=== design 1 ===
Fig. 1: design 1, cell placement
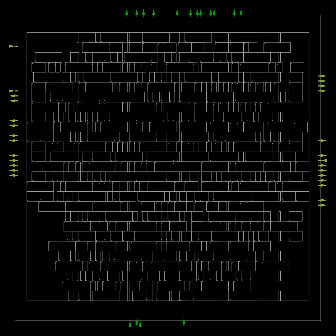

**config.mk**
```make
export PLATFORM = sky130hd
export DESIGN_NAME = adc_spi_multi_flat
export DESIGN_NICKNAME = d
export VERILOG_FILES = /design/src/rtl/adc_spi_multi_pkg.sv /design/src/rtl/adc_spi_multi_if.sv /design/src/rtl/adc_shift_ch.sv /design/src/rtl/adc_spi_multi.sv /design/src/flat_wrapper.sv
export VERILOG_INCLUDE_DIRS = /design/src /design/src/rtl
export SDC_FILE = /design/constraint.sdc
export NUM_CORES = 1
export LEC_CHECK = 0
export ABC_CLOCK_PERIOD_IN_PS = 3730
export CAP_MARGIN = 20
export CORE_MARGIN = 3
export CORE_UTILIZATION = 60
export CTS_BUF_LIST = sky130_fd_sc_hd__clkbuf_8
export DETAILED_ROUTE_END_ITERATION = 7
export PLACE_DENSITY = 0.91
export SYNTH_ARGS = -nofsm -noshare
export SYNTH_HDL_FRONTEND = slang
export SYNTH_SLANG_ARGS = --single-unit
```
**constraint.sdc**
```tcl
create_clock -name clk_i -period 3.73 [get_ports clk_i]
set_clock_uncertainty 0.1 [all_clocks]
set_input_delay 0.746 -clock clk_i [delete_from_list [all_inputs] [get_ports clk_i]]
set_output_delay 0.746 -clock clk_i [all_outputs]
set_load 0.005 [all_outputs]
```
**src/rtl/adc_defs.vh**
```
// Shared state encodings and derived widths for the multi-channel ADC capture path.
`ifndef ADC_DEFS_VH
`define ADC_DEFS_VH

`define ADC_ST_IDLE  2'd0
`define ADC_ST_CONV  2'd1
`define ADC_ST_QUIET 2'd2

// Expands in any scope that has FRAME_BITS and DATA_W parameters.
`define ADC_LEAD_W (FRAME_BITS - DATA_W)

`endif

```
**src/rtl/adc_spi_multi_pkg.sv**
```systemverilog
// Types and helpers shared by the adc_spi_multi capture path.
`include "adc_defs.vh"

package adc_spi_multi_pkg;

    typedef enum logic [1:0] {
        ST_IDLE  = `ADC_ST_IDLE,
        ST_CONV  = `ADC_ST_CONV,
        ST_QUIET = `ADC_ST_QUIET
    } adc_state_e;

    // Width of a counter running 0..n-1, never less than one bit.
    function automatic int cnt_w(input int n);
        return (n <= 2) ? 1 : $clog2(n);
    endfunction

endpackage

```
**src/rtl/adc_spi_multi_if.sv**
```systemverilog
// ADC serial lines plus the parallel sample bus towards the filter bank.
interface adc_spi_multi_if #(
    parameter int N_CH   = 2,
    parameter int DATA_W = 12,
    parameter int LEAD_W = 4
);
    logic                     cs_o;
    logic                     sclk_o;
    logic [N_CH-1:0]          data_i;
    logic [N_CH*DATA_W-1:0]   data_o;
    logic [N_CH*LEAD_W-1:0]   lead_o;
    logic                     valid_o;
    logic                     err_o;

    modport master (
        output cs_o, sclk_o, data_o, lead_o, valid_o, err_o,
        input  data_i
    );

    modport slave (
        input  cs_o, sclk_o, data_o, lead_o, valid_o, err_o,
        output data_i
    );
endinterface

```
**src/rtl/adc_shift_ch.sv**
```systemverilog
// One channel's MSB-first frame shift register; frame_o shows the value after the
// current shift so the final bit can be loaded out on its capture edge.
module adc_shift_ch #(
    parameter int FRAME_BITS = 16
) (
    input  logic                  clk_i,
    input  logic                  clr_i,
    input  logic                  shift_i,
    input  logic                  din_i,
    output logic [FRAME_BITS-1:0] frame_o
);
    logic [FRAME_BITS-1:0] sh_q;
    logic [FRAME_BITS-1:0] sh_d;

    assign sh_d    = shift_i ? {sh_q[FRAME_BITS-2:0], din_i} : sh_q;
    assign frame_o = sh_d;

    always_ff @(posedge clk_i) begin
        if (clr_i) begin
            sh_q <= '0;
        end else begin
            sh_q <= sh_d;
        end
    end
endmodule

```
**src/rtl/adc_spi_multi.sv**
```systemverilog
// N_CH lock-stepped serial ADC capture: fixed-rate CS/SCLK framing, parallel sample out
// with a one-cycle valid strobe, no backpressure. ADC_SIGNED_EN selects two's-complement output.
`include "adc_defs.vh"

module adc_spi_multi
    import adc_spi_multi_pkg::*;
#(
    parameter int SCLK_DIV   = 4,
    parameter int DATA_W     = 12,
    parameter int FRAME_BITS = 16,
    parameter int N_CH       = 2,
    parameter int SAMPLE_DIV = 2268,
    parameter int QUIET_CYC  = 8
) (
    input  logic             clk_i,
    input  logic             rst_i,
    input  logic             en_i,
    adc_spi_multi_if.master  bus,
    output logic             ovr_o,
    output logic             busy_o
);
    localparam int LEAD_W = `ADC_LEAD_W;
    localparam int SMP_W  = cnt_w(SAMPLE_DIV);
    localparam int DIV_W  = cnt_w(SCLK_DIV);
    localparam int RISE_W = cnt_w(FRAME_BITS);
    localparam int QUI_W  = cnt_w(QUIET_CYC);

    localparam logic [SMP_W-1:0]  SMP_MAX  = SMP_W'(SAMPLE_DIV - 1);
    localparam logic [DIV_W-1:0]  DIV_MAX  = DIV_W'(SCLK_DIV - 1);
    localparam logic [RISE_W-1:0] RISE_MAX = RISE_W'(FRAME_BITS - 1);
    localparam logic [QUI_W-1:0]  QUI_MAX  = QUI_W'(QUIET_CYC - 1);

`ifdef ADC_SIGNED_EN
    // Offset binary to two's complement is a flip of the sample MSB.
    localparam logic [DATA_W-1:0] SIGN_MASK = DATA_W'(1) << (DATA_W - 1);
`else
    localparam logic [DATA_W-1:0] SIGN_MASK = '0;
`endif

    adc_state_e state_q, state_d;
    logic [SMP_W-1:0]         smp_q, smp_d;
    logic [DIV_W-1:0]         div_q, div_d;
    logic [RISE_W-1:0]        rise_q, rise_d;
    logic [QUI_W-1:0]         quiet_q, quiet_d;
    logic                     cs_q, cs_d;
    logic                     sclk_q, sclk_d;
    logic [N_CH*DATA_W-1:0]   data_q, data_d;
    logic [N_CH*LEAD_W-1:0]   lead_q, lead_d;
    logic                     valid_q, valid_d;
    logic                     err_q, err_d;
    logic                     ovr_q, ovr_d;

    logic                     tick;
    logic                     start;
    logic                     shift_en;
    logic                     shift_clr;
    logic [N_CH*DATA_W-1:0]   samp_all;
    logic [N_CH*LEAD_W-1:0]   lead_all;
    logic [N_CH-1:0]          lead_nz;

    // A reset or a new frame discards whatever partial frame is in the shifters.
    assign shift_clr = rst_i | start;

    for (genvar c = 0; c < N_CH; c++) begin : g_ch
        logic [FRAME_BITS-1:0] frame_nxt;

        adc_shift_ch #(
            .FRAME_BITS (FRAME_BITS)
        ) u_shift (
            .clk_i   (clk_i),
            .clr_i   (shift_clr),
            .shift_i (shift_en),
            .din_i   (bus.data_i[c]),
            .frame_o (frame_nxt)
        );

        assign samp_all[c*DATA_W +: DATA_W] = frame_nxt[DATA_W-1:0] ^ SIGN_MASK;
        assign lead_all[c*LEAD_W +: LEAD_W] = frame_nxt[FRAME_BITS-1:DATA_W];
        assign lead_nz[c]                   = |frame_nxt[FRAME_BITS-1:DATA_W];
    end

    always_comb begin
        state_d  = state_q;
        smp_d    = smp_q;
        div_d    = div_q;
        rise_d   = rise_q;
        quiet_d  = quiet_q;
        cs_d     = cs_q;
        sclk_d   = sclk_q;
        data_d   = data_q;
        lead_d   = lead_q;
        valid_d  = 1'b0;
        err_d    = err_q;
        ovr_d    = ovr_q;
        start    = 1'b0;
        shift_en = 1'b0;

        tick = en_i && (smp_q == SMP_MAX);
        if (!en_i || tick) begin
            smp_d = '0;
        end else begin
            smp_d = smp_q + SMP_W'(1);
        end

        case (state_q)
            ST_IDLE: begin
                if (tick) begin
                    state_d = ST_CONV;
                    cs_d    = 1'b0;
                    sclk_d  = 1'b1;
                    div_d   = '0;
                    rise_d  = '0;
                    start   = 1'b1;
                end
            end
            ST_CONV: begin
                if (tick) begin
                    ovr_d = 1'b1;
                end
                if (div_q == DIV_MAX) begin
                    div_d  = '0;
                    sclk_d = ~sclk_q;
                    // Capture on the edge that drives SCLK high; the last one closes the frame.
                    if (!sclk_q) begin
                        shift_en = 1'b1;
                        if (rise_q == RISE_MAX) begin
                            state_d = ST_QUIET;
                            cs_d    = 1'b1;
                            rise_d  = '0;
                            quiet_d = '0;
                            valid_d = 1'b1;
                            data_d  = samp_all;
                            lead_d  = lead_all;
                            err_d   = |lead_nz;
                        end else begin
                            rise_d = rise_q + RISE_W'(1);
                        end
                    end
                end else begin
                    div_d = div_q + DIV_W'(1);
                end
            end
            ST_QUIET: begin
                if (tick) begin
                    ovr_d = 1'b1;
                end
                if (quiet_q == QUI_MAX) begin
                    state_d = ST_IDLE;
                    quiet_d = '0;
                end else begin
                    quiet_d = quiet_q + QUI_W'(1);
                end
            end
            default: begin
                state_d = ST_IDLE;
            end
        endcase
    end

    always_ff @(posedge clk_i) begin
        if (rst_i) begin
            state_q <= ST_IDLE;
            smp_q   <= '0;
            div_q   <= '0;
            rise_q  <= '0;
            quiet_q <= '0;
            cs_q    <= 1'b1;
            sclk_q  <= 1'b1;
            data_q  <= '0;
            lead_q  <= '0;
            valid_q <= 1'b0;
            err_q   <= 1'b0;
            ovr_q   <= 1'b0;
        end else begin
            state_q <= state_d;
            smp_q   <= smp_d;
            div_q   <= div_d;
            rise_q  <= rise_d;
            quiet_q <= quiet_d;
            cs_q    <= cs_d;
            sclk_q  <= sclk_d;
            data_q  <= data_d;
            lead_q  <= lead_d;
            valid_q <= valid_d;
            err_q   <= err_d;
            ovr_q   <= ovr_d;
        end
    end

    assign bus.cs_o    = cs_q;
    assign bus.sclk_o  = sclk_q;
    assign bus.data_o  = data_q;
    assign bus.lead_o  = lead_q;
    assign bus.valid_o = valid_q;
    assign bus.err_o   = err_q;
    assign ovr_o       = ovr_q;
    assign busy_o      = (state_q != ST_IDLE);
endmodule

```
**src/flat_wrapper.sv**
```systemverilog
// flat-port wrapper written by rule: the top's interface ports become plain ports
module adc_spi_multi_flat import adc_spi_multi_pkg::*;
#(
    parameter int SCLK_DIV   = 4,
    parameter int DATA_W     = 12,
    parameter int FRAME_BITS = 16,
    parameter int N_CH       = 2,
    parameter int SAMPLE_DIV = 2268,
    parameter int QUIET_CYC  = 8
)
  (clk_i, rst_i, en_i, ovr_o, busy_o, bus_cs_o, bus_sclk_o, bus_data_o, bus_lead_o, bus_valid_o, bus_err_o, bus_data_i);
  adc_spi_multi_if #(.N_CH(N_CH), .DATA_W(DATA_W), .LEAD_W(4)) bus_i ();
  input  logic clk_i;
  input  logic rst_i;
  input  logic en_i;
  output logic ovr_o;
  output logic busy_o;
  output wire logic [$bits(bus_i.cs_o)-1:0] bus_cs_o;
  output wire logic [$bits(bus_i.sclk_o)-1:0] bus_sclk_o;
  output wire logic [$bits(bus_i.data_o)-1:0] bus_data_o;
  output wire logic [$bits(bus_i.lead_o)-1:0] bus_lead_o;
  output wire logic [$bits(bus_i.valid_o)-1:0] bus_valid_o;
  output wire logic [$bits(bus_i.err_o)-1:0] bus_err_o;
  input wire logic [$bits(bus_i.data_i)-1:0] bus_data_i;
  assign bus_cs_o = bus_i.cs_o;
  assign bus_sclk_o = bus_i.sclk_o;
  assign bus_data_o = bus_i.data_o;
  assign bus_lead_o = bus_i.lead_o;
  assign bus_valid_o = bus_i.valid_o;
  assign bus_err_o = bus_i.err_o;
  assign bus_i.data_i = bus_data_i;
  adc_spi_multi #(.SCLK_DIV(SCLK_DIV), .DATA_W(DATA_W), .FRAME_BITS(FRAME_BITS), .N_CH(N_CH), .SAMPLE_DIV(SAMPLE_DIV), .QUIET_CYC(QUIET_CYC)) u_core (.clk_i(clk_i), .rst_i(rst_i), .en_i(en_i), .bus(bus_i), .ovr_o(ovr_o), .busy_o(busy_o));
endmodule
```
=== design 2 ===
## src/rtl/spider_spawn_ctrl.sv

```systemverilog
// rtl/spider_spawn_ctrl.sv - spider hazard placement, collision and respawn sequencer
module spider_spawn_ctrl #(
  parameter int          NUM_SPIDERS   = 5,
  parameter int          RESPAWN_TICKS = 60,
  parameter int          GRID_STEP     = 20,
  parameter int          X_ORG         = 20,
  parameter int          Y_ORG         = 20,
  parameter int          PARK_XY       = 700,
  parameter logic [15:0] LFSR_SEED     = 16'hACE1
) (
  input  logic                      clk,
  input  logic                      reset,
  input  logic                      game_start,
  input  logic                      game_stop,
  input  logic                      tick,
  input  logic [11:0]               snake_x,
  input  logic [11:0]               snake_y,
  output logic [12*NUM_SPIDERS-1:0] spider_x,
  output logic [12*NUM_SPIDERS-1:0] spider_y,
  output logic [NUM_SPIDERS-1:0]    spider_valid,
  output logic                      spider_hit,
  output logic [2:0]                hit_idx,
  output logic [7:0]                hit_count,
  output logic                      busy
);
  typedef enum logic [1:0] {IDLE, PLACE, ACTIVE} state_t;

  localparam logic [11:0]               PARK     = 12'(PARK_XY);
  localparam logic [7:0]                RELOAD   = 8'(RESPAWN_TICKS);
  localparam logic [12*NUM_SPIDERS-1:0] PARK_ALL = {NUM_SPIDERS{PARK}};

  state_t                 state;
  logic [15:0]            lfsr;
  logic [15:0]            lfsr_next;
  logic [7:0]             timer [NUM_SPIDERS];
  logic [NUM_SPIDERS-1:0] pending;
  logic [NUM_SPIDERS-1:0] pending_next;
  logic [NUM_SPIDERS-1:0] expire;
  logic [11:0]            cand_x;
  logic [11:0]            cand_y;
  logic                   cand_clash;
  logic                   hit_any;
  logic                   place_any;
  logic                   place_ok;
  logic [2:0]             hit_slot;
  logic [2:0]             place_slot;

  assign lfsr_next = lfsr[0] ? ((lfsr >> 1) ^ 16'hB400) : (lfsr >> 1);
  assign cand_x    = 12'(X_ORG) + 12'(GRID_STEP) * {7'd0, lfsr[4:0]};
  assign cand_y    = 12'(Y_ORG) + 12'(GRID_STEP) * {7'd0, lfsr[9:5]};

  // Descending scan so the lowest matching / pending index wins.
  always_comb begin
    hit_any    = 1'b0;
    hit_slot   = '0;
    place_any  = 1'b0;
    place_slot = '0;
    expire     = '0;
    cand_clash = (cand_x == snake_x) && (cand_y == snake_y);
    for (int i = NUM_SPIDERS - 1; i >= 0; i--) begin
      if (spider_valid[i] && (spider_x[12*i +: 12] == snake_x) &&
          (spider_y[12*i +: 12] == snake_y)) begin
        hit_any  = 1'b1;
        hit_slot = 3'(i);
      end
      if (pending[i]) begin
        place_any  = 1'b1;
        place_slot = 3'(i);
      end
      if (spider_valid[i] && (spider_x[12*i +: 12] == cand_x) &&
          (spider_y[12*i +: 12] == cand_y)) begin
        cand_clash = 1'b1;
      end
      expire[i] = tick && (timer[i] == 8'd1);
    end
    place_ok     = (state == PLACE) && place_any && !cand_clash;
    pending_next = pending | expire;
    if (place_ok) begin
      pending_next[place_slot] = 1'b0;
    end
  end

  always_ff @(posedge clk or posedge reset) begin
    if (reset) begin
      state        <= IDLE;
      lfsr         <= LFSR_SEED;
      spider_x     <= PARK_ALL;
      spider_y     <= PARK_ALL;
      spider_valid <= '0;
      spider_hit   <= 1'b0;
      hit_idx      <= '0;
      hit_count    <= '0;
      pending      <= '0;
      busy         <= 1'b0;
      for (int i = 0; i < NUM_SPIDERS; i++) timer[i] <= '0;
    end else begin
      lfsr       <= lfsr_next;
      spider_hit <= 1'b0;
      if (game_stop) begin
        // A hit detected this cycle is dropped along with the round.
        state        <= IDLE;
        busy         <= 1'b0;
        spider_x     <= PARK_ALL;
        spider_y     <= PARK_ALL;
        spider_valid <= '0;
        pending      <= '0;
        for (int i = 0; i < NUM_SPIDERS; i++) timer[i] <= '0;
      end else begin
        case (state)
          IDLE: begin
            if (game_start) begin
              state     <= PLACE;
              busy      <= 1'b1;
              hit_count <= '0;
              pending   <= '1;
              for (int i = 0; i < NUM_SPIDERS; i++) timer[i] <= '0;
            end
          end
          PLACE, ACTIVE: begin
            pending <= pending_next;
            state   <= (pending_next != '0) ? PLACE : ACTIVE;
            busy    <= (pending_next != '0);
            if (hit_any) begin
              spider_hit <= 1'b1;
              hit_idx    <= hit_slot;
              if (hit_count != 8'hFF) hit_count <= hit_count + 8'd1;
            end
            for (int i = 0; i < NUM_SPIDERS; i++) begin
              if (hit_any && (hit_slot == 3'(i))) begin
                spider_valid[i]      <= 1'b0;
                spider_x[12*i +: 12] <= PARK;
                spider_y[12*i +: 12] <= PARK;
                timer[i]             <= RELOAD;
              end else begin
                if (place_ok && (place_slot == 3'(i))) begin
                  spider_valid[i]      <= 1'b1;
                  spider_x[12*i +: 12] <= cand_x;
                  spider_y[12*i +: 12] <= cand_y;
                end
                if (tick && (timer[i] != 8'd0)) timer[i] <= timer[i] - 8'd1;
              end
            end
          end
          default: state <= IDLE;
        endcase
      end
    end
  end
endmodule

```

## config.mk

```make
export PLATFORM = sky130hd
export DESIGN_NAME = spider_spawn_ctrl
export DESIGN_NICKNAME = d
export VERILOG_FILES = /design/src/rtl/spider_spawn_ctrl.sv
export SDC_FILE = /design/constraint.sdc
export NUM_CORES = 1
export LEC_CHECK = 0
export CAP_MARGIN = 20
export CORE_MARGIN = 5
export CORE_UTILIZATION = 37
export CTS_CLUSTER_DIAMETER = 80
export CTS_CLUSTER_SIZE = 12
export DETAILED_ROUTE_END_ITERATION = 10
export GPL_TIMING_DRIVEN = 0
export PLACE_DENSITY = 0.55
export SYNTH_ARGS = -nofsm -noshare
export SYNTH_HDL_FRONTEND = slang
export SYNTH_SLANG_ARGS = --single-unit
```

## constraint.sdc

```tcl
create_clock -name clk -period 9.85 [get_ports clk]
set_input_delay 2.4625 -clock clk [delete_from_list [all_inputs] [get_ports clk]]
set_output_delay 2.4625 -clock clk [all_outputs]
set_load 0.005 [all_outputs]
```

=== design 3 ===
[src/rtl/jtcop_coin.sv]
// jtcop_coin_cond
//   Conditions the cabinet coin and service switches for the decoder read path.
//   Each switch is synchronised and debounced. Every accepted coin becomes a
//   frame-aligned active-low pulse of PULSEF frames, followed by a gap of GAPF
//   frames. Coins inserted while a pulse is running are queued, up to QMAX per
//   slot.
// Ports
//   clk, rst_n   clock, asynchronous active-low reset
//   LVBL         vertical blank (active low); its falling edge is the frame tick
//   coin_raw     raw coin switches (active low, asynchronous)
//   service_raw  raw service switch (active low, asynchronous)
//   coin_input   conditioned coins to the decoder (active low)
//   service      conditioned service level (active low)
//   coin_ctr     one-clk coin-counter pulse per coin that starts playing
//   dropped      one-clk strobe when a coin is lost because the queue is full

// Two-flop synchroniser followed by a hold-time filter. A mismatch must persist
// for DEBOUNCE consecutive clocks; any return to the filtered level restarts it.
module jtcop_coin_filter #(
    parameter int              DEBW     = 16,
    parameter logic [DEBW-1:0] DEBOUNCE = 16'd2000
) (
    input  logic clk,
    input  logic rst_n,
    input  logic raw,
    output logic filt
);
    localparam logic [DEBW-1:0] DEB_LAST = DEBW'(DEBOUNCE - 1);

    logic [1:0]      sync;
    logic [DEBW-1:0] cnt;

    always_ff @(posedge clk or negedge rst_n) begin
        if (!rst_n) begin
            sync <= 2'b11;
            cnt  <= '0;
            filt <= 1'b1;
        end else begin
            sync <= {sync[0], raw};
            if (sync[1] == filt) begin
                cnt <= '0;
            end else if (cnt == DEB_LAST) begin
                filt <= sync[1];
                cnt  <= '0;
            end else begin
                cnt <= cnt + DEBW'(1);
            end
        end
    end
endmodule

// One coin slot: the pending-coin queue counter and the pulse FSM.
module jtcop_coin_slot #(
    parameter logic [2:0] PULSEF = 3'd3,
    parameter logic [2:0] GAPF   = 3'd1,
    parameter logic [1:0] QMAX   = 2'd3
) (
    input  logic clk,
    input  logic rst_n,
    input  logic tick,
    input  logic press,
    output logic coin_n,
    output logic ctr,
    output logic drop
);
    typedef enum logic [1:0] { IDLE, ACT, GAP } state_t;

    state_t     st, st_nxt;
    logic [2:0] fcnt, fcnt_nxt;
    logic [1:0] q, q_nxt;
    logic       deq, acc, drp;

    always_comb begin
        st_nxt   = st;
        fcnt_nxt = fcnt;
        deq      = 1'b0;
        if (tick) begin
            case (st)
                IDLE: if (q != 2'd0) begin
                    st_nxt   = ACT;
                    fcnt_nxt = PULSEF - 3'd1;
                    deq      = 1'b1;
                end
                ACT: if (fcnt == 3'd0) begin
                    st_nxt   = GAP;
                    fcnt_nxt = GAPF - 3'd1;
                end else begin
                    fcnt_nxt = fcnt - 3'd1;
                end
                // When the gap ends with coins waiting, pass through IDLE on the
                // same tick so the high time between queued coins is exactly GAPF.
                GAP: if (fcnt != 3'd0) begin
                    fcnt_nxt = fcnt - 3'd1;
                end else if (q != 2'd0) begin
                    st_nxt   = ACT;
                    fcnt_nxt = PULSEF - 3'd1;
                    deq      = 1'b1;
                end else begin
                    st_nxt   = IDLE;
                end
                default: st_nxt = IDLE;
            endcase
        end
        // A dequeue on the same clock frees a slot, so a press with a full
        // queue is still accepted then.
        acc   = press & ((q < QMAX) | deq);
        drp   = press & ~acc;
        q_nxt = q;
        if (acc & ~deq)      q_nxt = q + 2'd1;
        else if (~acc & deq) q_nxt = q - 2'd1;
    end

    always_ff @(posedge clk or negedge rst_n) begin
        if (!rst_n) begin
            st     <= IDLE;
            fcnt   <= 3'd0;
            q      <= 2'd0;
            coin_n <= 1'b1;
            ctr    <= 1'b0;
            drop   <= 1'b0;
        end else begin
            st     <= st_nxt;
            fcnt   <= fcnt_nxt;
            q      <= q_nxt;
            coin_n <= (st_nxt != ACT);
            ctr    <= deq;
            drop   <= drp;
        end
    end
endmodule

module jtcop_coin_cond #(
    parameter int              DEBW     = 16,
    parameter logic [DEBW-1:0] DEBOUNCE = 16'd2000,
    parameter logic [2:0]      PULSEF   = 3'd3,
    parameter logic [2:0]      GAPF     = 3'd1,
    parameter logic [1:0]      QMAX     = 2'd3
) (
    input  logic       clk,
    input  logic       rst_n,
    input  logic       LVBL,
    input  logic [1:0] coin_raw,
    input  logic       service_raw,
    output logic [1:0] coin_input,
    output logic       service,
    output logic [1:0] coin_ctr,
    output logic [1:0] dropped
);
    logic       LVBL_l, tick;
    logic [1:0] coin_f, coin_fl, press;

    always_ff @(posedge clk or negedge rst_n) begin
        if (!rst_n) begin
            LVBL_l  <= 1'b1;
            coin_fl <= 2'b11;
        end else begin
            LVBL_l  <= LVBL;
            coin_fl <= coin_f;
        end
    end

    assign tick  = LVBL_l & ~LVBL;
    assign press = coin_fl & ~coin_f;   // filtered falling edge: one per hold

    jtcop_coin_filter #(.DEBW(DEBW), .DEBOUNCE(DEBOUNCE)) u_srv (
        .clk(clk), .rst_n(rst_n), .raw(service_raw), .filt(service)
    );

    genvar n;
    generate
        for (n = 0; n < 2; n++) begin : g_slot
            jtcop_coin_filter #(.DEBW(DEBW), .DEBOUNCE(DEBOUNCE)) u_flt (
                .clk(clk), .rst_n(rst_n), .raw(coin_raw[n]), .filt(coin_f[n])
            );
            jtcop_coin_slot #(.PULSEF(PULSEF), .GAPF(GAPF), .QMAX(QMAX)) u_slot (
                .clk(clk), .rst_n(rst_n), .tick(tick), .press(press[n]),
                .coin_n(coin_input[n]), .ctr(coin_ctr[n]), .drop(dropped[n])
            );
        end
    endgenerate
endmodule
[config.mk]
export PLATFORM = sky130hd
export DESIGN_NAME = jtcop_coin_cond
export DESIGN_NICKNAME = d
export VERILOG_FILES = /design/src/rtl/jtcop_coin.sv
export SDC_FILE = /design/constraint.sdc
export NUM_CORES = 1
export LEC_CHECK = 0
export CAP_MARGIN = 20
export CELL_PAD_IN_SITES_DETAIL_PLACEMENT = 1
export CELL_PAD_IN_SITES_GLOBAL_PLACEMENT = 1
export CORE_ASPECT_RATIO = 0.5
export CORE_MARGIN = 1
export CORE_UTILIZATION = 53
export DETAILED_ROUTE_END_ITERATION = 8
export HOLD_SLACK_MARGIN = 0.05
export PLACE_DENSITY = 0.9
export SYNTH_ARGS = -nofsm -noshare
export SYNTH_HDL_FRONTEND = slang
export SYNTH_HIERARCHICAL = 1
export SYNTH_SLANG_ARGS = --single-unit
export TNS_END_PERCENT = 10
[constraint.sdc]
create_clock -name clk -period 4.32 [get_ports clk]
set_clock_uncertainty 0.1 [all_clocks]
set_input_delay 0.864 -clock clk [delete_from_list [all_inputs] [get_ports clk]]
set_output_delay 0.864 -clock clk [all_outputs]
set_load 0.03 [all_outputs]
Fig. 2: design 2, routed clock nets over the placement
The bar under the picture is 50 um long.
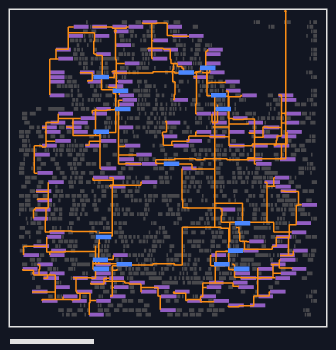
[purple] flip-flops | count: 171
[orange] clock wires | length: 2640 um
[blue] clock-net drivers | count: 17
routed clock nets	18
flops lie	spread over the die
clock share of power: 31.2%
worst clock skew: 15.4 ps
clk latency late pin: 460 ps
Clock group: 710 uW

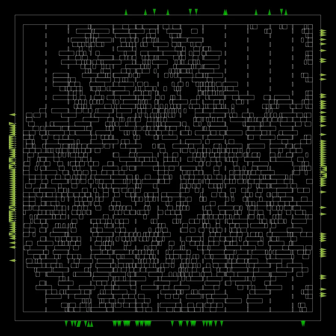
Fig. 3. Cell placement (design 2).
post-route insts no fill: 1835
Site Rows: 65

==> impl_metrics.json, design 2 <==
{
  "ios": 167,
  "grt_max_degree": 112,
  "status": "completed",
  "critPathTopFamily": "simple AND/OR/NAND/NOR gates",
  "path_class": "input port to flop",
  "antenna_found_initial": 0,
  "drive_gt1_share_pct": 13.5,
  "routed_via_density": 5.81,
  "grt_first_pass_wirelength_um": 64500,
  "routed_wl_um": 43100,
  "ant_nets": 0,
  "worst_hold_path.endpoint": "lfsr[11]$_DFF_PP1_",
  "nFillCells": 3060,
  "area_growth_pct": 20.5,
  "tns_ps": 0,
  "initCoreUtil_pct": 37.3
}
[design 2: cell families after synthesis]
logic type                 share of synthesized area, %
and+or+nand+nor                                    18.4
AOI/OAI and AO/OA                                  17.3
xor gates and xnor gates                           16.6
DFF                                                37.2
buffers and inverters                              6.81
adders and majority gates                          3.32
muxes                                             0.373
other                                            0.0319
[design 2: power by group]
part	switching, uW	total (uW)	internal (uW)
combinational	398	687	289
clock	327	710	383
sequential	94.9	880	785
[design 2: stage by stage]
step                      instances  setup slack, ps
final                          1835             4040
after global placement         1802              250
after CTS                      1835             4120
after detailed placement       1803             3630
after floorplan                1283             2870
after global routing           1835             3890
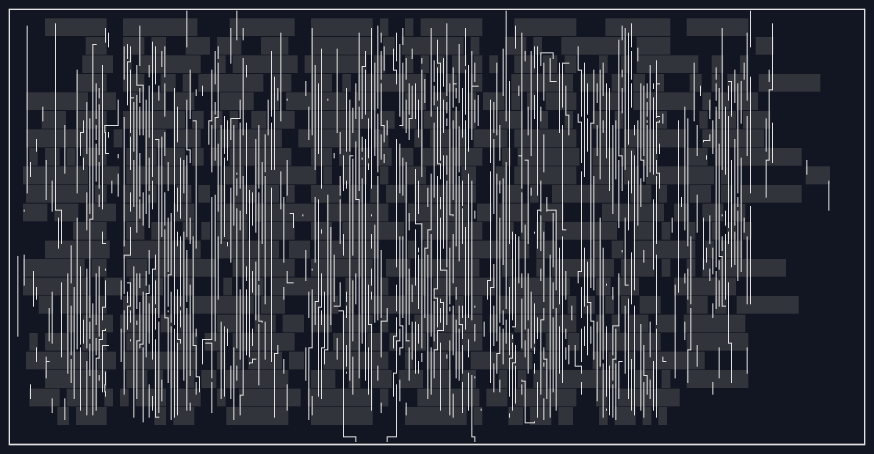
Fig. 4. Met2 routing (design 3).
Cells faint in the background.
longest straight run	35.4 um
share of all routed wire	51%
main direction	vertical
vias after detailed routing: 3018
WL final: 10500 um
grt met2 use: 52.2%

==> impl_metrics.json, design 3 <==
{
  "status": "completed",
  "seq-power_uw": 931,
  "cp.depth": 10,
  "synth_chip_area_sq_um": 4040,
  "routed_via_density": 5.99,
  "path_buffers": 1,
  "cts_resized": 0,
  "dr.pass1.iters": 5,
  "cts_inserted_buffers": 9,
  "ys_sh_aoi_pct": 7.68,
  "r2r_start": "g_slot[1].u_slot/fcnt[0]$_DFFE_PN0P_",
  "tns_ps": 0,
  "layout_top_cell": "nor2_1",
  "fin_nets": 426,
  "rsz0062_at_grt": "false",
  "max_cap_viol_count": 0
}
design 3: per-layer routing:
metal / track usage [%] / up-vias / wire length [um]
met5: 0 / - / 0
met4: 12.0 / 0 / 346
met3: 7.45 / 38 / 321
met2: 52.2 / 76 / 5370
met1: 33.0 / 1547 / 4430
li1: - / 1357 / -
design 3: layout make-up:
cell class / count / area, sq um / area share [%]
well taps: 96 / 120 / 2.62
inverters: 28 / 105 / 2.29
repair buffers: 13 / 145 / 3.16
multi-input cells: 271 / 1860 / 40.5
clock buffers: 14 / 284 / 6.18
flip-flops and latches: 80 / 2020 / 44.0
clock inverters: 2 / 60.1 / 1.31
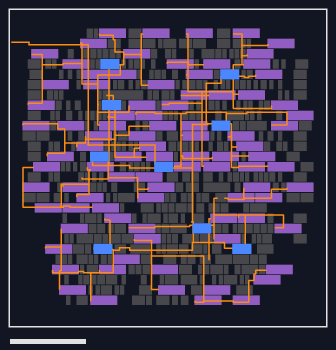
Fig. 5. Routed clock nets over the placement (design 1).
The bar under the picture is 20 um long.
[blue] clock-net drivers | count: 9
[orange] clock wires | length: 998 um
[purple] flip-flops | count: 90
routed clock nets	10
Clock group: 684 uW
clk latency late pin: 350 ps
clock share of power: 40.9%

Notes on Fig. 1 above:
post-route insts no fill: 546
post-layout util: 74.1%
flip-flops: 90
tap cells: 72
area of the core: 5680 sq um

==> impl_metrics.json, design 1 <==
{
  "dp_hpwl_um": 4950,
  "hold_class": "flop to flop",
  "cp_data_required_time_ps": 2880,
  "r2r_start": "u_core.state_q[1]$_SDFFE_PP0P_",
  "dp_cells": 530,
  "comb-power_uw": 25.3,
  "critPathMaxStageDelay_ps": 530,
  "drc": 0,
  "critPathTopFamily": "buffers and inverters",
  "ant_nets": 0,
  "status": "completed",
  "hold_viol_final": 0,
  "power.switching_uw": 373,
  "clock_sinks": 90,
  "gp_congestion": 0.892,
  "cp.depth": 4,
  "layout_top_cell": "nand2_1",
  "hold-worst-slack_ps": 358,
  "largest_class": "registers",
  "worst_hold_path.endpoint": "u_core.bus.data_o[1]$_SDFFE_PP0P_",
  "clock_buffers": 10,
  "antenna_found_initial": 0,
  "crit_path_start": "u_core.state_q[0]$_SDFFE_PP0P_",
  "comb_area_share_pct": 39.1,
  "worst_pin_slew_ps": 878,
  "top_area_share_pct": 49.8,
  "finish.instance_area_sq_um": 4210,
  "routed_wl_um": 7810,
  "cts_setup_buffers": 0
}
design 1: cell usage after synthesis, types with 2 or more instances:
library cell / n
nand3_1: 10
nand2_1: 137
a32o_1: 2
buf_6: 4
xor2_1: 2
a21oi_1: 66
nand2b_1: 3
and3_1: 2
a311oi_1: 2
clkbuf_1: 12
inv_1: 9
nor3_1: 5
mux2i_1: 5
ha_1: 9
o21ai_0: 9
dfxtp_1: 90
nor2_2: 2
buf_2: 8
xnor2_1: 9
nor2_1: 20
nand4_1: 4
nor4_1: 5

=== design 4 ===
Fig. 6: design 4, cell placement
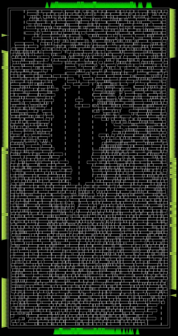

`src/rtl/matrix_op_sequencer.sv`:
```
// Stream adapter and initiator for one 4x4 matrix engine: loads A and B from a byte
// stream, starts the engine, waits for a guarded completion and drains results row-major.
module matrix_op_sequencer #(
    parameter int N            = 4,
    parameter int DATA_W       = 8,
    parameter int RES_W        = 16,
    parameter int GUARD_CYCLES = 24,
    parameter int TIMEOUT      = 1023
) (
    input  logic              clk,
    input  logic              rst_n,
    input  logic              in_valid,
    output logic              in_ready,
    input  logic [DATA_W-1:0] in_data,
    output logic [DATA_W-1:0] mtx_a [0:N-1][0:N-1],
    output logic [DATA_W-1:0] mtx_b [0:N-1][0:N-1],
    output logic              mtx_start,
    input  logic [RES_W-1:0]  mtx_c [0:N-1][0:N-1],
    input  logic              mtx_done,
    output logic              out_valid,
    input  logic              out_ready,
    output logic [RES_W-1:0]  out_data,
    output logic              out_last,
    output logic              busy,
    output logic              timeout_err
);

    localparam int NN    = N * N;
    localparam int IDX_W = $clog2(NN);
    localparam int CNT_W = $clog2(TIMEOUT + 1);
    localparam logic [IDX_W-1:0] LAST_IDX = IDX_W'(NN - 1);

    typedef enum logic [2:0] {
        ST_LOAD_A = 3'd0,
        ST_LOAD_B = 3'd1,
        ST_START  = 3'd2,
        ST_WAIT   = 3'd3,
        ST_DRAIN  = 3'd4
    } state_t;

    state_t             state_r, state_s;
    logic [IDX_W-1:0]   k_r, k_s, m_r, m_s;
    logic [CNT_W-1:0]   wait_cnt_r, wait_cnt_s, cnt_inc_s;
    logic               a_we_s, b_we_s, cap_s, timeout_s;
    logic               load_hs_s, out_hs_s;
    logic [DATA_W-1:0]  a_r   [0:N-1][0:N-1];
    logic [DATA_W-1:0]  b_r   [0:N-1][0:N-1];
    logic [RES_W-1:0]   res_r [0:N-1][0:N-1];
    logic [RES_W-1:0]   out_data_s;
    logic               in_ready_r, mtx_start_r, out_valid_r, out_last_r, busy_r, timeout_err_r;

    assign load_hs_s = in_valid && in_ready_r;
    assign out_hs_s  = out_valid_r && out_ready;
    // The wait count is "cycles since the start cycle", so the guard and timeout compare the incremented value.
    assign cnt_inc_s = wait_cnt_r + CNT_W'(1);

    // Next-state, index and strobe decode.
    always_comb begin
        state_s    = state_r;
        k_s        = k_r;
        m_s        = m_r;
        wait_cnt_s = wait_cnt_r;
        a_we_s     = 1'b0;
        b_we_s     = 1'b0;
        cap_s      = 1'b0;
        timeout_s  = 1'b0;
        case (state_r)
            ST_LOAD_A, ST_LOAD_B: begin
                if (load_hs_s) begin
                    a_we_s = (state_r == ST_LOAD_A);
                    b_we_s = (state_r == ST_LOAD_B);
                    if (k_r == LAST_IDX) begin
                        k_s     = '0;
                        state_s = (state_r == ST_LOAD_A) ? ST_LOAD_B : ST_START;
                    end else begin
                        k_s = k_r + IDX_W'(1);
                    end
                end else begin
                    k_s = k_r;
                end
            end
            ST_START: begin
                wait_cnt_s = '0;
                state_s    = ST_WAIT;
            end
            ST_WAIT: begin
                wait_cnt_s = cnt_inc_s;
                if ((cnt_inc_s >= CNT_W'(GUARD_CYCLES)) && mtx_done) begin
                    cap_s   = 1'b1;
                    state_s = ST_DRAIN;
                end else if (cnt_inc_s == CNT_W'(TIMEOUT)) begin
                    timeout_s = 1'b1;
                    state_s   = ST_LOAD_A;
                end else begin
                    state_s = ST_WAIT;
                end
            end
            ST_DRAIN: begin
                if (out_hs_s) begin
                    if (m_r == LAST_IDX) begin
                        m_s     = '0;
                        state_s = ST_LOAD_A;
                    end else begin
                        m_s = m_r + IDX_W'(1);
                    end
                end else begin
                    m_s = m_r;
                end
            end
            default: begin
                state_s = ST_LOAD_A;
            end
        endcase
    end

    // State, counters and output flags; flags are registered from the next state.
    always_ff @(posedge clk or negedge rst_n) begin
        if (!rst_n) begin
            state_r       <= ST_LOAD_A;
            k_r           <= '0;
            m_r           <= '0;
            wait_cnt_r    <= '0;
            in_ready_r    <= 1'b1;
            mtx_start_r   <= 1'b0;
            out_valid_r   <= 1'b0;
            out_last_r    <= 1'b0;
            busy_r        <= 1'b0;
            timeout_err_r <= 1'b0;
        end else begin
            state_r       <= state_s;
            k_r           <= k_s;
            m_r           <= m_s;
            wait_cnt_r    <= wait_cnt_s;
            in_ready_r    <= (state_s == ST_LOAD_A) || (state_s == ST_LOAD_B);
            mtx_start_r   <= (state_s == ST_START);
            out_valid_r   <= (state_s == ST_DRAIN);
            out_last_r    <= (state_s == ST_DRAIN) && (m_s == LAST_IDX);
            busy_r        <= (state_s == ST_START) || (state_s == ST_WAIT) || (state_s == ST_DRAIN);
            timeout_err_r <= timeout_err_r | timeout_s;
        end
    end

    // Operand registers and result buffer.
    always_ff @(posedge clk or negedge rst_n) begin
        if (!rst_n) begin
            for (int i = 0; i < N; i++) begin
                for (int j = 0; j < N; j++) begin
                    a_r[i][j]   <= '0;
                    b_r[i][j]   <= '0;
                    res_r[i][j] <= '0;
                end
            end
        end else begin
            for (int i = 0; i < N; i++) begin
                for (int j = 0; j < N; j++) begin
                    if (a_we_s && (k_r == IDX_W'(i * N + j))) a_r[i][j] <= in_data;
                    if (b_we_s && (k_r == IDX_W'(i * N + j))) b_r[i][j] <= in_data;
                    if (cap_s) res_r[i][j] <= mtx_c[i][j];
                end
            end
        end
    end

    // Row-major output element select.
    always_comb begin
        out_data_s = '0;
        for (int i = 0; i < N; i++) begin
            for (int j = 0; j < N; j++) begin
                out_data_s = out_data_s | ((m_r == IDX_W'(i * N + j)) ? res_r[i][j] : '0);
            end
        end
    end

    assign mtx_a       = a_r;
    assign mtx_b       = b_r;
    assign in_ready    = in_ready_r;
    assign mtx_start   = mtx_start_r;
    assign out_valid   = out_valid_r;
    assign out_data    = out_data_s;
    assign out_last    = out_last_r;
    assign busy        = busy_r;
    assign timeout_err = timeout_err_r;

endmodule

```
`config.mk`:
```
export PLATFORM = sky130hd
export DESIGN_NAME = matrix_op_sequencer
export DESIGN_NICKNAME = d
export VERILOG_FILES = /design/src/rtl/matrix_op_sequencer.sv
export SDC_FILE = /design/constraint.sdc
export NUM_CORES = 1
export LEC_CHECK = 0
export ABC_AREA = 1
export CAP_MARGIN = 5
export CORE_AREA = 2 2 161 321
export CTS_CLUSTER_DIAMETER = 150
export CTS_CLUSTER_SIZE = 10
export DETAILED_ROUTE_END_ITERATION = 16
export DIE_AREA = 0 0 163 323
export MAX_ROUTING_LAYER = met4
export PLACE_DENSITY = 0.74
export SYNTH_ARGS = -nofsm -noshare
export SYNTH_HDL_FRONTEND = slang
export SYNTH_SLANG_ARGS = --single-unit
```
`constraint.sdc`:
```
create_clock -name clk -period 1.9 [get_ports clk]
set_input_delay 0.19 -clock clk [delete_from_list [all_inputs] [get_ports clk]]
set_output_delay 0.19 -clock clk [all_outputs]
set_load 0.02 [all_outputs]
```
=== design 5 ===
### config.mk
export PLATFORM = sky130hd
export DESIGN_NAME = seq_divider_8x4
export DESIGN_NICKNAME = d
export VERILOG_FILES = /design/src/rtl/seq_divider_8x4.sv
export SDC_FILE = /design/constraint.sdc
export NUM_CORES = 1
export LEC_CHECK = 0
export CORE_MARGIN = 5
export CORE_UTILIZATION = 55
export DETAILED_ROUTE_END_ITERATION = 6
export MAX_ROUTING_LAYER = met4
export PLACE_DENSITY = 0.82
export SYNTH_ARGS = -nofsm -noshare
export SYNTH_HDL_FRONTEND = slang
export SYNTH_SLANG_ARGS = --single-unit
### constraint.sdc
create_clock -name clk -period 2.89 [get_ports clk]
set_input_delay 0.578 -clock clk [delete_from_list [all_inputs] [get_ports clk]]
set_output_delay 0.578 -clock clk [all_outputs]
set_load 0.02 [all_outputs]
### src/rtl/seq_divider_8x4.sv
// rtl/seq_divider_8x4.sv - 8-bit by 4-bit sequential restoring divider
// Optional macro DIV_ZERO_CHECK_EN: zero divisor bypasses RUN and raises div_by_zero.
module seq_divider_8x4 (
    input  logic       clk,
    input  logic       rst,
    input  logic       start,
    input  logic [7:0] dividend,
    input  logic [3:0] divisor,
    output logic [7:0] quotient,
    output logic [3:0] remainder,
    output logic       busy,
    output logic       done,
    output logic       div_by_zero
);

    typedef enum logic [1:0] {IDLE, RUN, DONE} state_t;

    state_t     state;
    state_t     state_next;
    logic [7:0] dvd_sh;
    logic [3:0] dvs;
    logic [4:0] rem_acc;
    logic [7:0] quo_acc;
    logic [2:0] cnt;
    logic [5:0] trial;
    logic       fit;
    logic [4:0] rem_step;
    logic       zero_skip;

    always_comb begin
        trial    = {rem_acc, dvd_sh[7]};
        fit      = (trial >= {2'b00, dvs});
        rem_step = fit ? 5'(trial - {2'b00, dvs}) : trial[4:0];
    end

`ifdef DIV_ZERO_CHECK_EN
    assign zero_skip = (divisor == 4'd0);
`else
    assign zero_skip = 1'b0;
`endif

    always_comb begin
        state_next = state;
        case (state)
            IDLE:    if (start) state_next = zero_skip ? DONE : RUN;
            RUN:     if (cnt == 3'd7) state_next = DONE;
            DONE:    state_next = IDLE;
            default: state_next = IDLE;
        endcase
    end

    // busy and done are registered copies of the state, so they trail it by one edge
    always_ff @(posedge clk) begin
        if (rst) begin
            state     <= IDLE;
            dvd_sh    <= '0;
            dvs       <= '0;
            rem_acc   <= '0;
            quo_acc   <= '0;
            cnt       <= '0;
            quotient  <= '0;
            remainder <= '0;
            busy      <= 1'b0;
            done      <= 1'b0;
        end else begin
            state <= state_next;
            busy  <= (state == RUN);
            done  <= (state == DONE);
            case (state)
                IDLE: begin
                    if (start) begin
                        dvd_sh  <= dividend;
                        dvs     <= divisor;
                        rem_acc <= '0;
                        quo_acc <= '0;
                        cnt     <= '0;
                        if (zero_skip) begin
                            quotient  <= 8'hFF;
                            remainder <= dividend[3:0];
                        end
                    end
                end
                RUN: begin
                    dvd_sh  <= {dvd_sh[6:0], 1'b0};
                    rem_acc <= rem_step;
                    quo_acc <= {quo_acc[6:0], fit};
                    cnt     <= cnt + 3'd1;
                    if (cnt == 3'd7) begin
                        quotient  <= {quo_acc[6:0], fit};
                        remainder <= rem_step[3:0];
                    end
                end
                default: ;
            endcase
        end
    end

`ifdef DIV_ZERO_CHECK_EN
    always_ff @(posedge clk) begin
        if (rst)
            div_by_zero <= 1'b0;
        else if (state == IDLE && start)
            div_by_zero <= zero_skip;
    end
`else
    assign div_by_zero = 1'b0;
`endif

endmodule

=== design 6 ===
[config.mk]
export PLATFORM = sky130hd
export DESIGN_NAME = audio_sample_conditioner_flat
export DESIGN_NICKNAME = d
export VERILOG_FILES = /design/src/rtl/audio_pkg.sv /design/src/rtl/audio_sample_conditioner_if.sv /design/src/rtl/audio_dc_blocker.sv /design/src/rtl/audio_sample_conditioner.sv /design/src/flat_wrapper.sv
export SDC_FILE = /design/constraint.sdc
export NUM_CORES = 1
export LEC_CHECK = 0
export ABC_CLOCK_PERIOD_IN_PS = 2900
export CAP_MARGIN = 25
export CORE_MARGIN = 1.5
export CORE_UTILIZATION = 42
export DETAILED_ROUTE_END_ITERATION = 6
export GPL_ROUTABILITY_DRIVEN = 0
export HOLD_SLACK_MARGIN = 0.06
export SYNTH_ARGS = -nofsm -noshare
export SYNTH_HDL_FRONTEND = slang
export SYNTH_SLANG_ARGS = --single-unit
[constraint.sdc]
create_clock -name clk -period 2.9 [get_ports clk]
set_clock_uncertainty 0.2 [all_clocks]
set_input_delay 0.58 -clock clk [delete_from_list [all_inputs] [get_ports clk]]
set_output_delay 0.58 -clock clk [all_outputs]
set_load 0.01 [all_outputs]
[src/rtl/audio_pkg.sv]
// Shared constants, state encoding and saturation helper for the audio sample conditioner.
package audio_pkg;

   localparam int ADC_WIDTH = 12;
   localparam int PCM_WIDTH = 16;
   localparam int DC_SHIFT  = 8;

   typedef enum logic {
      MUTED = 1'b0,
      RUN   = 1'b1
   } state_e;

   // Clamp a 17-bit signed difference into the 16-bit PCM range.
   function automatic logic signed [PCM_WIDTH-1:0] sat16(input logic signed [PCM_WIDTH:0] v);
      if (v > 17'sd32767) begin
         sat16 = 16'sh7FFF;
      end else if (v < -17'sd32768) begin
         sat16 = 16'sh8000;
      end else begin
         sat16 = v[PCM_WIDTH-1:0];
      end
   endfunction

endpackage

[src/rtl/audio_sample_conditioner_if.sv]
// Sample-in / PCM-out signal bundle; the ADC side is the master, the conditioner the slave.
interface audio_sample_conditioner_if;
   import audio_pkg::*;

   logic                 sample_valid;
   logic [ADC_WIDTH-1:0] adc_data;
   logic [PCM_WIDTH-1:0] pcm_out;
   logic                 pcm_strobe;
   logic                 adc_stalled;

   modport master (
      output sample_valid, adc_data,
      input  pcm_out, pcm_strobe, adc_stalled
   );

   modport slave (
      input  sample_valid, adc_data,
      output pcm_out, pcm_strobe, adc_stalled
   );

endinterface

[src/rtl/audio_dc_blocker.sv]
// First-order DC blocker: y = sat16(x - dc_acc[23:8]), dc_acc tracks the input mean on each emit.
module audio_dc_blocker
   import audio_pkg::*;
(
   input  logic                        clk,
   input  logic                        reset_n,
   input  logic                        emit,
   input  logic signed [PCM_WIDTH-1:0] x,
   output logic signed [PCM_WIDTH-1:0] y
);

   localparam int DC_ACC_W = DC_SHIFT + PCM_WIDTH;

   logic signed [DC_ACC_W-1:0]  dc_acc_q;
   logic signed [DC_ACC_W-1:0]  dc_acc_d;
   logic signed [PCM_WIDTH-1:0] dc;
   logic signed [PCM_WIDTH:0]   diff;

   always_comb begin
      dc       = dc_acc_q[DC_SHIFT +: PCM_WIDTH];
      diff     = {x[PCM_WIDTH-1], x} - {dc[PCM_WIDTH-1], dc};
      y        = sat16(diff);
      dc_acc_d = dc_acc_q;
      // The accumulator only moves on real emits, so it holds across muted periods.
      if (emit) begin
         dc_acc_d = dc_acc_q + {{(DC_ACC_W-PCM_WIDTH-1){diff[PCM_WIDTH]}}, diff};
      end
   end

   always_ff @(posedge clk) begin
      if (!reset_n) begin
         dc_acc_q <= '0;
      end else begin
         dc_acc_q <= dc_acc_d;
      end
   end

endmodule

[src/rtl/audio_sample_conditioner.sv]
// Averages 2**DECIM_LOG2 ADC samples into left-justified PCM and mutes on ADC stall.
// Optional DC blocker on the PCM path is enabled by defining AUDIO_DC_BLOCK_EN.
module audio_sample_conditioner
   import audio_pkg::*;
#(
   parameter int DECIM_LOG2     = 2,
   parameter int TIMEOUT_CYCLES = 4096
)(
   input logic                       clk,
   input logic                       reset_n,
   audio_sample_conditioner_if.slave bus
);

   localparam int CNT_W  = (DECIM_LOG2 > 0) ? DECIM_LOG2 : 1;
   localparam int ACC_W  = ADC_WIDTH + DECIM_LOG2;
   localparam int IDLE_W = 16;
   localparam logic [CNT_W-1:0]  CNT_LAST  = CNT_W'((1 << DECIM_LOG2) - 1);
   localparam logic [IDLE_W-1:0] IDLE_LAST = IDLE_W'(TIMEOUT_CYCLES - 1);

   state_e                      state_q, state_d;
   logic [CNT_W-1:0]            cnt_q, cnt_d;
   logic signed [ACC_W-1:0]     acc_q, acc_d;
   logic [IDLE_W-1:0]           idle_q, idle_d;
   logic [PCM_WIDTH-1:0]        pcm_q, pcm_d;
   logic                        strobe_q, strobe_d;

   logic signed [ADC_WIDTH-1:0] s;
   logic signed [ACC_W-1:0]     s_ext;
   logic signed [ACC_W-1:0]     sum;
   logic signed [ADC_WIDTH-1:0] avg;
   logic [PCM_WIDTH-1:0]        x_val;
   logic [PCM_WIDTH-1:0]        emit_value;
   logic                        group_done;
   logic                        timeout;

`ifdef AUDIO_DC_BLOCK_EN
   logic signed [PCM_WIDTH-1:0] dc_y;

   audio_dc_blocker u_dc_blocker (
      .clk     (clk),
      .reset_n (reset_n),
      .emit    (group_done),
      .x       (x_val),
      .y       (dc_y)
   );

   assign emit_value = dc_y;
`else
   assign emit_value = x_val;
`endif

   // Sample in a muted state starts a fresh group, so both states share the accumulate path.
   always_comb begin
      s          = {~bus.adc_data[ADC_WIDTH-1], bus.adc_data[ADC_WIDTH-2:0]};
      s_ext      = ACC_W'(s);
      sum        = acc_q + s_ext;
      avg        = ADC_WIDTH'(sum >>> DECIM_LOG2);
      x_val      = {avg, {(PCM_WIDTH-ADC_WIDTH){1'b0}}};
      group_done = bus.sample_valid && (cnt_q == CNT_LAST);
      timeout    = (state_q == RUN) && !bus.sample_valid && (idle_q == IDLE_LAST);

      state_d  = state_q;
      cnt_d    = cnt_q;
      acc_d    = acc_q;
      pcm_d    = pcm_q;
      strobe_d = 1'b0;
      idle_d   = bus.sample_valid ? '0 :
                 (idle_q == {IDLE_W{1'b1}}) ? idle_q : idle_q + IDLE_W'(1);

      if (bus.sample_valid) begin
         state_d = RUN;
         if (group_done) begin
            acc_d    = '0;
            cnt_d    = '0;
            pcm_d    = emit_value;
            strobe_d = 1'b1;
         end else begin
            acc_d = sum;
            cnt_d = cnt_q + CNT_W'(1);
         end
      end else if (timeout) begin
         state_d  = MUTED;
         acc_d    = '0;
         cnt_d    = '0;
         pcm_d    = '0;
         strobe_d = 1'b1;
      end
   end

   always_ff @(posedge clk) begin
      if (!reset_n) begin
         state_q  <= MUTED;
         cnt_q    <= '0;
         acc_q    <= '0;
         idle_q   <= '0;
         pcm_q    <= '0;
         strobe_q <= 1'b0;
      end else begin
         state_q  <= state_d;
         cnt_q    <= cnt_d;
         acc_q    <= acc_d;
         idle_q   <= idle_d;
         pcm_q    <= pcm_d;
         strobe_q <= strobe_d;
      end
   end

   assign bus.pcm_out     = pcm_q;
   assign bus.pcm_strobe  = strobe_q;
   assign bus.adc_stalled = (state_q == MUTED);

endmodule

[src/flat_wrapper.sv]
// flat-port wrapper written by rule: the top's interface ports become plain ports
module audio_sample_conditioner_flat import audio_pkg::*;
#(
   parameter int DECIM_LOG2     = 2,
   parameter int TIMEOUT_CYCLES = 4096
)
  (clk, reset_n, bus_sample_valid, bus_adc_data, bus_pcm_out, bus_pcm_strobe, bus_adc_stalled);
  audio_sample_conditioner_if bus_i ();
  input logic clk;
  input logic reset_n;
  input wire logic [$bits(bus_i.sample_valid)-1:0] bus_sample_valid;
  input wire logic [$bits(bus_i.adc_data)-1:0] bus_adc_data;
  output wire logic [$bits(bus_i.pcm_out)-1:0] bus_pcm_out;
  output wire logic [$bits(bus_i.pcm_strobe)-1:0] bus_pcm_strobe;
  output wire logic [$bits(bus_i.adc_stalled)-1:0] bus_adc_stalled;
  assign bus_i.sample_valid = bus_sample_valid;
  assign bus_i.adc_data = bus_adc_data;
  assign bus_pcm_out = bus_i.pcm_out;
  assign bus_pcm_strobe = bus_i.pcm_strobe;
  assign bus_adc_stalled = bus_i.adc_stalled;
  audio_sample_conditioner #(.DECIM_LOG2(DECIM_LOG2), .TIMEOUT_CYCLES(TIMEOUT_CYCLES)) u_core (.clk(clk), .reset_n(reset_n), .bus(bus_i));
endmodule
Fig. 7: design 5, met2 routing
Cells faint in the background.
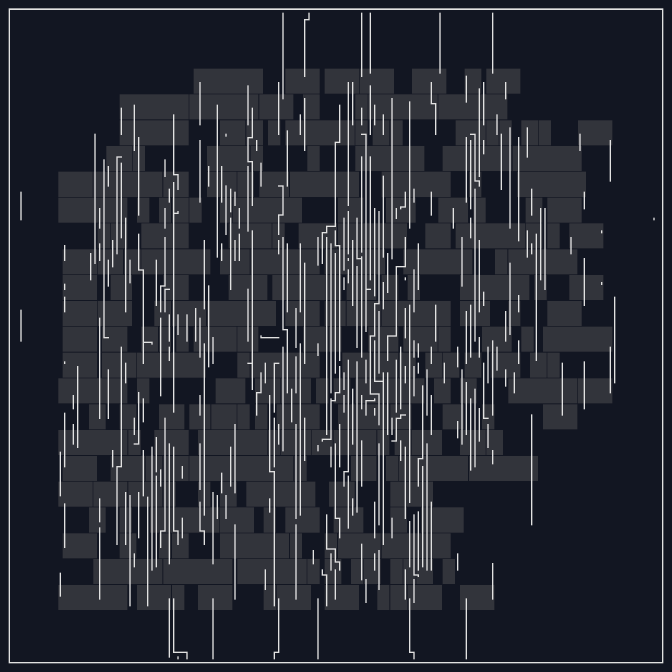
wire length on this layer	1760 um
main direction	vertical
nets with wire on the layer	203
longest straight run	24.1 um
share of all routed wire	46%
grt met2 use: 29.8%
WL final: 3790 um
vias after detailed routing: 1498

==> impl_metrics.json, design 5 <==
{
  "status": "completed",
  "critPathTopFamily": "simple AND/OR/NAND/NOR gates",
  "synth_nets": 228,
  "nFillCells": 291,
  "ys_sh_aoi_pct": 18.7,
  "setup_violations": 0,
  "finalCritPeriodShare_pct": 71.8,
  "postSynthSeqShare_pct": 45.4,
  "antenna_cells": 0,
  "ant_nets": 0,
  "cp_data_required_time_ps": 3150,
  "ys_top_cells_by_count": "dfxtp_1, nand2_1, a21oi_1",
  "ys_warn_count": 0,
  "n_tap_cell": 46,
  "seq_area_sq_um": 861,
  "ios": 30,
  "critPathMaxStageDelay_ps": 390
}
## design 5: tightest hold or removal path, cell delays in order, from the launching register on
cell and delay, ps:
dfxtp_1 330, nand2_1 50, a21oi_1 50
## design 5: cell usage in the layout (no fill, tap or decap), drive strengths merged, types with 3 or more instances in the layout
cell type and count:
mux2i 9, buf 3, a22o 8, ha 6
nand4 3, dfxtp 43, nor2 17, inv 11
clkbuf 5, nand3 6, a311oi 3, o21ai 11
clkdlybuf4s50 28, a21oi 18, nand2 27
## design 5: report_power, final
group,total [uW],switching [uW],internal (uW)
clock network,389,206,182
registers,636,19.4,617
logic,218,130,87.6
total,1240,356,887
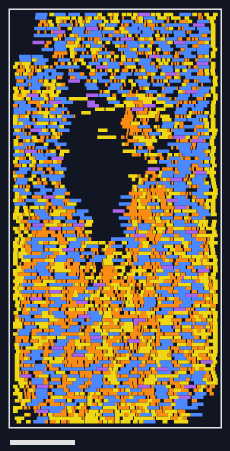
Fig. 8. Cells colored by class (design 4).
The bar under the picture is 50 um long.
color	class	cells
blue	registers	539
orange	remaining logic cells	1835
purple	clock drivers and dummy loads	75
yellow	remaining buffers and delay cells	907
post-layout util: 75.4%
Finished Cell Area: 38100 sq um

## Picture notes: Fig. 6
Site Rows: 117
filler cell count: 3045

==> impl_metrics.json, design 4 <==
{
  "max_cap_viol_count": 0,
  "synth-main-ff-cell": "dfrtp_1",
  "cts_setup_buffers": 95,
  "failed_checks": "setup timing",
  "grt_remaining_overflow": 0,
  "fin_crit_ps": 3190,
  "via_count": 23100,
  "area_leaders": "dfrtp_1, nand2_1, o21ai_0",
  "postSynthSeqShare_pct": 60.1,
  "status": "finished with violations",
  "cts-root-buf": "clkbuf_16",
  "synth_nets": 2783,
  "worst_slack_ps": -1290,
  "setup_violations": 345,
  "ys_sh_xor_pct": 0.117,
  "largest_register": "res_r",
  "grtUsageMet1_pct": 41.2,
  "ir_drop_uv": 1300,
  "fin_cells": 4010
}
## design 4: through the flow
stage / power (uW) / util [%] / setup slack, ps
floorplan: 21300 / - / 35.0
global placement: 28800 / 59.8 / -682
detailed placement: 29100 / 59.8 / -741
CTS: 39200 / 70.7 / -855
global route: 41800 / 75.4 / -1280
finish: 40100 / 75.4 / -1290
## design 4: area by class of cell
cell class | instances | share of cell area, %
flip-flops and latches | 539 | 35.5
clock inverters | 2 | 0.0657
inverters | 343 | 3.48
multi-input cells | 1491 | 26.5
repair inverters | 1 | 0.0197
repair buffers | 907 | 28.3
well taps | 654 | 2.15
clock buffers | 73 | 4.07
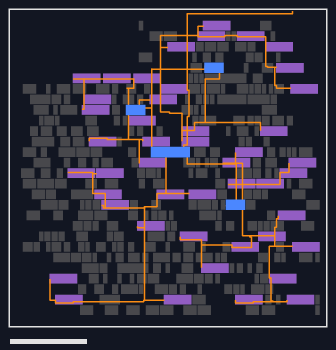
Fig. 9. Routed clock nets over the placement (design 6).
The bar under the picture is 20 um long.
[purple] flip-flops | count: 46
[blue] clock-net drivers | count: 5
[orange] clock wires | length: 601 um
routed clock nets	6
flops lie	spread over the die
clk latency late pin: 300 ps
Clock group: 486 uW
clock share of power: 30.5%

==> impl_metrics.json, design 6 <==
{
  "ant_nets": 0,
  "ctsHoldBuffers": 0,
  "fin_crit_ps": 2680,
  "status": "completed",
  "wl_met1_um": 2760,
  "final-nonclk-buf-share_pct": 12.8,
  "cts_tree": "built",
  "finish.instance_area_sq_um": 3120,
  "final-clk-cell-share_pct": 3.65,
  "grt_first_pass_wirelength_um": 9580,
  "swShare_pct": 29.2,
  "highest-signal-layer": "met4",
  "top_power_group": "registers",
  "ys_sh_adder_pct": 8.01,
  "synth_chip_area_sq_um": 2590
}
## design 6: state kept, by name, indices dropped and copies added (netlist names)
| signal | flops |
|---|---|
| u_core.state_q | 1 |
| u_core.bus.pcm_strobe | 1 |
| u_core.bus.pcm_out | 12 |
| u_core.acc_q | 14 |
| u_core.cnt_q | 2 |
| u_core.idle_q | 16 |
## design 6: critical path, stage by stage
cell and delay [ps]:
clkdlybuf4s50_1 460, ha_2 170, inv_1 50, fa_2 340, nor2b_1 120, o21ai_1 90
o21ai_1 140, buf_4 140, o211a_1 130, o21ai_1 80, xnor2_2 150, a32o_1 210

=== design 7 ===
Fig. 10: design 7, cells colored by class
The bar under the picture is 100 um long.
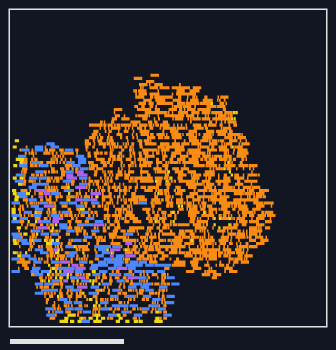

$ cat config.mk
export PLATFORM = sky130hd
export DESIGN_NAME = qif_neuron_array
export DESIGN_NICKNAME = d
export VERILOG_FILES = /design/src/rtl/qif_pkg.sv /design/src/rtl/qif_update_core.sv /design/src/rtl/qif_neuron_array.sv
export SDC_FILE = /design/constraint.sdc
export NUM_CORES = 1
export LEC_CHECK = 0
export ABC_AREA = 1
export CORE_MARGIN = 1
export CORE_UTILIZATION = 25
export CTS_CLUSTER_SIZE = 14
export DETAILED_ROUTE_END_ITERATION = 12
export GPL_TIMING_DRIVEN = 0
export SLEW_MARGIN = 15
export SYNTH_ARGS = -nofsm -noshare
export SYNTH_HDL_FRONTEND = slang
export SYNTH_SLANG_ARGS = --single-unit
$ cat constraint.sdc
create_clock -name clk -period 11.6 [get_ports clk]
set_input_delay 1.16 -clock clk [delete_from_list [all_inputs] [get_ports clk]]
set_output_delay 1.16 -clock clk [all_outputs]
set_load 0.03 [all_outputs]
$ cat src/rtl/qif_pkg.sv
// Shared types, FSM encoding and saturation helper for the QIF neuron array.
package qif_pkg;

    localparam int QIF_W = 16;

    typedef logic signed [QIF_W-1:0] vmem_t;

    localparam vmem_t VMEM_MAX = vmem_t'((2 ** (QIF_W - 1)) - 1);
    localparam vmem_t VMEM_MIN = vmem_t'(-(2 ** (QIF_W - 1)));

    typedef enum logic [1:0] {
        ST_IDLE  = 2'd0,
        ST_SWEEP = 2'd1,
        ST_FLUSH = 2'd2
    } state_e;

    // Clamp a wide signed value to the range of a w-bit signed word.
    function automatic logic signed [63:0] sat_w(input logic signed [63:0] x,
                                                 input int unsigned w);
        logic signed [63:0] hi;
        logic signed [63:0] lo;
        logic signed [63:0] res;
        hi = (64'sd1 <<< (w - 1)) - 64'sd1;
        lo = -(64'sd1 <<< (w - 1));
        res = x;
        if (x > hi) begin
            res = hi;
        end else if (x < lo) begin
            res = lo;
        end
        return res;
    endfunction

endpackage

$ cat src/rtl/qif_update_core.sv
// Stage-2 combinational QIF update: v' = v + (v*v >> SHIFT) + I, with spike/reset and saturation.
module qif_update_core
    import qif_pkg::*;
#(
    parameter int W       = QIF_W,
    parameter int SHIFT   = 8,
    parameter int V_PEAK  = 1024,
    parameter int V_RESET = -256
) (
    input  logic signed [W-1:0] v,
    input  logic signed [W-1:0] i_cur,
    input  logic                refr_act,
    output logic signed [W-1:0] v_next,
    output logic                spike
);

    localparam int SW = 2 * W + 2;
    localparam logic signed [SW-1:0] PEAK_EXT = SW'(V_PEAK);
    localparam logic signed [W-1:0]  RESET_V  = W'(V_RESET);

    function automatic logic signed [W-1:0] sat_v(input logic signed [SW-1:0] x);
        return W'(sat_w(64'(x), W));
    endfunction

    logic signed [2*W-1:0] prod;
    logic        [2*W-1:0] sq;
    logic signed [SW-1:0]  sum;
    logic                  over;

    always_comb begin
        prod   = (2 * W)'(v) * (2 * W)'(v);
        sq     = $unsigned(prod) >> SHIFT;
        sum    = SW'(v) + SW'($signed({1'b0, sq})) + SW'(i_cur);
        over   = (sum >= PEAK_EXT);
        spike  = !refr_act && over;
        v_next = (refr_act || over) ? RESET_V : sat_v(sum);
    end

endmodule

$ cat src/rtl/qif_neuron_array.sv
// Time-multiplexed array of N_CH QIF neurons sharing one two-stage datapath.
// Optional refractory counters are enabled by defining QIF_REFRACTORY_EN.
module qif_neuron_array
    import qif_pkg::*;
#(
    parameter int N_CH    = 4,
    parameter int W       = 16,
    parameter int SHIFT   = 8,
    parameter int V_PEAK  = 1024,
    parameter int V_RESET = -256,
    parameter int REFRACT = 2
) (
    input  logic                    clk,
    input  logic                    rst,
    input  logic                    cur_we,
    input  logic [$clog2(N_CH)-1:0] cur_addr,
    input  logic signed [W-1:0]     cur_data,
    input  logic                    step,
    output logic                    busy,
    output logic                    done,
    output logic [N_CH-1:0]         spike_out,
    input  logic [$clog2(N_CH)-1:0] vmem_sel,
    output logic signed [W-1:0]     vmem_rd
);

    localparam int AW = $clog2(N_CH);
    localparam logic [AW-1:0] LAST_IDX = AW'(N_CH - 1);

    state_e              state_q, state_d;
    logic [AW-1:0]       idx_q, idx_d;
    logic signed [W-1:0] vmem_q [N_CH];
    logic signed [W-1:0] vmem_d [N_CH];
    logic signed [W-1:0] cur_q  [N_CH];
    logic signed [W-1:0] cur_d  [N_CH];
    logic [N_CH-1:0]     spk_acc_q, spk_acc_d;
    logic [N_CH-1:0]     spike_out_q, spike_out_d;
    logic                done_q, done_d;
    logic                vld_p1_q, vld_p1_d;

    logic [AW-1:0]       idx_p1_q, idx_p1_d;
    logic signed [W-1:0] v_p1_q, v_p1_d;
    logic signed [W-1:0] i_p1_q, i_p1_d;
    logic                refr_p1_q, refr_p1_d;

    logic                refr_rd;
    logic signed [W-1:0] v_next;
    logic                spike_nx;

    // Stage 2: update of the channel captured last cycle
    qif_update_core #(
        .W       (W),
        .SHIFT   (SHIFT),
        .V_PEAK  (V_PEAK),
        .V_RESET (V_RESET)
    ) u_core (
        .v        (v_p1_q),
        .i_cur    (i_p1_q),
        .refr_act (refr_p1_q),
        .v_next   (v_next),
        .spike    (spike_nx)
    );

`ifdef QIF_REFRACTORY_EN
    localparam int CW = $clog2(REFRACT + 1);

    logic [CW-1:0] refr_q [N_CH];
    logic [CW-1:0] refr_d [N_CH];

    assign refr_rd = (refr_q[idx_q] != '0);

    always_comb begin
        refr_d = refr_q;
        if (vld_p1_q) begin
            if (refr_p1_q) begin
                refr_d[idx_p1_q] = refr_q[idx_p1_q] - CW'(1);
            end else if (spike_nx) begin
                refr_d[idx_p1_q] = CW'(REFRACT);
            end
        end
    end

    always_ff @(posedge clk) begin
        if (rst) begin
            for (int c = 0; c < N_CH; c++) begin
                refr_q[c] <= '0;
            end
        end else begin
            refr_q <= refr_d;
        end
    end
`else
    logic refract_unused;
    assign refract_unused = (REFRACT != 0);
    assign refr_rd        = 1'b0;
`endif

    // Stage 1: register-file read of the issued channel
    always_comb begin
        idx_p1_d  = idx_q;
        v_p1_d    = vmem_q[idx_q];
        i_p1_d    = cur_q[idx_q];
        refr_p1_d = refr_rd;
    end

    always_comb begin
        state_d     = state_q;
        idx_d       = idx_q;
        vld_p1_d    = 1'b0;
        spk_acc_d   = spk_acc_q;
        spike_out_d = spike_out_q;
        done_d      = 1'b0;
        vmem_d      = vmem_q;
        cur_d       = cur_q;

        if (cur_we) begin
            cur_d[cur_addr] = cur_data;
        end

        if (vld_p1_q) begin
            vmem_d[idx_p1_q]    = v_next;
            spk_acc_d[idx_p1_q] = spike_nx;
        end

        unique case (state_q)
            ST_IDLE: begin
                if (step) begin
                    state_d   = ST_SWEEP;
                    idx_d     = '0;
                    spk_acc_d = '0;
                end
            end
            ST_SWEEP: begin
                vld_p1_d = 1'b1;
                if (idx_q == LAST_IDX) begin
                    state_d = ST_FLUSH;
                end else begin
                    idx_d = idx_q + AW'(1);
                end
            end
            ST_FLUSH: begin
                // Last channel's spike bit is merged in the same cycle it is written back
                state_d     = ST_IDLE;
                done_d      = 1'b1;
                spike_out_d = spk_acc_d;
            end
            default: begin
                state_d = ST_IDLE;
            end
        endcase
    end

    always_ff @(posedge clk) begin
        if (rst) begin
            state_q     <= ST_IDLE;
            idx_q       <= '0;
            vld_p1_q    <= 1'b0;
            spk_acc_q   <= '0;
            spike_out_q <= '0;
            done_q      <= 1'b0;
            for (int c = 0; c < N_CH; c++) begin
                vmem_q[c] <= '0;
                cur_q[c]  <= '0;
            end
        end else begin
            state_q     <= state_d;
            idx_q       <= idx_d;
            vld_p1_q    <= vld_p1_d;
            spk_acc_q   <= spk_acc_d;
            spike_out_q <= spike_out_d;
            done_q      <= done_d;
            vmem_q      <= vmem_d;
            cur_q       <= cur_d;
        end
    end

    always_ff @(posedge clk) begin
        idx_p1_q  <= idx_p1_d;
        v_p1_q    <= v_p1_d;
        i_p1_q    <= i_p1_d;
        refr_p1_q <= refr_p1_d;
    end

    assign busy      = (state_q != ST_IDLE);
    assign done      = done_q;
    assign spike_out = spike_out_q;
    assign vmem_rd   = vmem_q[vmem_sel];

endmodule

=== design 8 ===
## src/rtl/ex_mul_pkg.sv

```systemverilog
// Shared types for the EX-stage iterative multiplier: operation encoding,
// sequencer states and the per-operation operand signedness lookup.
package ex_mul_pkg;

  typedef enum logic [1:0] {
    OP_MUL    = 2'b00,
    OP_MULH   = 2'b01,
    OP_MULHSU = 2'b10,
    OP_MULHU  = 2'b11
  } mul_op_t;

  typedef enum logic [1:0] {
    ST_IDLE = 2'b00,
    ST_BUSY = 2'b01,
    ST_DONE = 2'b10
  } mul_state_t;

  // Returns {opa_signed, opb_signed}; MUL only needs the low word, so unsigned is exact.
  function automatic logic [1:0] op_signedness(input mul_op_t op);
    logic [1:0] sgn;
    case (op)
      OP_MULH:   sgn = 2'b11;
      OP_MULHSU: sgn = 2'b10;
      OP_MUL:    sgn = 2'b00;
      OP_MULHU:  sgn = 2'b00;
      default:   sgn = 2'b00;
    endcase
    return sgn;
  endfunction

endpackage

```

## src/rtl/ex_mul_seq_mul_step.sv

```systemverilog
// One shift-add iteration: folds BPC multiplier bits into the 2*XLEN accumulator.
module mul_step #(
  parameter int W   = 64,
  parameter int BPC = 1
) (
  input  logic [W-1:0]   acc_i,
  input  logic [W-1:0]   mcand_i,
  input  logic [BPC-1:0] bits_i,
  output logic [W-1:0]   acc_o
);

  // Partial products for each retired multiplier bit, full width, no truncation.
  always_comb begin
    acc_o = acc_i;
    for (int i = 0; i < BPC; i++) begin
      if (bits_i[i]) begin
        acc_o = acc_o + (mcand_i << i);
      end else begin
        acc_o = acc_o;
      end
    end
  end

endmodule

```

## src/rtl/ex_mul_seq.sv

```systemverilog
// Iterative RV32M multiply sequencer that stalls EX until the product is ready.
// Optional result reuse for repeated operands is enabled by EX_MUL_SEQ_REUSE_EN.
module ex_mul_seq
  import ex_mul_pkg::*;
#(
  parameter int XLEN           = 32,
  parameter int BITS_PER_CYCLE = 1
) (
  input  logic            clk,
  input  logic            rst,
  input  logic            req_valid,
  output logic            req_ready,
  input  logic [XLEN-1:0] req_opa,
  input  logic [XLEN-1:0] req_opb,
  input  logic [1:0]      req_op,
  input  logic            flush,
  output logic            resp_valid,
  input  logic            resp_ready,
  output logic [XLEN-1:0] resp_result,
  output logic            ex_stall
);

  localparam int N     = XLEN / BITS_PER_CYCLE;
  localparam int CNT_W = $clog2(N);
  localparam int P     = 2 * XLEN;
  localparam logic [CNT_W-1:0] CNT_LAST = CNT_W'(N - 1);

  mul_state_t       state_q;
  mul_op_t          op_q;
  logic             neg_q;
  logic [CNT_W-1:0] count_q;
  logic [P-1:0]     mcand_q;
  logic [XLEN-1:0]  mplier_q;
  logic [P-1:0]     acc_q;
  logic [XLEN-1:0]  resp_result_q;

  mul_op_t          req_op_s;
  logic [1:0]       sgn_s;
  logic             opa_neg_s;
  logic             opb_neg_s;
  logic [XLEN-1:0]  opa_mag_s;
  logic [XLEN-1:0]  opb_mag_s;
  logic             accept_s;
  logic             hit_s;
  logic [XLEN-1:0]  hit_result_s;
  logic [P-1:0]     acc_d;
  logic [P-1:0]     final_d;

  function automatic logic [XLEN-1:0] sel_half(input logic [P-1:0] p, input mul_op_t op);
    if (op == OP_MUL) begin
      return p[XLEN-1:0];
    end else begin
      return p[P-1:XLEN];
    end
  endfunction

  assign req_op_s  = mul_op_t'(req_op);
  assign sgn_s     = op_signedness(req_op_s);
  assign opa_neg_s = sgn_s[1] & req_opa[XLEN-1];
  assign opb_neg_s = sgn_s[0] & req_opb[XLEN-1];
  assign opa_mag_s = opa_neg_s ? -req_opa : req_opa;
  assign opb_mag_s = opb_neg_s ? -req_opb : req_opb;

  assign req_ready   = !flush & ((state_q == ST_IDLE) | ((state_q == ST_DONE) & resp_ready));
  assign accept_s    = req_valid & req_ready;
  assign resp_valid  = (state_q == ST_DONE);
  assign resp_result = resp_result_q;
  assign ex_stall    = (req_valid & !req_ready) | (state_q == ST_BUSY) |
                       ((state_q == ST_DONE) & !resp_ready);

  mul_step #(.W(P), .BPC(BITS_PER_CYCLE)) u_step (
    .acc_i  (acc_q),
    .mcand_i(mcand_q),
    .bits_i (mplier_q[BITS_PER_CYCLE-1:0]),
    .acc_o  (acc_d)
  );

  assign final_d = neg_q ? -acc_d : acc_d;

`ifdef EX_MUL_SEQ_REUSE_EN
  logic [XLEN-1:0] last_opa_q;
  logic [XLEN-1:0] last_opb_q;
  logic [1:0]      last_sgn_q;
  logic [P-1:0]    last_prod_q;
  logic            last_valid_q;

  // A MUL only consumes the low word, which is identical for every signedness class.
  assign hit_s = last_valid_q & (req_opa == last_opa_q) & (req_opb == last_opb_q) &
                 ((req_op_s == OP_MUL) | (sgn_s == last_sgn_q));
  assign hit_result_s = sel_half(last_prod_q, req_op_s);
`else
  assign hit_s        = 1'b0;
  assign hit_result_s = '0;
`endif

  // Sequencer state, operand/accumulator datapath and registered response.
  always_ff @(posedge clk or negedge rst) begin
    if (!rst) begin
      state_q       <= ST_IDLE;
      op_q          <= OP_MUL;
      neg_q         <= 1'b0;
      count_q       <= '0;
      mcand_q       <= '0;
      mplier_q      <= '0;
      acc_q         <= '0;
      resp_result_q <= '0;
`ifdef EX_MUL_SEQ_REUSE_EN
      last_opa_q    <= '0;
      last_opb_q    <= '0;
      last_sgn_q    <= 2'b00;
      last_prod_q   <= '0;
      last_valid_q  <= 1'b0;
`endif
    end else if (flush) begin
      state_q <= ST_IDLE;
`ifdef EX_MUL_SEQ_REUSE_EN
      last_valid_q <= 1'b0;
`endif
    end else if (accept_s) begin
      op_q  <= req_op_s;
      neg_q <= opa_neg_s ^ opb_neg_s;
      if (hit_s) begin
        state_q       <= ST_DONE;
        resp_result_q <= hit_result_s;
      end else begin
        state_q  <= ST_BUSY;
        mcand_q  <= {{XLEN{1'b0}}, opa_mag_s};
        mplier_q <= opb_mag_s;
        acc_q    <= '0;
        count_q  <= '0;
`ifdef EX_MUL_SEQ_REUSE_EN
        last_opa_q   <= req_opa;
        last_opb_q   <= req_opb;
        last_sgn_q   <= sgn_s;
        last_valid_q <= 1'b0;
`endif
      end
    end else begin
      case (state_q)
        ST_IDLE: state_q <= ST_IDLE;
        ST_BUSY: begin
          acc_q    <= acc_d;
          mcand_q  <= mcand_q << BITS_PER_CYCLE;
          mplier_q <= mplier_q >> BITS_PER_CYCLE;
          count_q  <= count_q + CNT_W'(1);
          if (count_q == CNT_LAST) begin
            state_q       <= ST_DONE;
            resp_result_q <= sel_half(final_d, op_q);
`ifdef EX_MUL_SEQ_REUSE_EN
            last_prod_q  <= final_d;
            last_valid_q <= 1'b1;
`endif
          end else begin
            state_q <= ST_BUSY;
          end
        end
        ST_DONE: begin
          if (resp_ready) begin
            state_q <= ST_IDLE;
          end else begin
            state_q <= ST_DONE;
          end
        end
        default: state_q <= ST_IDLE;
      endcase
    end
  end

endmodule

```

## config.mk

```make
export PLATFORM = sky130hd
export DESIGN_NAME = ex_mul_seq
export DESIGN_NICKNAME = d
export VERILOG_FILES = /design/src/rtl/ex_mul_pkg.sv /design/src/rtl/ex_mul_seq_mul_step.sv /design/src/rtl/ex_mul_seq.sv
export SDC_FILE = /design/constraint.sdc
export NUM_CORES = 1
export LEC_CHECK = 0
export CELL_PAD_IN_SITES_DETAIL_PLACEMENT = 1
export CELL_PAD_IN_SITES_GLOBAL_PLACEMENT = 2
export CORE_MARGIN = 4
export CORE_UTILIZATION = 36
export DETAILED_ROUTE_END_ITERATION = 10
export PLACE_DENSITY = 0.79
export SLEW_MARGIN = 25
export SYNTH_ARGS = -nofsm -noshare
export SYNTH_HDL_FRONTEND = slang
export SYNTH_SLANG_ARGS = --single-unit
export TNS_END_PERCENT = 1
```

## constraint.sdc

```tcl
create_clock -name clk -period 6.7 [get_ports clk]
set_input_delay 0.67 -clock clk [delete_from_list [all_inputs] [get_ports clk]]
set_output_delay 0.67 -clock clk [all_outputs]
set_load 0.005 [all_outputs]
```

=== design 9 ===
`src/rtl/wbuf_pkg.sv`:
```
// Shared definitions for the write buffer.
// Contents:
//   wbuf_state_t  FSM state encoding (IDLE, FETCH, DRAIN, RESP)
//   DEF_ADDR_W    default block address width
//   DEF_DATA_W    default block data width
//   clog2()       pointer-width helper usable in constant expressions
package wbuf_pkg;

  localparam int DEF_ADDR_W = 28;
  localparam int DEF_DATA_W = 128;

  typedef enum logic [1:0] {
    ST_IDLE  = 2'd0,
    ST_FETCH = 2'd1,
    ST_DRAIN = 2'd2,
    ST_RESP  = 2'd3
  } wbuf_state_t;

  // Smallest r with (1 << r) >= n.
  function automatic int clog2(input int n);
    int r;
    r = 0;
    for (int i = 0; i < 31; i++) begin
      if ((1 << i) < n) r = i + 1;
    end
    return r;
  endfunction

endpackage

```
`src/rtl/write_buffer_if.sv`:
```
// Block bus used on both sides of the write buffer (cache side and memory side).
// Signals:
//   read, write  request strobes, held by the requester until ready
//   addr         block address
//   wdata        write data
//   rdata        read data, valid while ready=1
//   ready        one-cycle completion pulse from the responder
// Handshake: the master raises read or write with addr/wdata stable and holds
// them until it sees ready=1 for one cycle; that cycle completes the transfer
// (and carries rdata for a read). The master must drop the request after the
// ready cycle; the responder never pulses ready without a pending request.
// Modports: master = requester, slave = responder.
interface write_buffer_if
  import wbuf_pkg::*;
#(
  parameter int ADDR_W = DEF_ADDR_W,
  parameter int DATA_W = DEF_DATA_W
) ();

  logic              read;
  logic              write;
  logic [ADDR_W-1:0] addr;
  logic [DATA_W-1:0] wdata;
  logic [DATA_W-1:0] rdata;
  logic              ready;

  modport master (
    output read, write, addr, wdata,
    input  rdata, ready
  );

  modport slave (
    input  read, write, addr, wdata,
    output rdata, ready
  );

endinterface

```
`src/rtl/wbuf_fifo.sv`:
```
// Entry storage for the write buffer: circular FIFO of {addr, data} blocks
// with head/tail pointers and an occupancy count, plus a parallel address
// compare over all live entries that reports the youngest match.
// Ports:
//   clk, rst              clock, synchronous active-high reset (clears pointers/count)
//   push, push_addr/data  append a new tail entry
//   ow_en, ow_idx/data    overwrite the data of an existing entry in place
//   pop                   retire the head entry
//   lookup_addr           address compared against every live entry
//   hit, hit_idx, hit_data youngest live entry whose address equals lookup_addr
//   head_addr, head_data  oldest entry (next to drain)
//   count                 number of live entries, 0..DEPTH
module wbuf_fifo
  import wbuf_pkg::*;
#(
  parameter int DEPTH  = 4,
  parameter int ADDR_W = DEF_ADDR_W,
  parameter int DATA_W = DEF_DATA_W
) (
  input  logic                      clk,
  input  logic                      rst,
  input  logic                      push,
  input  logic [ADDR_W-1:0]         push_addr,
  input  logic [DATA_W-1:0]         push_data,
  input  logic                      ow_en,
  input  logic [clog2(DEPTH)-1:0]   ow_idx,
  input  logic [DATA_W-1:0]         ow_data,
  input  logic                      pop,
  input  logic [ADDR_W-1:0]         lookup_addr,
  output logic                      hit,
  output logic [clog2(DEPTH)-1:0]   hit_idx,
  output logic [DATA_W-1:0]         hit_data,
  output logic [ADDR_W-1:0]         head_addr,
  output logic [DATA_W-1:0]         head_data,
  output logic [clog2(DEPTH):0]     count
);

  localparam int PTR_W = clog2(DEPTH);
  localparam logic [PTR_W-1:0] PTR_ONE = PTR_W'(1);
  localparam logic [PTR_W:0]   CNT_ONE = (PTR_W + 1)'(1);

  logic [ADDR_W-1:0] addr_mem [DEPTH];
  logic [DATA_W-1:0] data_mem [DEPTH];
  logic [PTR_W-1:0]  head;
  logic [PTR_W-1:0]  tail;
  logic [PTR_W:0]    cnt;
  logic [DEPTH-1:0]  match_vec;

  // Pointers wrap naturally because DEPTH is a power of two.
  always_ff @(posedge clk) begin
    if (rst) begin
      head <= '0;
      tail <= '0;
      cnt  <= '0;
    end else begin
      if (push) tail <= tail + PTR_ONE;
      if (pop)  head <= head + PTR_ONE;
      case ({push, pop})
        2'b10:   cnt <= cnt + CNT_ONE;
        2'b01:   cnt <= cnt - CNT_ONE;
        default: cnt <= cnt;
      endcase
    end
  end

  // Storage needs no reset: liveness is defined by head/count alone.
  always_ff @(posedge clk) begin
    if (push) begin
      addr_mem[tail] <= push_addr;
      data_mem[tail] <= push_data;
    end
    if (ow_en) data_mem[ow_idx] <= ow_data;
  end

  // An entry is live when its distance from head is below the count.
  for (genvar i = 0; i < DEPTH; i++) begin : g_match
    logic [PTR_W-1:0] age;
    assign age          = PTR_W'(i) - head;
    assign match_vec[i] = ({1'b0, age} < cnt) && (addr_mem[i] == lookup_addr);
  end

  // Walk from oldest slot (tail - DEPTH) to youngest (tail - 1); the last
  // match seen wins, giving the youngest matching entry.
  always_comb begin
    hit     = 1'b0;
    hit_idx = '0;
    for (int k = DEPTH; k >= 1; k--) begin
      if (match_vec[tail - PTR_W'(k)]) begin
        hit     = 1'b1;
        hit_idx = tail - PTR_W'(k);
      end
    end
  end

  assign hit_data  = data_mem[hit_idx];
  assign head_addr = addr_mem[head];
  assign head_data = data_mem[head];
  assign count     = cnt;

endmodule

```
`src/rtl/write_buffer.sv`:
```
// Write buffer between the cache and main memory on the block bus.
// Cache write-backs are absorbed into a small FIFO and drained to memory when
// the cache is quiet. Reads hitting a buffered block are answered locally;
// reads missing the buffer go to memory ahead of pending drains.
// Ports:
//   clk          clock
//   proc_reset   synchronous active-high reset; clears the FIFO and aborts any
//                memory transfer in progress
//   cache        write_buffer_if.slave  - requests from the cache
//   mem          write_buffer_if.master - requests to main memory
//   wbuf_empty   FIFO holds no entries (registered)
//   dbg_state    current FSM state
//   dbg_count    current FIFO occupancy
// Build option: define WBUF_COALESCE_EN to merge a write into an existing
// entry with the same address instead of allocating a new one.
// All cache-/memory-facing outputs are registered.
module write_buffer
  import wbuf_pkg::*;
#(
  parameter int DEPTH  = 4,
  parameter int ADDR_W = DEF_ADDR_W,
  parameter int DATA_W = DEF_DATA_W
) (
  input  logic                   clk,
  input  logic                   proc_reset,
  write_buffer_if.slave          cache,
  write_buffer_if.master         mem,
  output logic                   wbuf_empty,
  output wbuf_state_t            dbg_state,
  output logic [clog2(DEPTH):0]  dbg_count
);

  localparam int PTR_W = clog2(DEPTH);
  localparam logic [PTR_W:0] FULL_CNT = (PTR_W + 1)'(DEPTH);
  localparam logic [PTR_W:0] CNT_ONE  = (PTR_W + 1)'(1);

  wbuf_state_t state_q, state_d;

  logic [DATA_W-1:0] c_rdata_q,   c_rdata_d;
  logic              c_ready_q,   c_ready_d;
  logic              mem_read_q,  mem_read_d;
  logic              mem_write_q, mem_write_d;
  logic [ADDR_W-1:0] mem_addr_q,  mem_addr_d;
  logic [DATA_W-1:0] mem_wdata_q, mem_wdata_d;
  logic              empty_q,     empty_d;

  logic              push;
  logic              pop;
  logic              ow_en;
  logic              hit;
  logic [PTR_W-1:0]  hit_idx;
  logic [DATA_W-1:0] hit_data;
  logic [ADDR_W-1:0] head_addr;
  logic [DATA_W-1:0] head_data;
  logic [PTR_W:0]    fifo_count;

  wbuf_fifo #(
    .DEPTH  (DEPTH),
    .ADDR_W (ADDR_W),
    .DATA_W (DATA_W)
  ) u_fifo (
    .clk         (clk),
    .rst         (proc_reset),
    .push        (push),
    .push_addr   (cache.addr),
    .push_data   (cache.wdata),
    .ow_en       (ow_en),
    .ow_idx      (hit_idx),
    .ow_data     (cache.wdata),
    .pop         (pop),
    .lookup_addr (cache.addr),
    .hit         (hit),
    .hit_idx     (hit_idx),
    .hit_data    (hit_data),
    .head_addr   (head_addr),
    .head_data   (head_data),
    .count       (fifo_count)
  );

  always_ff @(posedge clk) begin
    if (proc_reset) begin
      state_q     <= ST_IDLE;
      c_rdata_q   <= '0;
      c_ready_q   <= 1'b0;
      mem_read_q  <= 1'b0;
      mem_write_q <= 1'b0;
      mem_addr_q  <= '0;
      mem_wdata_q <= '0;
      empty_q     <= 1'b1;
    end else begin
      state_q     <= state_d;
      c_rdata_q   <= c_rdata_d;
      c_ready_q   <= c_ready_d;
      mem_read_q  <= mem_read_d;
      mem_write_q <= mem_write_d;
      mem_addr_q  <= mem_addr_d;
      mem_wdata_q <= mem_wdata_d;
      empty_q     <= empty_d;
    end
  end

  // Requests are only sampled in IDLE, so FIFO pushes/overwrites never
  // happen while DRAIN is reading the head entry.
  always_comb begin
    state_d     = state_q;
    c_rdata_d   = c_rdata_q;
    c_ready_d   = 1'b0;
    mem_read_d  = mem_read_q;
    mem_write_d = mem_write_q;
    mem_addr_d  = mem_addr_q;
    mem_wdata_d = mem_wdata_q;
    empty_d     = empty_q;
    push        = 1'b0;
    pop         = 1'b0;
    ow_en       = 1'b0;

    case (state_q)
      ST_IDLE: begin
        // A read wins over a simultaneous write; the write is dropped.
        if (cache.read && hit) begin
          c_rdata_d = hit_data;
          c_ready_d = 1'b1;
          state_d   = ST_RESP;
        end else if (cache.read) begin
          mem_read_d = 1'b1;
          mem_addr_d = cache.addr;
          state_d    = ST_FETCH;
        end else if (cache.write && (fifo_count < FULL_CNT)) begin
`ifdef WBUF_COALESCE_EN
          if (hit) ow_en = 1'b1;
          else     push  = 1'b1;
`else
          push = 1'b1;
`endif
          c_ready_d = 1'b1;
          state_d   = ST_RESP;
        end else if (fifo_count != '0) begin
          // Also covers a write arriving while full: drain first, then the
          // held write is accepted on the next IDLE evaluation.
          mem_write_d = 1'b1;
          mem_addr_d  = head_addr;
          mem_wdata_d = head_data;
          state_d     = ST_DRAIN;
        end
      end

      ST_FETCH: begin
        if (mem.ready) begin
          c_rdata_d  = mem.rdata;
          c_ready_d  = 1'b1;
          mem_read_d = 1'b0;
          state_d    = ST_RESP;
        end
      end

      ST_DRAIN: begin
        if (mem.ready) begin
          mem_write_d = 1'b0;
          pop         = 1'b1;
          state_d     = ST_IDLE;
        end
      end

      ST_RESP: begin
        // Dead cycle so the cache can drop its request before the next sample.
        c_rdata_d = '0;
        state_d   = ST_IDLE;
      end

      default: state_d = ST_IDLE;
    endcase

    if (push)     empty_d = 1'b0;
    else if (pop) empty_d = (fifo_count == CNT_ONE);
  end

  assign cache.rdata = c_rdata_q;
  assign cache.ready = c_ready_q;
  assign mem.read    = mem_read_q;
  assign mem.write   = mem_write_q;
  assign mem.addr    = mem_addr_q;
  assign mem.wdata   = mem_wdata_q;
  assign wbuf_empty  = empty_q;
  assign dbg_state   = state_q;
  assign dbg_count   = fifo_count;

endmodule

```
`src/flat_wrapper.sv`:
```
// flat-port wrapper written by rule: the top's interface ports become plain ports
module write_buffer_flat import wbuf_pkg::*;
#(
  parameter int DEPTH  = 4,
  parameter int ADDR_W = DEF_ADDR_W,
  parameter int DATA_W = DEF_DATA_W
)
  (clk, proc_reset, wbuf_empty, dbg_state, dbg_count, cache_read, cache_write, cache_addr, cache_wdata, cache_rdata, cache_ready, mem_read, mem_write, mem_addr, mem_wdata, mem_rdata, mem_ready);
  write_buffer_if #(.ADDR_W(ADDR_W), .DATA_W(DATA_W)) cache_i ();
  write_buffer_if #(.ADDR_W(ADDR_W), .DATA_W(DATA_W)) mem_i ();
  input  logic clk;
  input  logic proc_reset;
  output logic wbuf_empty;
  output wbuf_state_t dbg_state;
  output logic [clog2(DEPTH):0] dbg_count;
  input wire logic [$bits(cache_i.read)-1:0] cache_read;
  input wire logic [$bits(cache_i.write)-1:0] cache_write;
  input wire logic [$bits(cache_i.addr)-1:0] cache_addr;
  input wire logic [$bits(cache_i.wdata)-1:0] cache_wdata;
  output wire logic [$bits(cache_i.rdata)-1:0] cache_rdata;
  output wire logic [$bits(cache_i.ready)-1:0] cache_ready;
  output wire logic [$bits(mem_i.read)-1:0] mem_read;
  output wire logic [$bits(mem_i.write)-1:0] mem_write;
  output wire logic [$bits(mem_i.addr)-1:0] mem_addr;
  output wire logic [$bits(mem_i.wdata)-1:0] mem_wdata;
  input wire logic [$bits(mem_i.rdata)-1:0] mem_rdata;
  input wire logic [$bits(mem_i.ready)-1:0] mem_ready;
  assign cache_i.read = cache_read;
  assign cache_i.write = cache_write;
  assign cache_i.addr = cache_addr;
  assign cache_i.wdata = cache_wdata;
  assign cache_rdata = cache_i.rdata;
  assign cache_ready = cache_i.ready;
  assign mem_read = mem_i.read;
  assign mem_write = mem_i.write;
  assign mem_addr = mem_i.addr;
  assign mem_wdata = mem_i.wdata;
  assign mem_i.rdata = mem_rdata;
  assign mem_i.ready = mem_ready;
  write_buffer #(.DEPTH(DEPTH), .ADDR_W(ADDR_W), .DATA_W(DATA_W)) u_core (.clk(clk), .proc_reset(proc_reset), .cache(cache_i), .mem(mem_i), .wbuf_empty(wbuf_empty), .dbg_state(dbg_state), .dbg_count(dbg_count));
endmodule
```
`config.mk`:
```
export PLATFORM = sky130hd
export DESIGN_NAME = write_buffer_flat
export DESIGN_NICKNAME = d
export VERILOG_FILES = /design/src/rtl/wbuf_pkg.sv /design/src/rtl/write_buffer_if.sv /design/src/rtl/wbuf_fifo.sv /design/src/rtl/write_buffer.sv /design/src/flat_wrapper.sv
export SDC_FILE = /design/constraint.sdc
export NUM_CORES = 2
export LEC_CHECK = 0
export CORE_MARGIN = 2
export CORE_UTILIZATION = 25
export DETAILED_ROUTE_END_ITERATION = 12
export GPL_TIMING_DRIVEN = 0
export PLACE_DENSITY_LB_ADDON = 0.3
export SLEW_MARGIN = 20
export SYNTH_ARGS = -nofsm -noshare
export SYNTH_HDL_FRONTEND = slang
export SYNTH_SLANG_ARGS = --single-unit
export TNS_END_PERCENT = 50
```
`constraint.sdc`:
```
create_clock -name clk -period 13.3 [get_ports clk]
set_input_delay 1.33 -clock clk [delete_from_list [all_inputs] [get_ports clk]]
set_output_delay 1.33 -clock clk [all_outputs]
set_load 0.02 [all_outputs]
```
=== design 10 ===
### config.mk
export PLATFORM = sky130hd
export DESIGN_NAME = regfile_reader
export DESIGN_NICKNAME = d
export VERILOG_FILES = /design/src/rtl/regfile_reader.sv
export SDC_FILE = /design/constraint.sdc
export NUM_CORES = 1
export LEC_CHECK = 0
export ABC_AREA = 1
export CAP_MARGIN = 15
export CORE_ASPECT_RATIO = 1.25
export CORE_UTILIZATION = 25
export CTS_CLUSTER_DIAMETER = 120
export CTS_CLUSTER_SIZE = 16
export DETAILED_ROUTE_END_ITERATION = 10
export HOLD_SLACK_MARGIN = 0.05
export PLACE_DENSITY = 0.55
export SETUP_SLACK_MARGIN = 0.05
export SLEW_MARGIN = 20
export SYNTH_ARGS = -nofsm -noshare
export SYNTH_HDL_FRONTEND = slang
export SYNTH_SLANG_ARGS = --single-unit
### constraint.sdc
create_clock -name clk -period 2.86 [get_ports clk]
set_input_delay 0.715 -clock clk [delete_from_list [all_inputs] [get_ports clk]]
set_output_delay 0.715 -clock clk [all_outputs]
set_load 0.05 [all_outputs]
### src/rtl/regfile_reader.sv
// Read-side sequencer: scans register file addresses 0..NUM_REGS-1 through an async read
// port, captures each word and offers it downstream on a valid/ready stream.
module regfile_reader #(
  parameter int unsigned DATA_WIDTH = 32,
  parameter int unsigned ADDR_WIDTH = 5,
  parameter int unsigned NUM_REGS   = 32
) (
  input  logic                  clk,
  input  logic                  rst,
  input  logic                  start,
  output logic [ADDR_WIDTH-1:0] rd_addr,
  input  logic [DATA_WIDTH-1:0] rd_data,
  output logic [DATA_WIDTH-1:0] out_data,
  output logic [ADDR_WIDTH-1:0] out_addr,
  output logic                  out_valid,
  input  logic                  out_ready,
  output logic                  busy,
  output logic                  done
);

  localparam logic [1:0] StIdle  = 2'd0;
  localparam logic [1:0] StFetch = 2'd1;
  localparam logic [1:0] StSend  = 2'd2;
  localparam logic [1:0] StDone  = 2'd3;

  localparam logic [ADDR_WIDTH-1:0] LastAddr = ADDR_WIDTH'(NUM_REGS - 1);

  logic [1:0]            state_q, state_d;
  logic [ADDR_WIDTH-1:0] rd_addr_q, rd_addr_d;
  logic [DATA_WIDTH-1:0] out_data_q, out_data_d;
  logic [ADDR_WIDTH-1:0] out_addr_q, out_addr_d;
  logic                  out_valid_q, out_valid_d;

  always_comb begin
    state_d     = state_q;
    rd_addr_d   = rd_addr_q;
    out_data_d  = out_data_q;
    out_addr_d  = out_addr_q;
    out_valid_d = out_valid_q;
    case (state_q)
      StIdle: begin
        if (start) begin
          rd_addr_d = '0;
          state_d   = StFetch;
        end
      end
      StFetch: begin
        out_data_d  = rd_data;
        out_addr_d  = rd_addr_q;
        out_valid_d = 1'b1;
        state_d     = StSend;
      end
      StSend: begin
        // Captured word stays frozen until the consumer takes it.
        if (out_ready) begin
          out_valid_d = 1'b0;
          if (rd_addr_q == LastAddr) begin
            rd_addr_d = '0;
            state_d   = StDone;
          end else begin
            rd_addr_d = rd_addr_q + ADDR_WIDTH'(1);
            state_d   = StFetch;
          end
        end
      end
      StDone: begin
        state_d = StIdle;
      end
      default: begin
        state_d = StIdle;
      end
    endcase
  end

  always_ff @(posedge clk or negedge rst) begin
    if (!rst) begin
      state_q     <= StIdle;
      rd_addr_q   <= '0;
      out_data_q  <= '0;
      out_addr_q  <= '0;
      out_valid_q <= 1'b0;
    end else begin
      state_q     <= state_d;
      rd_addr_q   <= rd_addr_d;
      out_data_q  <= out_data_d;
      out_addr_q  <= out_addr_d;
      out_valid_q <= out_valid_d;
    end
  end

  assign rd_addr   = rd_addr_q;
  assign out_data  = out_data_q;
  assign out_addr  = out_addr_q;
  assign out_valid = out_valid_q;
  assign busy      = (state_q == StFetch) | (state_q == StSend);
  assign done      = (state_q == StDone);

endmodule


==> screenshots <==
Cells colored by class.
(a)
The bar under the picture is 50 um long.
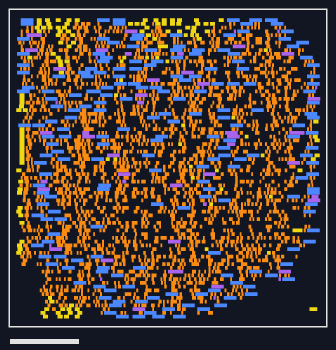
(b)
The bar under the picture is 20 um long.
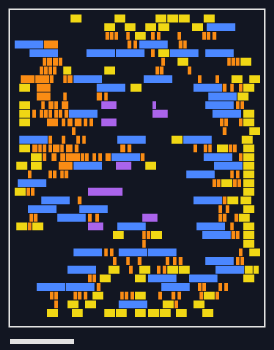
(c)
The bar under the picture is 100 um long.
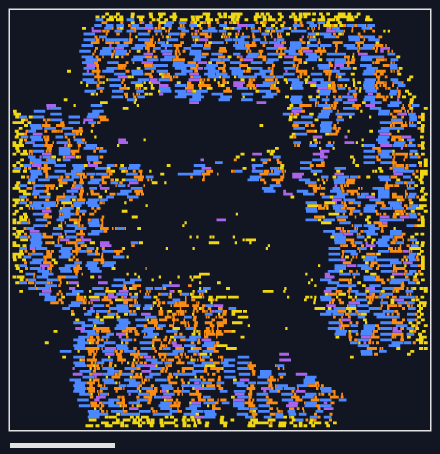
- most sequential cells: (c)
- fewest sequential cells: (b)
(c) is design 9.
(b) is design 10.
(a) is design 8.

Key to (c):
color	class	cells
purple	clock drivers and dummy loads	202
orange	remaining logic cells	1684
blue	registers	923
yellow	remaining buffers and delay cells	858

Fig. 11: design 9, met2 routing
Cells faint in the background.
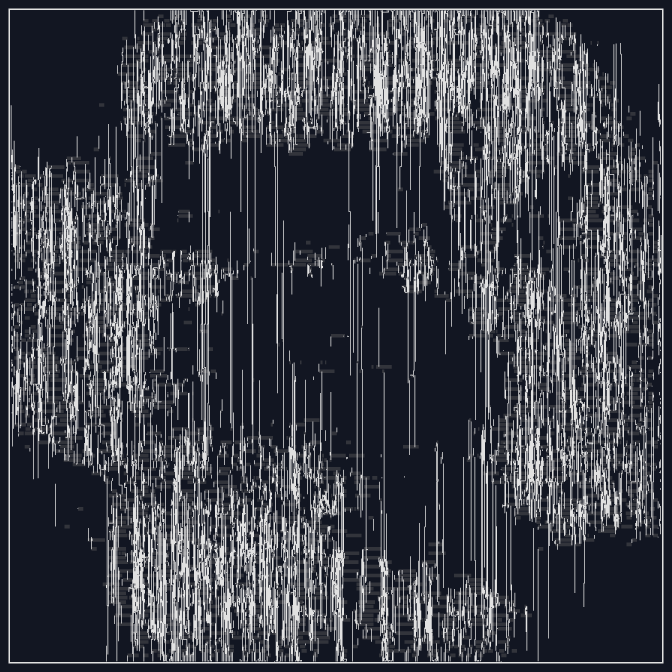
wire length on this layer	72.0 mm
main direction	vertical
WL final: 154000 um
grt met2 use: 30.2%
vias after detailed routing: 27800

==> impl_metrics.json, design 9 <==
{
  "cp-start-kind": "flop",
  "grt_remaining_overflow": 0,
  "yosys_cells": 2857,
  "grt_max_degree": 39,
  "synth_nets": 3160,
  "finalCritPeriodShare_pct": 47.2,
  "synthCells": 2857,
  "fin_crit_ps": 6270,
  "warnings": 34,
  "edf_count": 624,
  "grt_pass1_vias": 28100,
  "critPathMaxStageDelay_ps": 810,
  "cp_data_required_time_ps": 13930,
  "top_area_share_pct": 47.9,
  "crit_path_top_delay_cell": "nor4_1",
  "dr.pass1.iters": 5,
  "most_common_cell": "edfxtp_1",
  "wl_met1_um": 65900,
  "fin_skew_ps": 54.3,
  "async_reset_ff_share_pct": 0,
  "status": "completed",
  "arrival_ps": 6910,
  "worst_slack_ps": 7030,
  "avgSynthCellArea_sq_um": 13.7,
  "r2r_slack_ps": 7030,
  "mux_share_pct": 12.4,
  "rows": 145,
  "cp.depth": 16
}
==> design 9: cell type report <==
type	count	share of cell area (%)
multi-input combinational	1670	25.6
tap	2058	4.95
clock buffer	135	5.60
sequential	923	47.5
timing repair buffer	608	12.6
clock inverter	67	1.50
inverter	14	0.101
buffer	250	2.14
antenna	11	0.0529
==> design 9: through the flow <==
step	cells	util, %
floorplan	2857	-
global placement	5495	30.5
detailed placement	5523	31.0
CTS	5725	33.4
global route	5731	33.4
finish	5736	33.4
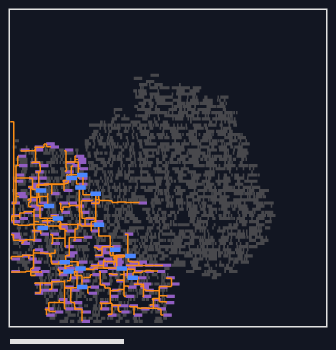
Fig. 12. Routed clock nets over the placement (design 7).
The bar under the picture is 100 um long.
[orange] clock wires | length: 2260 um
[blue] clock-net drivers | count: 17
[purple] flip-flops | count: 176
routed clock nets	18
clk latency late pin: 450 ps
worst clock skew: 18.3 ps

Notes on Fig. 10 above:
color	class	cells
purple	clock drivers and dummy loads	32
blue	registers	176
orange	remaining logic cells	2228
yellow	remaining buffers and delay cells	137
register share of the cell area: 16.7%
Site Rows: 100
post-layout util: 28.3%
Finished Cell Area: 21100 sq um
area of the core: 74300 sq um

==> impl_metrics.json, design 7 <==
{
  "synth_cell_types": 50,
  "comb_area_share_pct": 60.4,
  "die_area_sq_um": 76200,
  "syn_area_sq_um": 18800,
  "grtUsageMet1_pct": 18.9,
  "crit_fanout": 19,
  "antenna_found_initial": 1,
  "status": "completed",
  "avgSynthCellArea_sq_um": 7.52,
  "comb_area_sq_um": 12700,
  "ys_ff": 176,
  "dr.pass1.iters": 5,
  "largest_class": "logic gates",
  "crit_path_start": "v_p1_q[15]$_DFF_P_",
  "crit_end": "vmem_q[25]$_SDFFE_PP0P_",
  "cts_htree_levels": 4,
  "seq_cells": 176,
  "cts-root-buf": "clkbuf_16",
  "top_area_share_pct": 27.7,
  "grt_first_pass_wirelength_um": 86900,
  "drt_iter0_drc": 1178,
  "path_class": "flop to flop",
  "edf_count": 0,
  "async_reset_ff_share_pct": 0,
  "synthCells": 2496,
  "worst_slack_ps": 1490,
  "grt_remaining_overflow": 0,
  "ys_sh_adder_pct": 35.5,
  "postSynthSeqShare_pct": 18.8,
  "worst_hold_path.endpoint": "cur_q[18]$_SDFFE_PP0P_",
  "area_leaders": "fa_1, dfxtp_1, inv_1"
}
==> design 7: flip-flops by register name, summed over array words and instances (netlist names) <==
| register | cells |
|---|---|
| idx_p1_q | 2 |
| spike_out | 4 |
| i_p1_q | 16 |
| spk_acc_q | 4 |
| cur_q | 64 |
| idx_p1_d | 2 |
| vmem_q | 64 |
| v_p1_q | 16 |
| state_q | 2 |
| vld_p1_q | 1 |
| done | 1 |
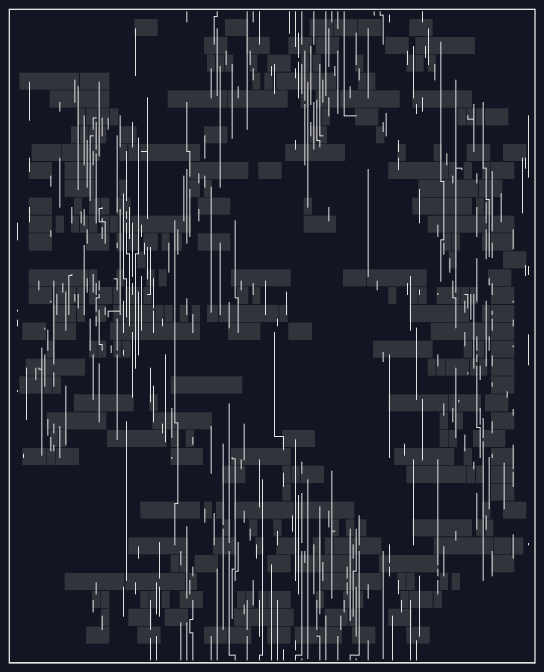
Fig. 13. Met2 routing (design 10).
Cells faint in the background.
nets with wire on the layer	256
longest straight run	32.3 um
share of all routed wire	48%
main direction	vertical
WL final: 4330 um
grt met2 use: 20.7%
vias after detailed routing: 1633

==> impl_metrics.json, design 10 <==
{
  "avgSynthCellArea_sq_um": 8.55,
  "grt.busiest_layer": "met2",
  "crit_chain": "inv_1, ha_1, clkdlybuf4s50_1",
  "ctsHoldBuffers": 0,
  "fmax_mhz": 385,
  "ys_sh_adder_pct": 4.63,
  "grt_max_degree": 46,
  "yosysTopAreaCell": "dfrtp_1",
  "grt_pass1_vias": 1562,
  "slew_violations": 0,
  "ys_sh_xor_pct": 0,
  "ios": 81,
  "ys_warn_count": 0,
  "post-route-util_pct": 39.3,
  "routed_via_density": 4.13,
  "postSynthSeqShare_pct": 59.6,
  "largest_reg_flops": 32,
  "synth_cell_types": 15,
  "cts-root-buf": "clkbuf_8",
  "grtUsageMet1_pct": 14.2,
  "core_area_sq_um": 7360,
  "status": "completed",
  "cp_data_required_time_ps": 2140,
  "area_growth_pct": 52.9,
  "syn_area_sq_um": 1890,
  "worst_hold_path.endpoint": "out_data[8]$_DFFE_PN0P_",
  "warnings": 30,
  "cts_htree_levels": 2,
  "tns_ps": 0,
  "dr.pass1.iters": 4,
  "drt_iter0_drc": 65
}
## design 10: area by class of cell
| class | instances | area [sq um] |
|---|---|---|
| inverters | 13 | 48.8 |
| clock buffers | 7 | 86.3 |
| multi-input cells | 155 | 673 |
| flip-flops and latches | 45 | 1130 |
| fillers | 750 | 4470 |
| well taps | 92 | 115 |
| clock inverters | 1 | 30.0 |
| repair buffers | 82 | 811 |
## design 10: synthesized netlist by cell type (all sizes together)
master	instances
buf	8
nor2	3
nand2	131
dfrtp	45
nand3	5
nand4	2
inv	13
o21ai	7
ha	7
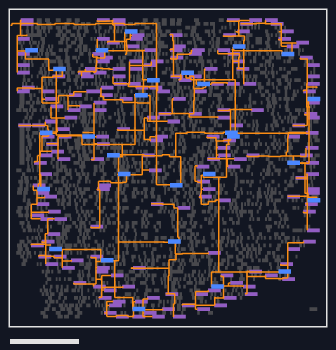
Fig. 14. Routed clock nets over the placement (design 8).
The bar under the picture is 50 um long.
[orange] clock wires | length: 3850 um
[blue] clock-net drivers | count: 28
[purple] flip-flops | count: 202
flops lie	spread over the die
routed clock nets	29
worst clock skew: 33.6 ps
clk latency late pin: 600 ps

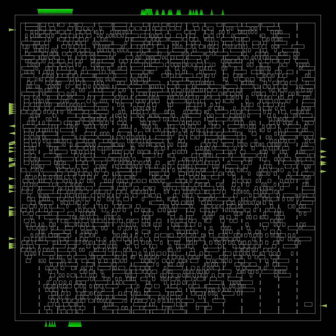
Fig. 15. Cell placement (design 8).
post-layout util: 41.7%
flip-flops: 202
Site Rows: 80

==> impl_metrics.json, design 8 <==
{
  "synth_cell_types": 95,
  "edf_count": 0,
  "largest_class": "logic gates",
  "n_tap_cell": 615,
  "seq_share_pct": 25.3,
  "io_buffers": 105,
  "routed_wl_um": 73900,
  "grt_max_degree": 202,
  "worst_slack_ps": 942,
  "ys_warn_count": 0,
  "routedWlPerCell_um": 24.7,
  "area_leaders": "dfrtp_1, nand2_1, nor2_1",
  "grt.total_usage_pct": 27.2,
  "ys_sh_adder_pct": 5.23,
  "top_area_share_pct": 28.7,
  "postSynthSeqShare_pct": 28.7,
  "die_y_um": 229,
  "cts_resized": 0,
  "clkTransAtPathRegs_ps": 60,
  "antenna_cells": 0,
  "reg_top3": "acc_q (64), mcand_q (64)",
  "dp_hpwl_um": 55900,
  "via_count": 18500,
  "status": "completed",
  "ant_nets": 0,
  "path_class": "flop to flop",
  "fmax_mhz": 174,
  "r2r_slack_ps": 940,
  "antenna_found_initial": 2,
  "hold_class": "input port to async pin",
  "max_cap_viol_count": 0
}
[design 8: per-layer routing]
layer / global-route usage (%) / part of all wire [%] / vias up
met5: 0 / 0.028 / -
met4: 10.3 / 4.4 / 4
met3: 3.33 / 4.5 / 147
met2: 45.3 / 47 / 490
met1: 36.1 / 44 / 9230
li1: - / - / 8658


## Gallery

Selected gate families.
picture 1
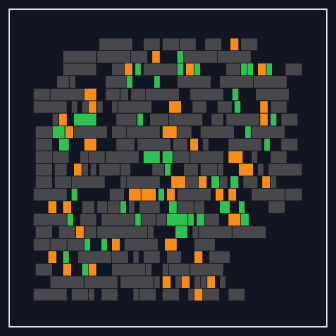
picture 2
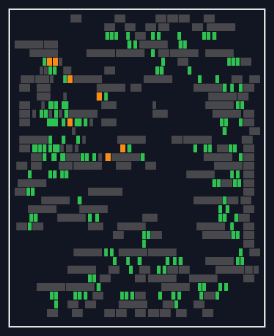
picture 3
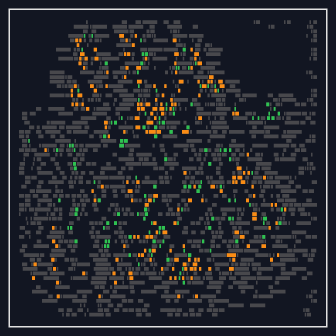
picture 4
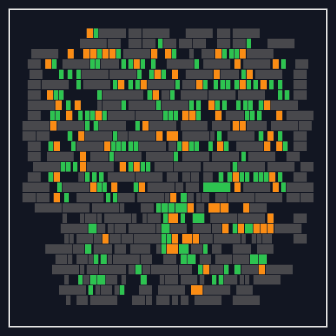
picture 5
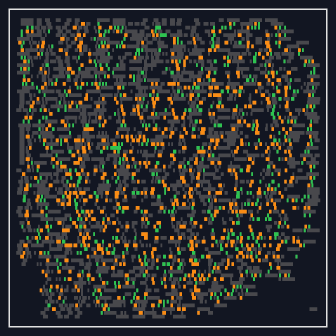
picture 6
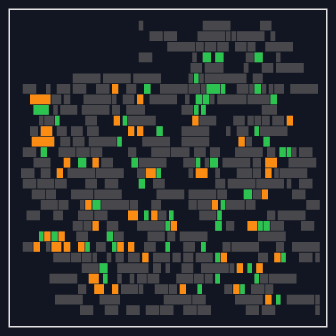
Picture 2 is design 10.
Picture 4 is design 1.
Picture 5 is design 8.
Picture 6 is design 6.
Picture 3 is design 2.
Picture 1 is design 5.
The one with the most cells is picture 5.
The one with the fewest cells is picture 1.

Key to picture 2:
color	family	cells
green	nand cells	138
orange	aoi and oai cells	7


## Gallery

Cell placement.
shot_01.png
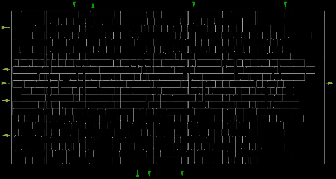
shot_02.png
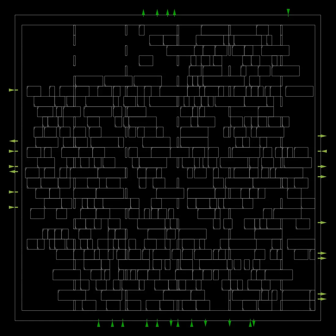
shot_03.png
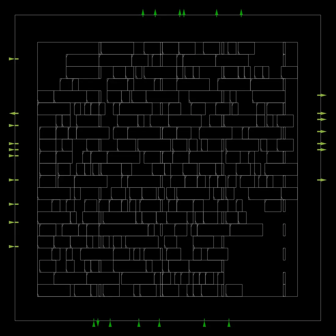
shot_04.png
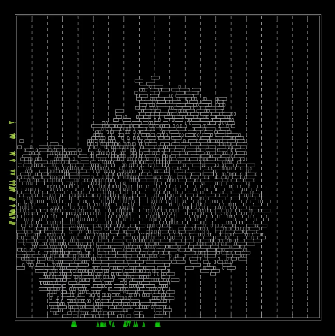
shot_05.png
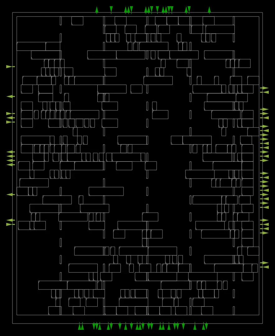
shot_06.png
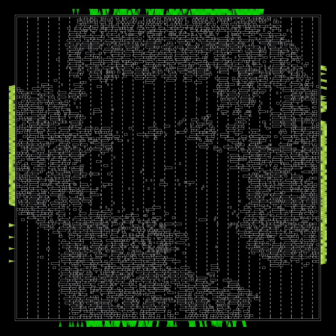
shot_04.png is design 7.
shot_02.png is design 6.
shot_03.png is design 5.
shot_05.png is design 10.
shot_06.png is design 9.
shot_01.png is design 3.
The one with the most sequential cells is shot_06.png.

Power is estimated from default activity; no workload was simulated.
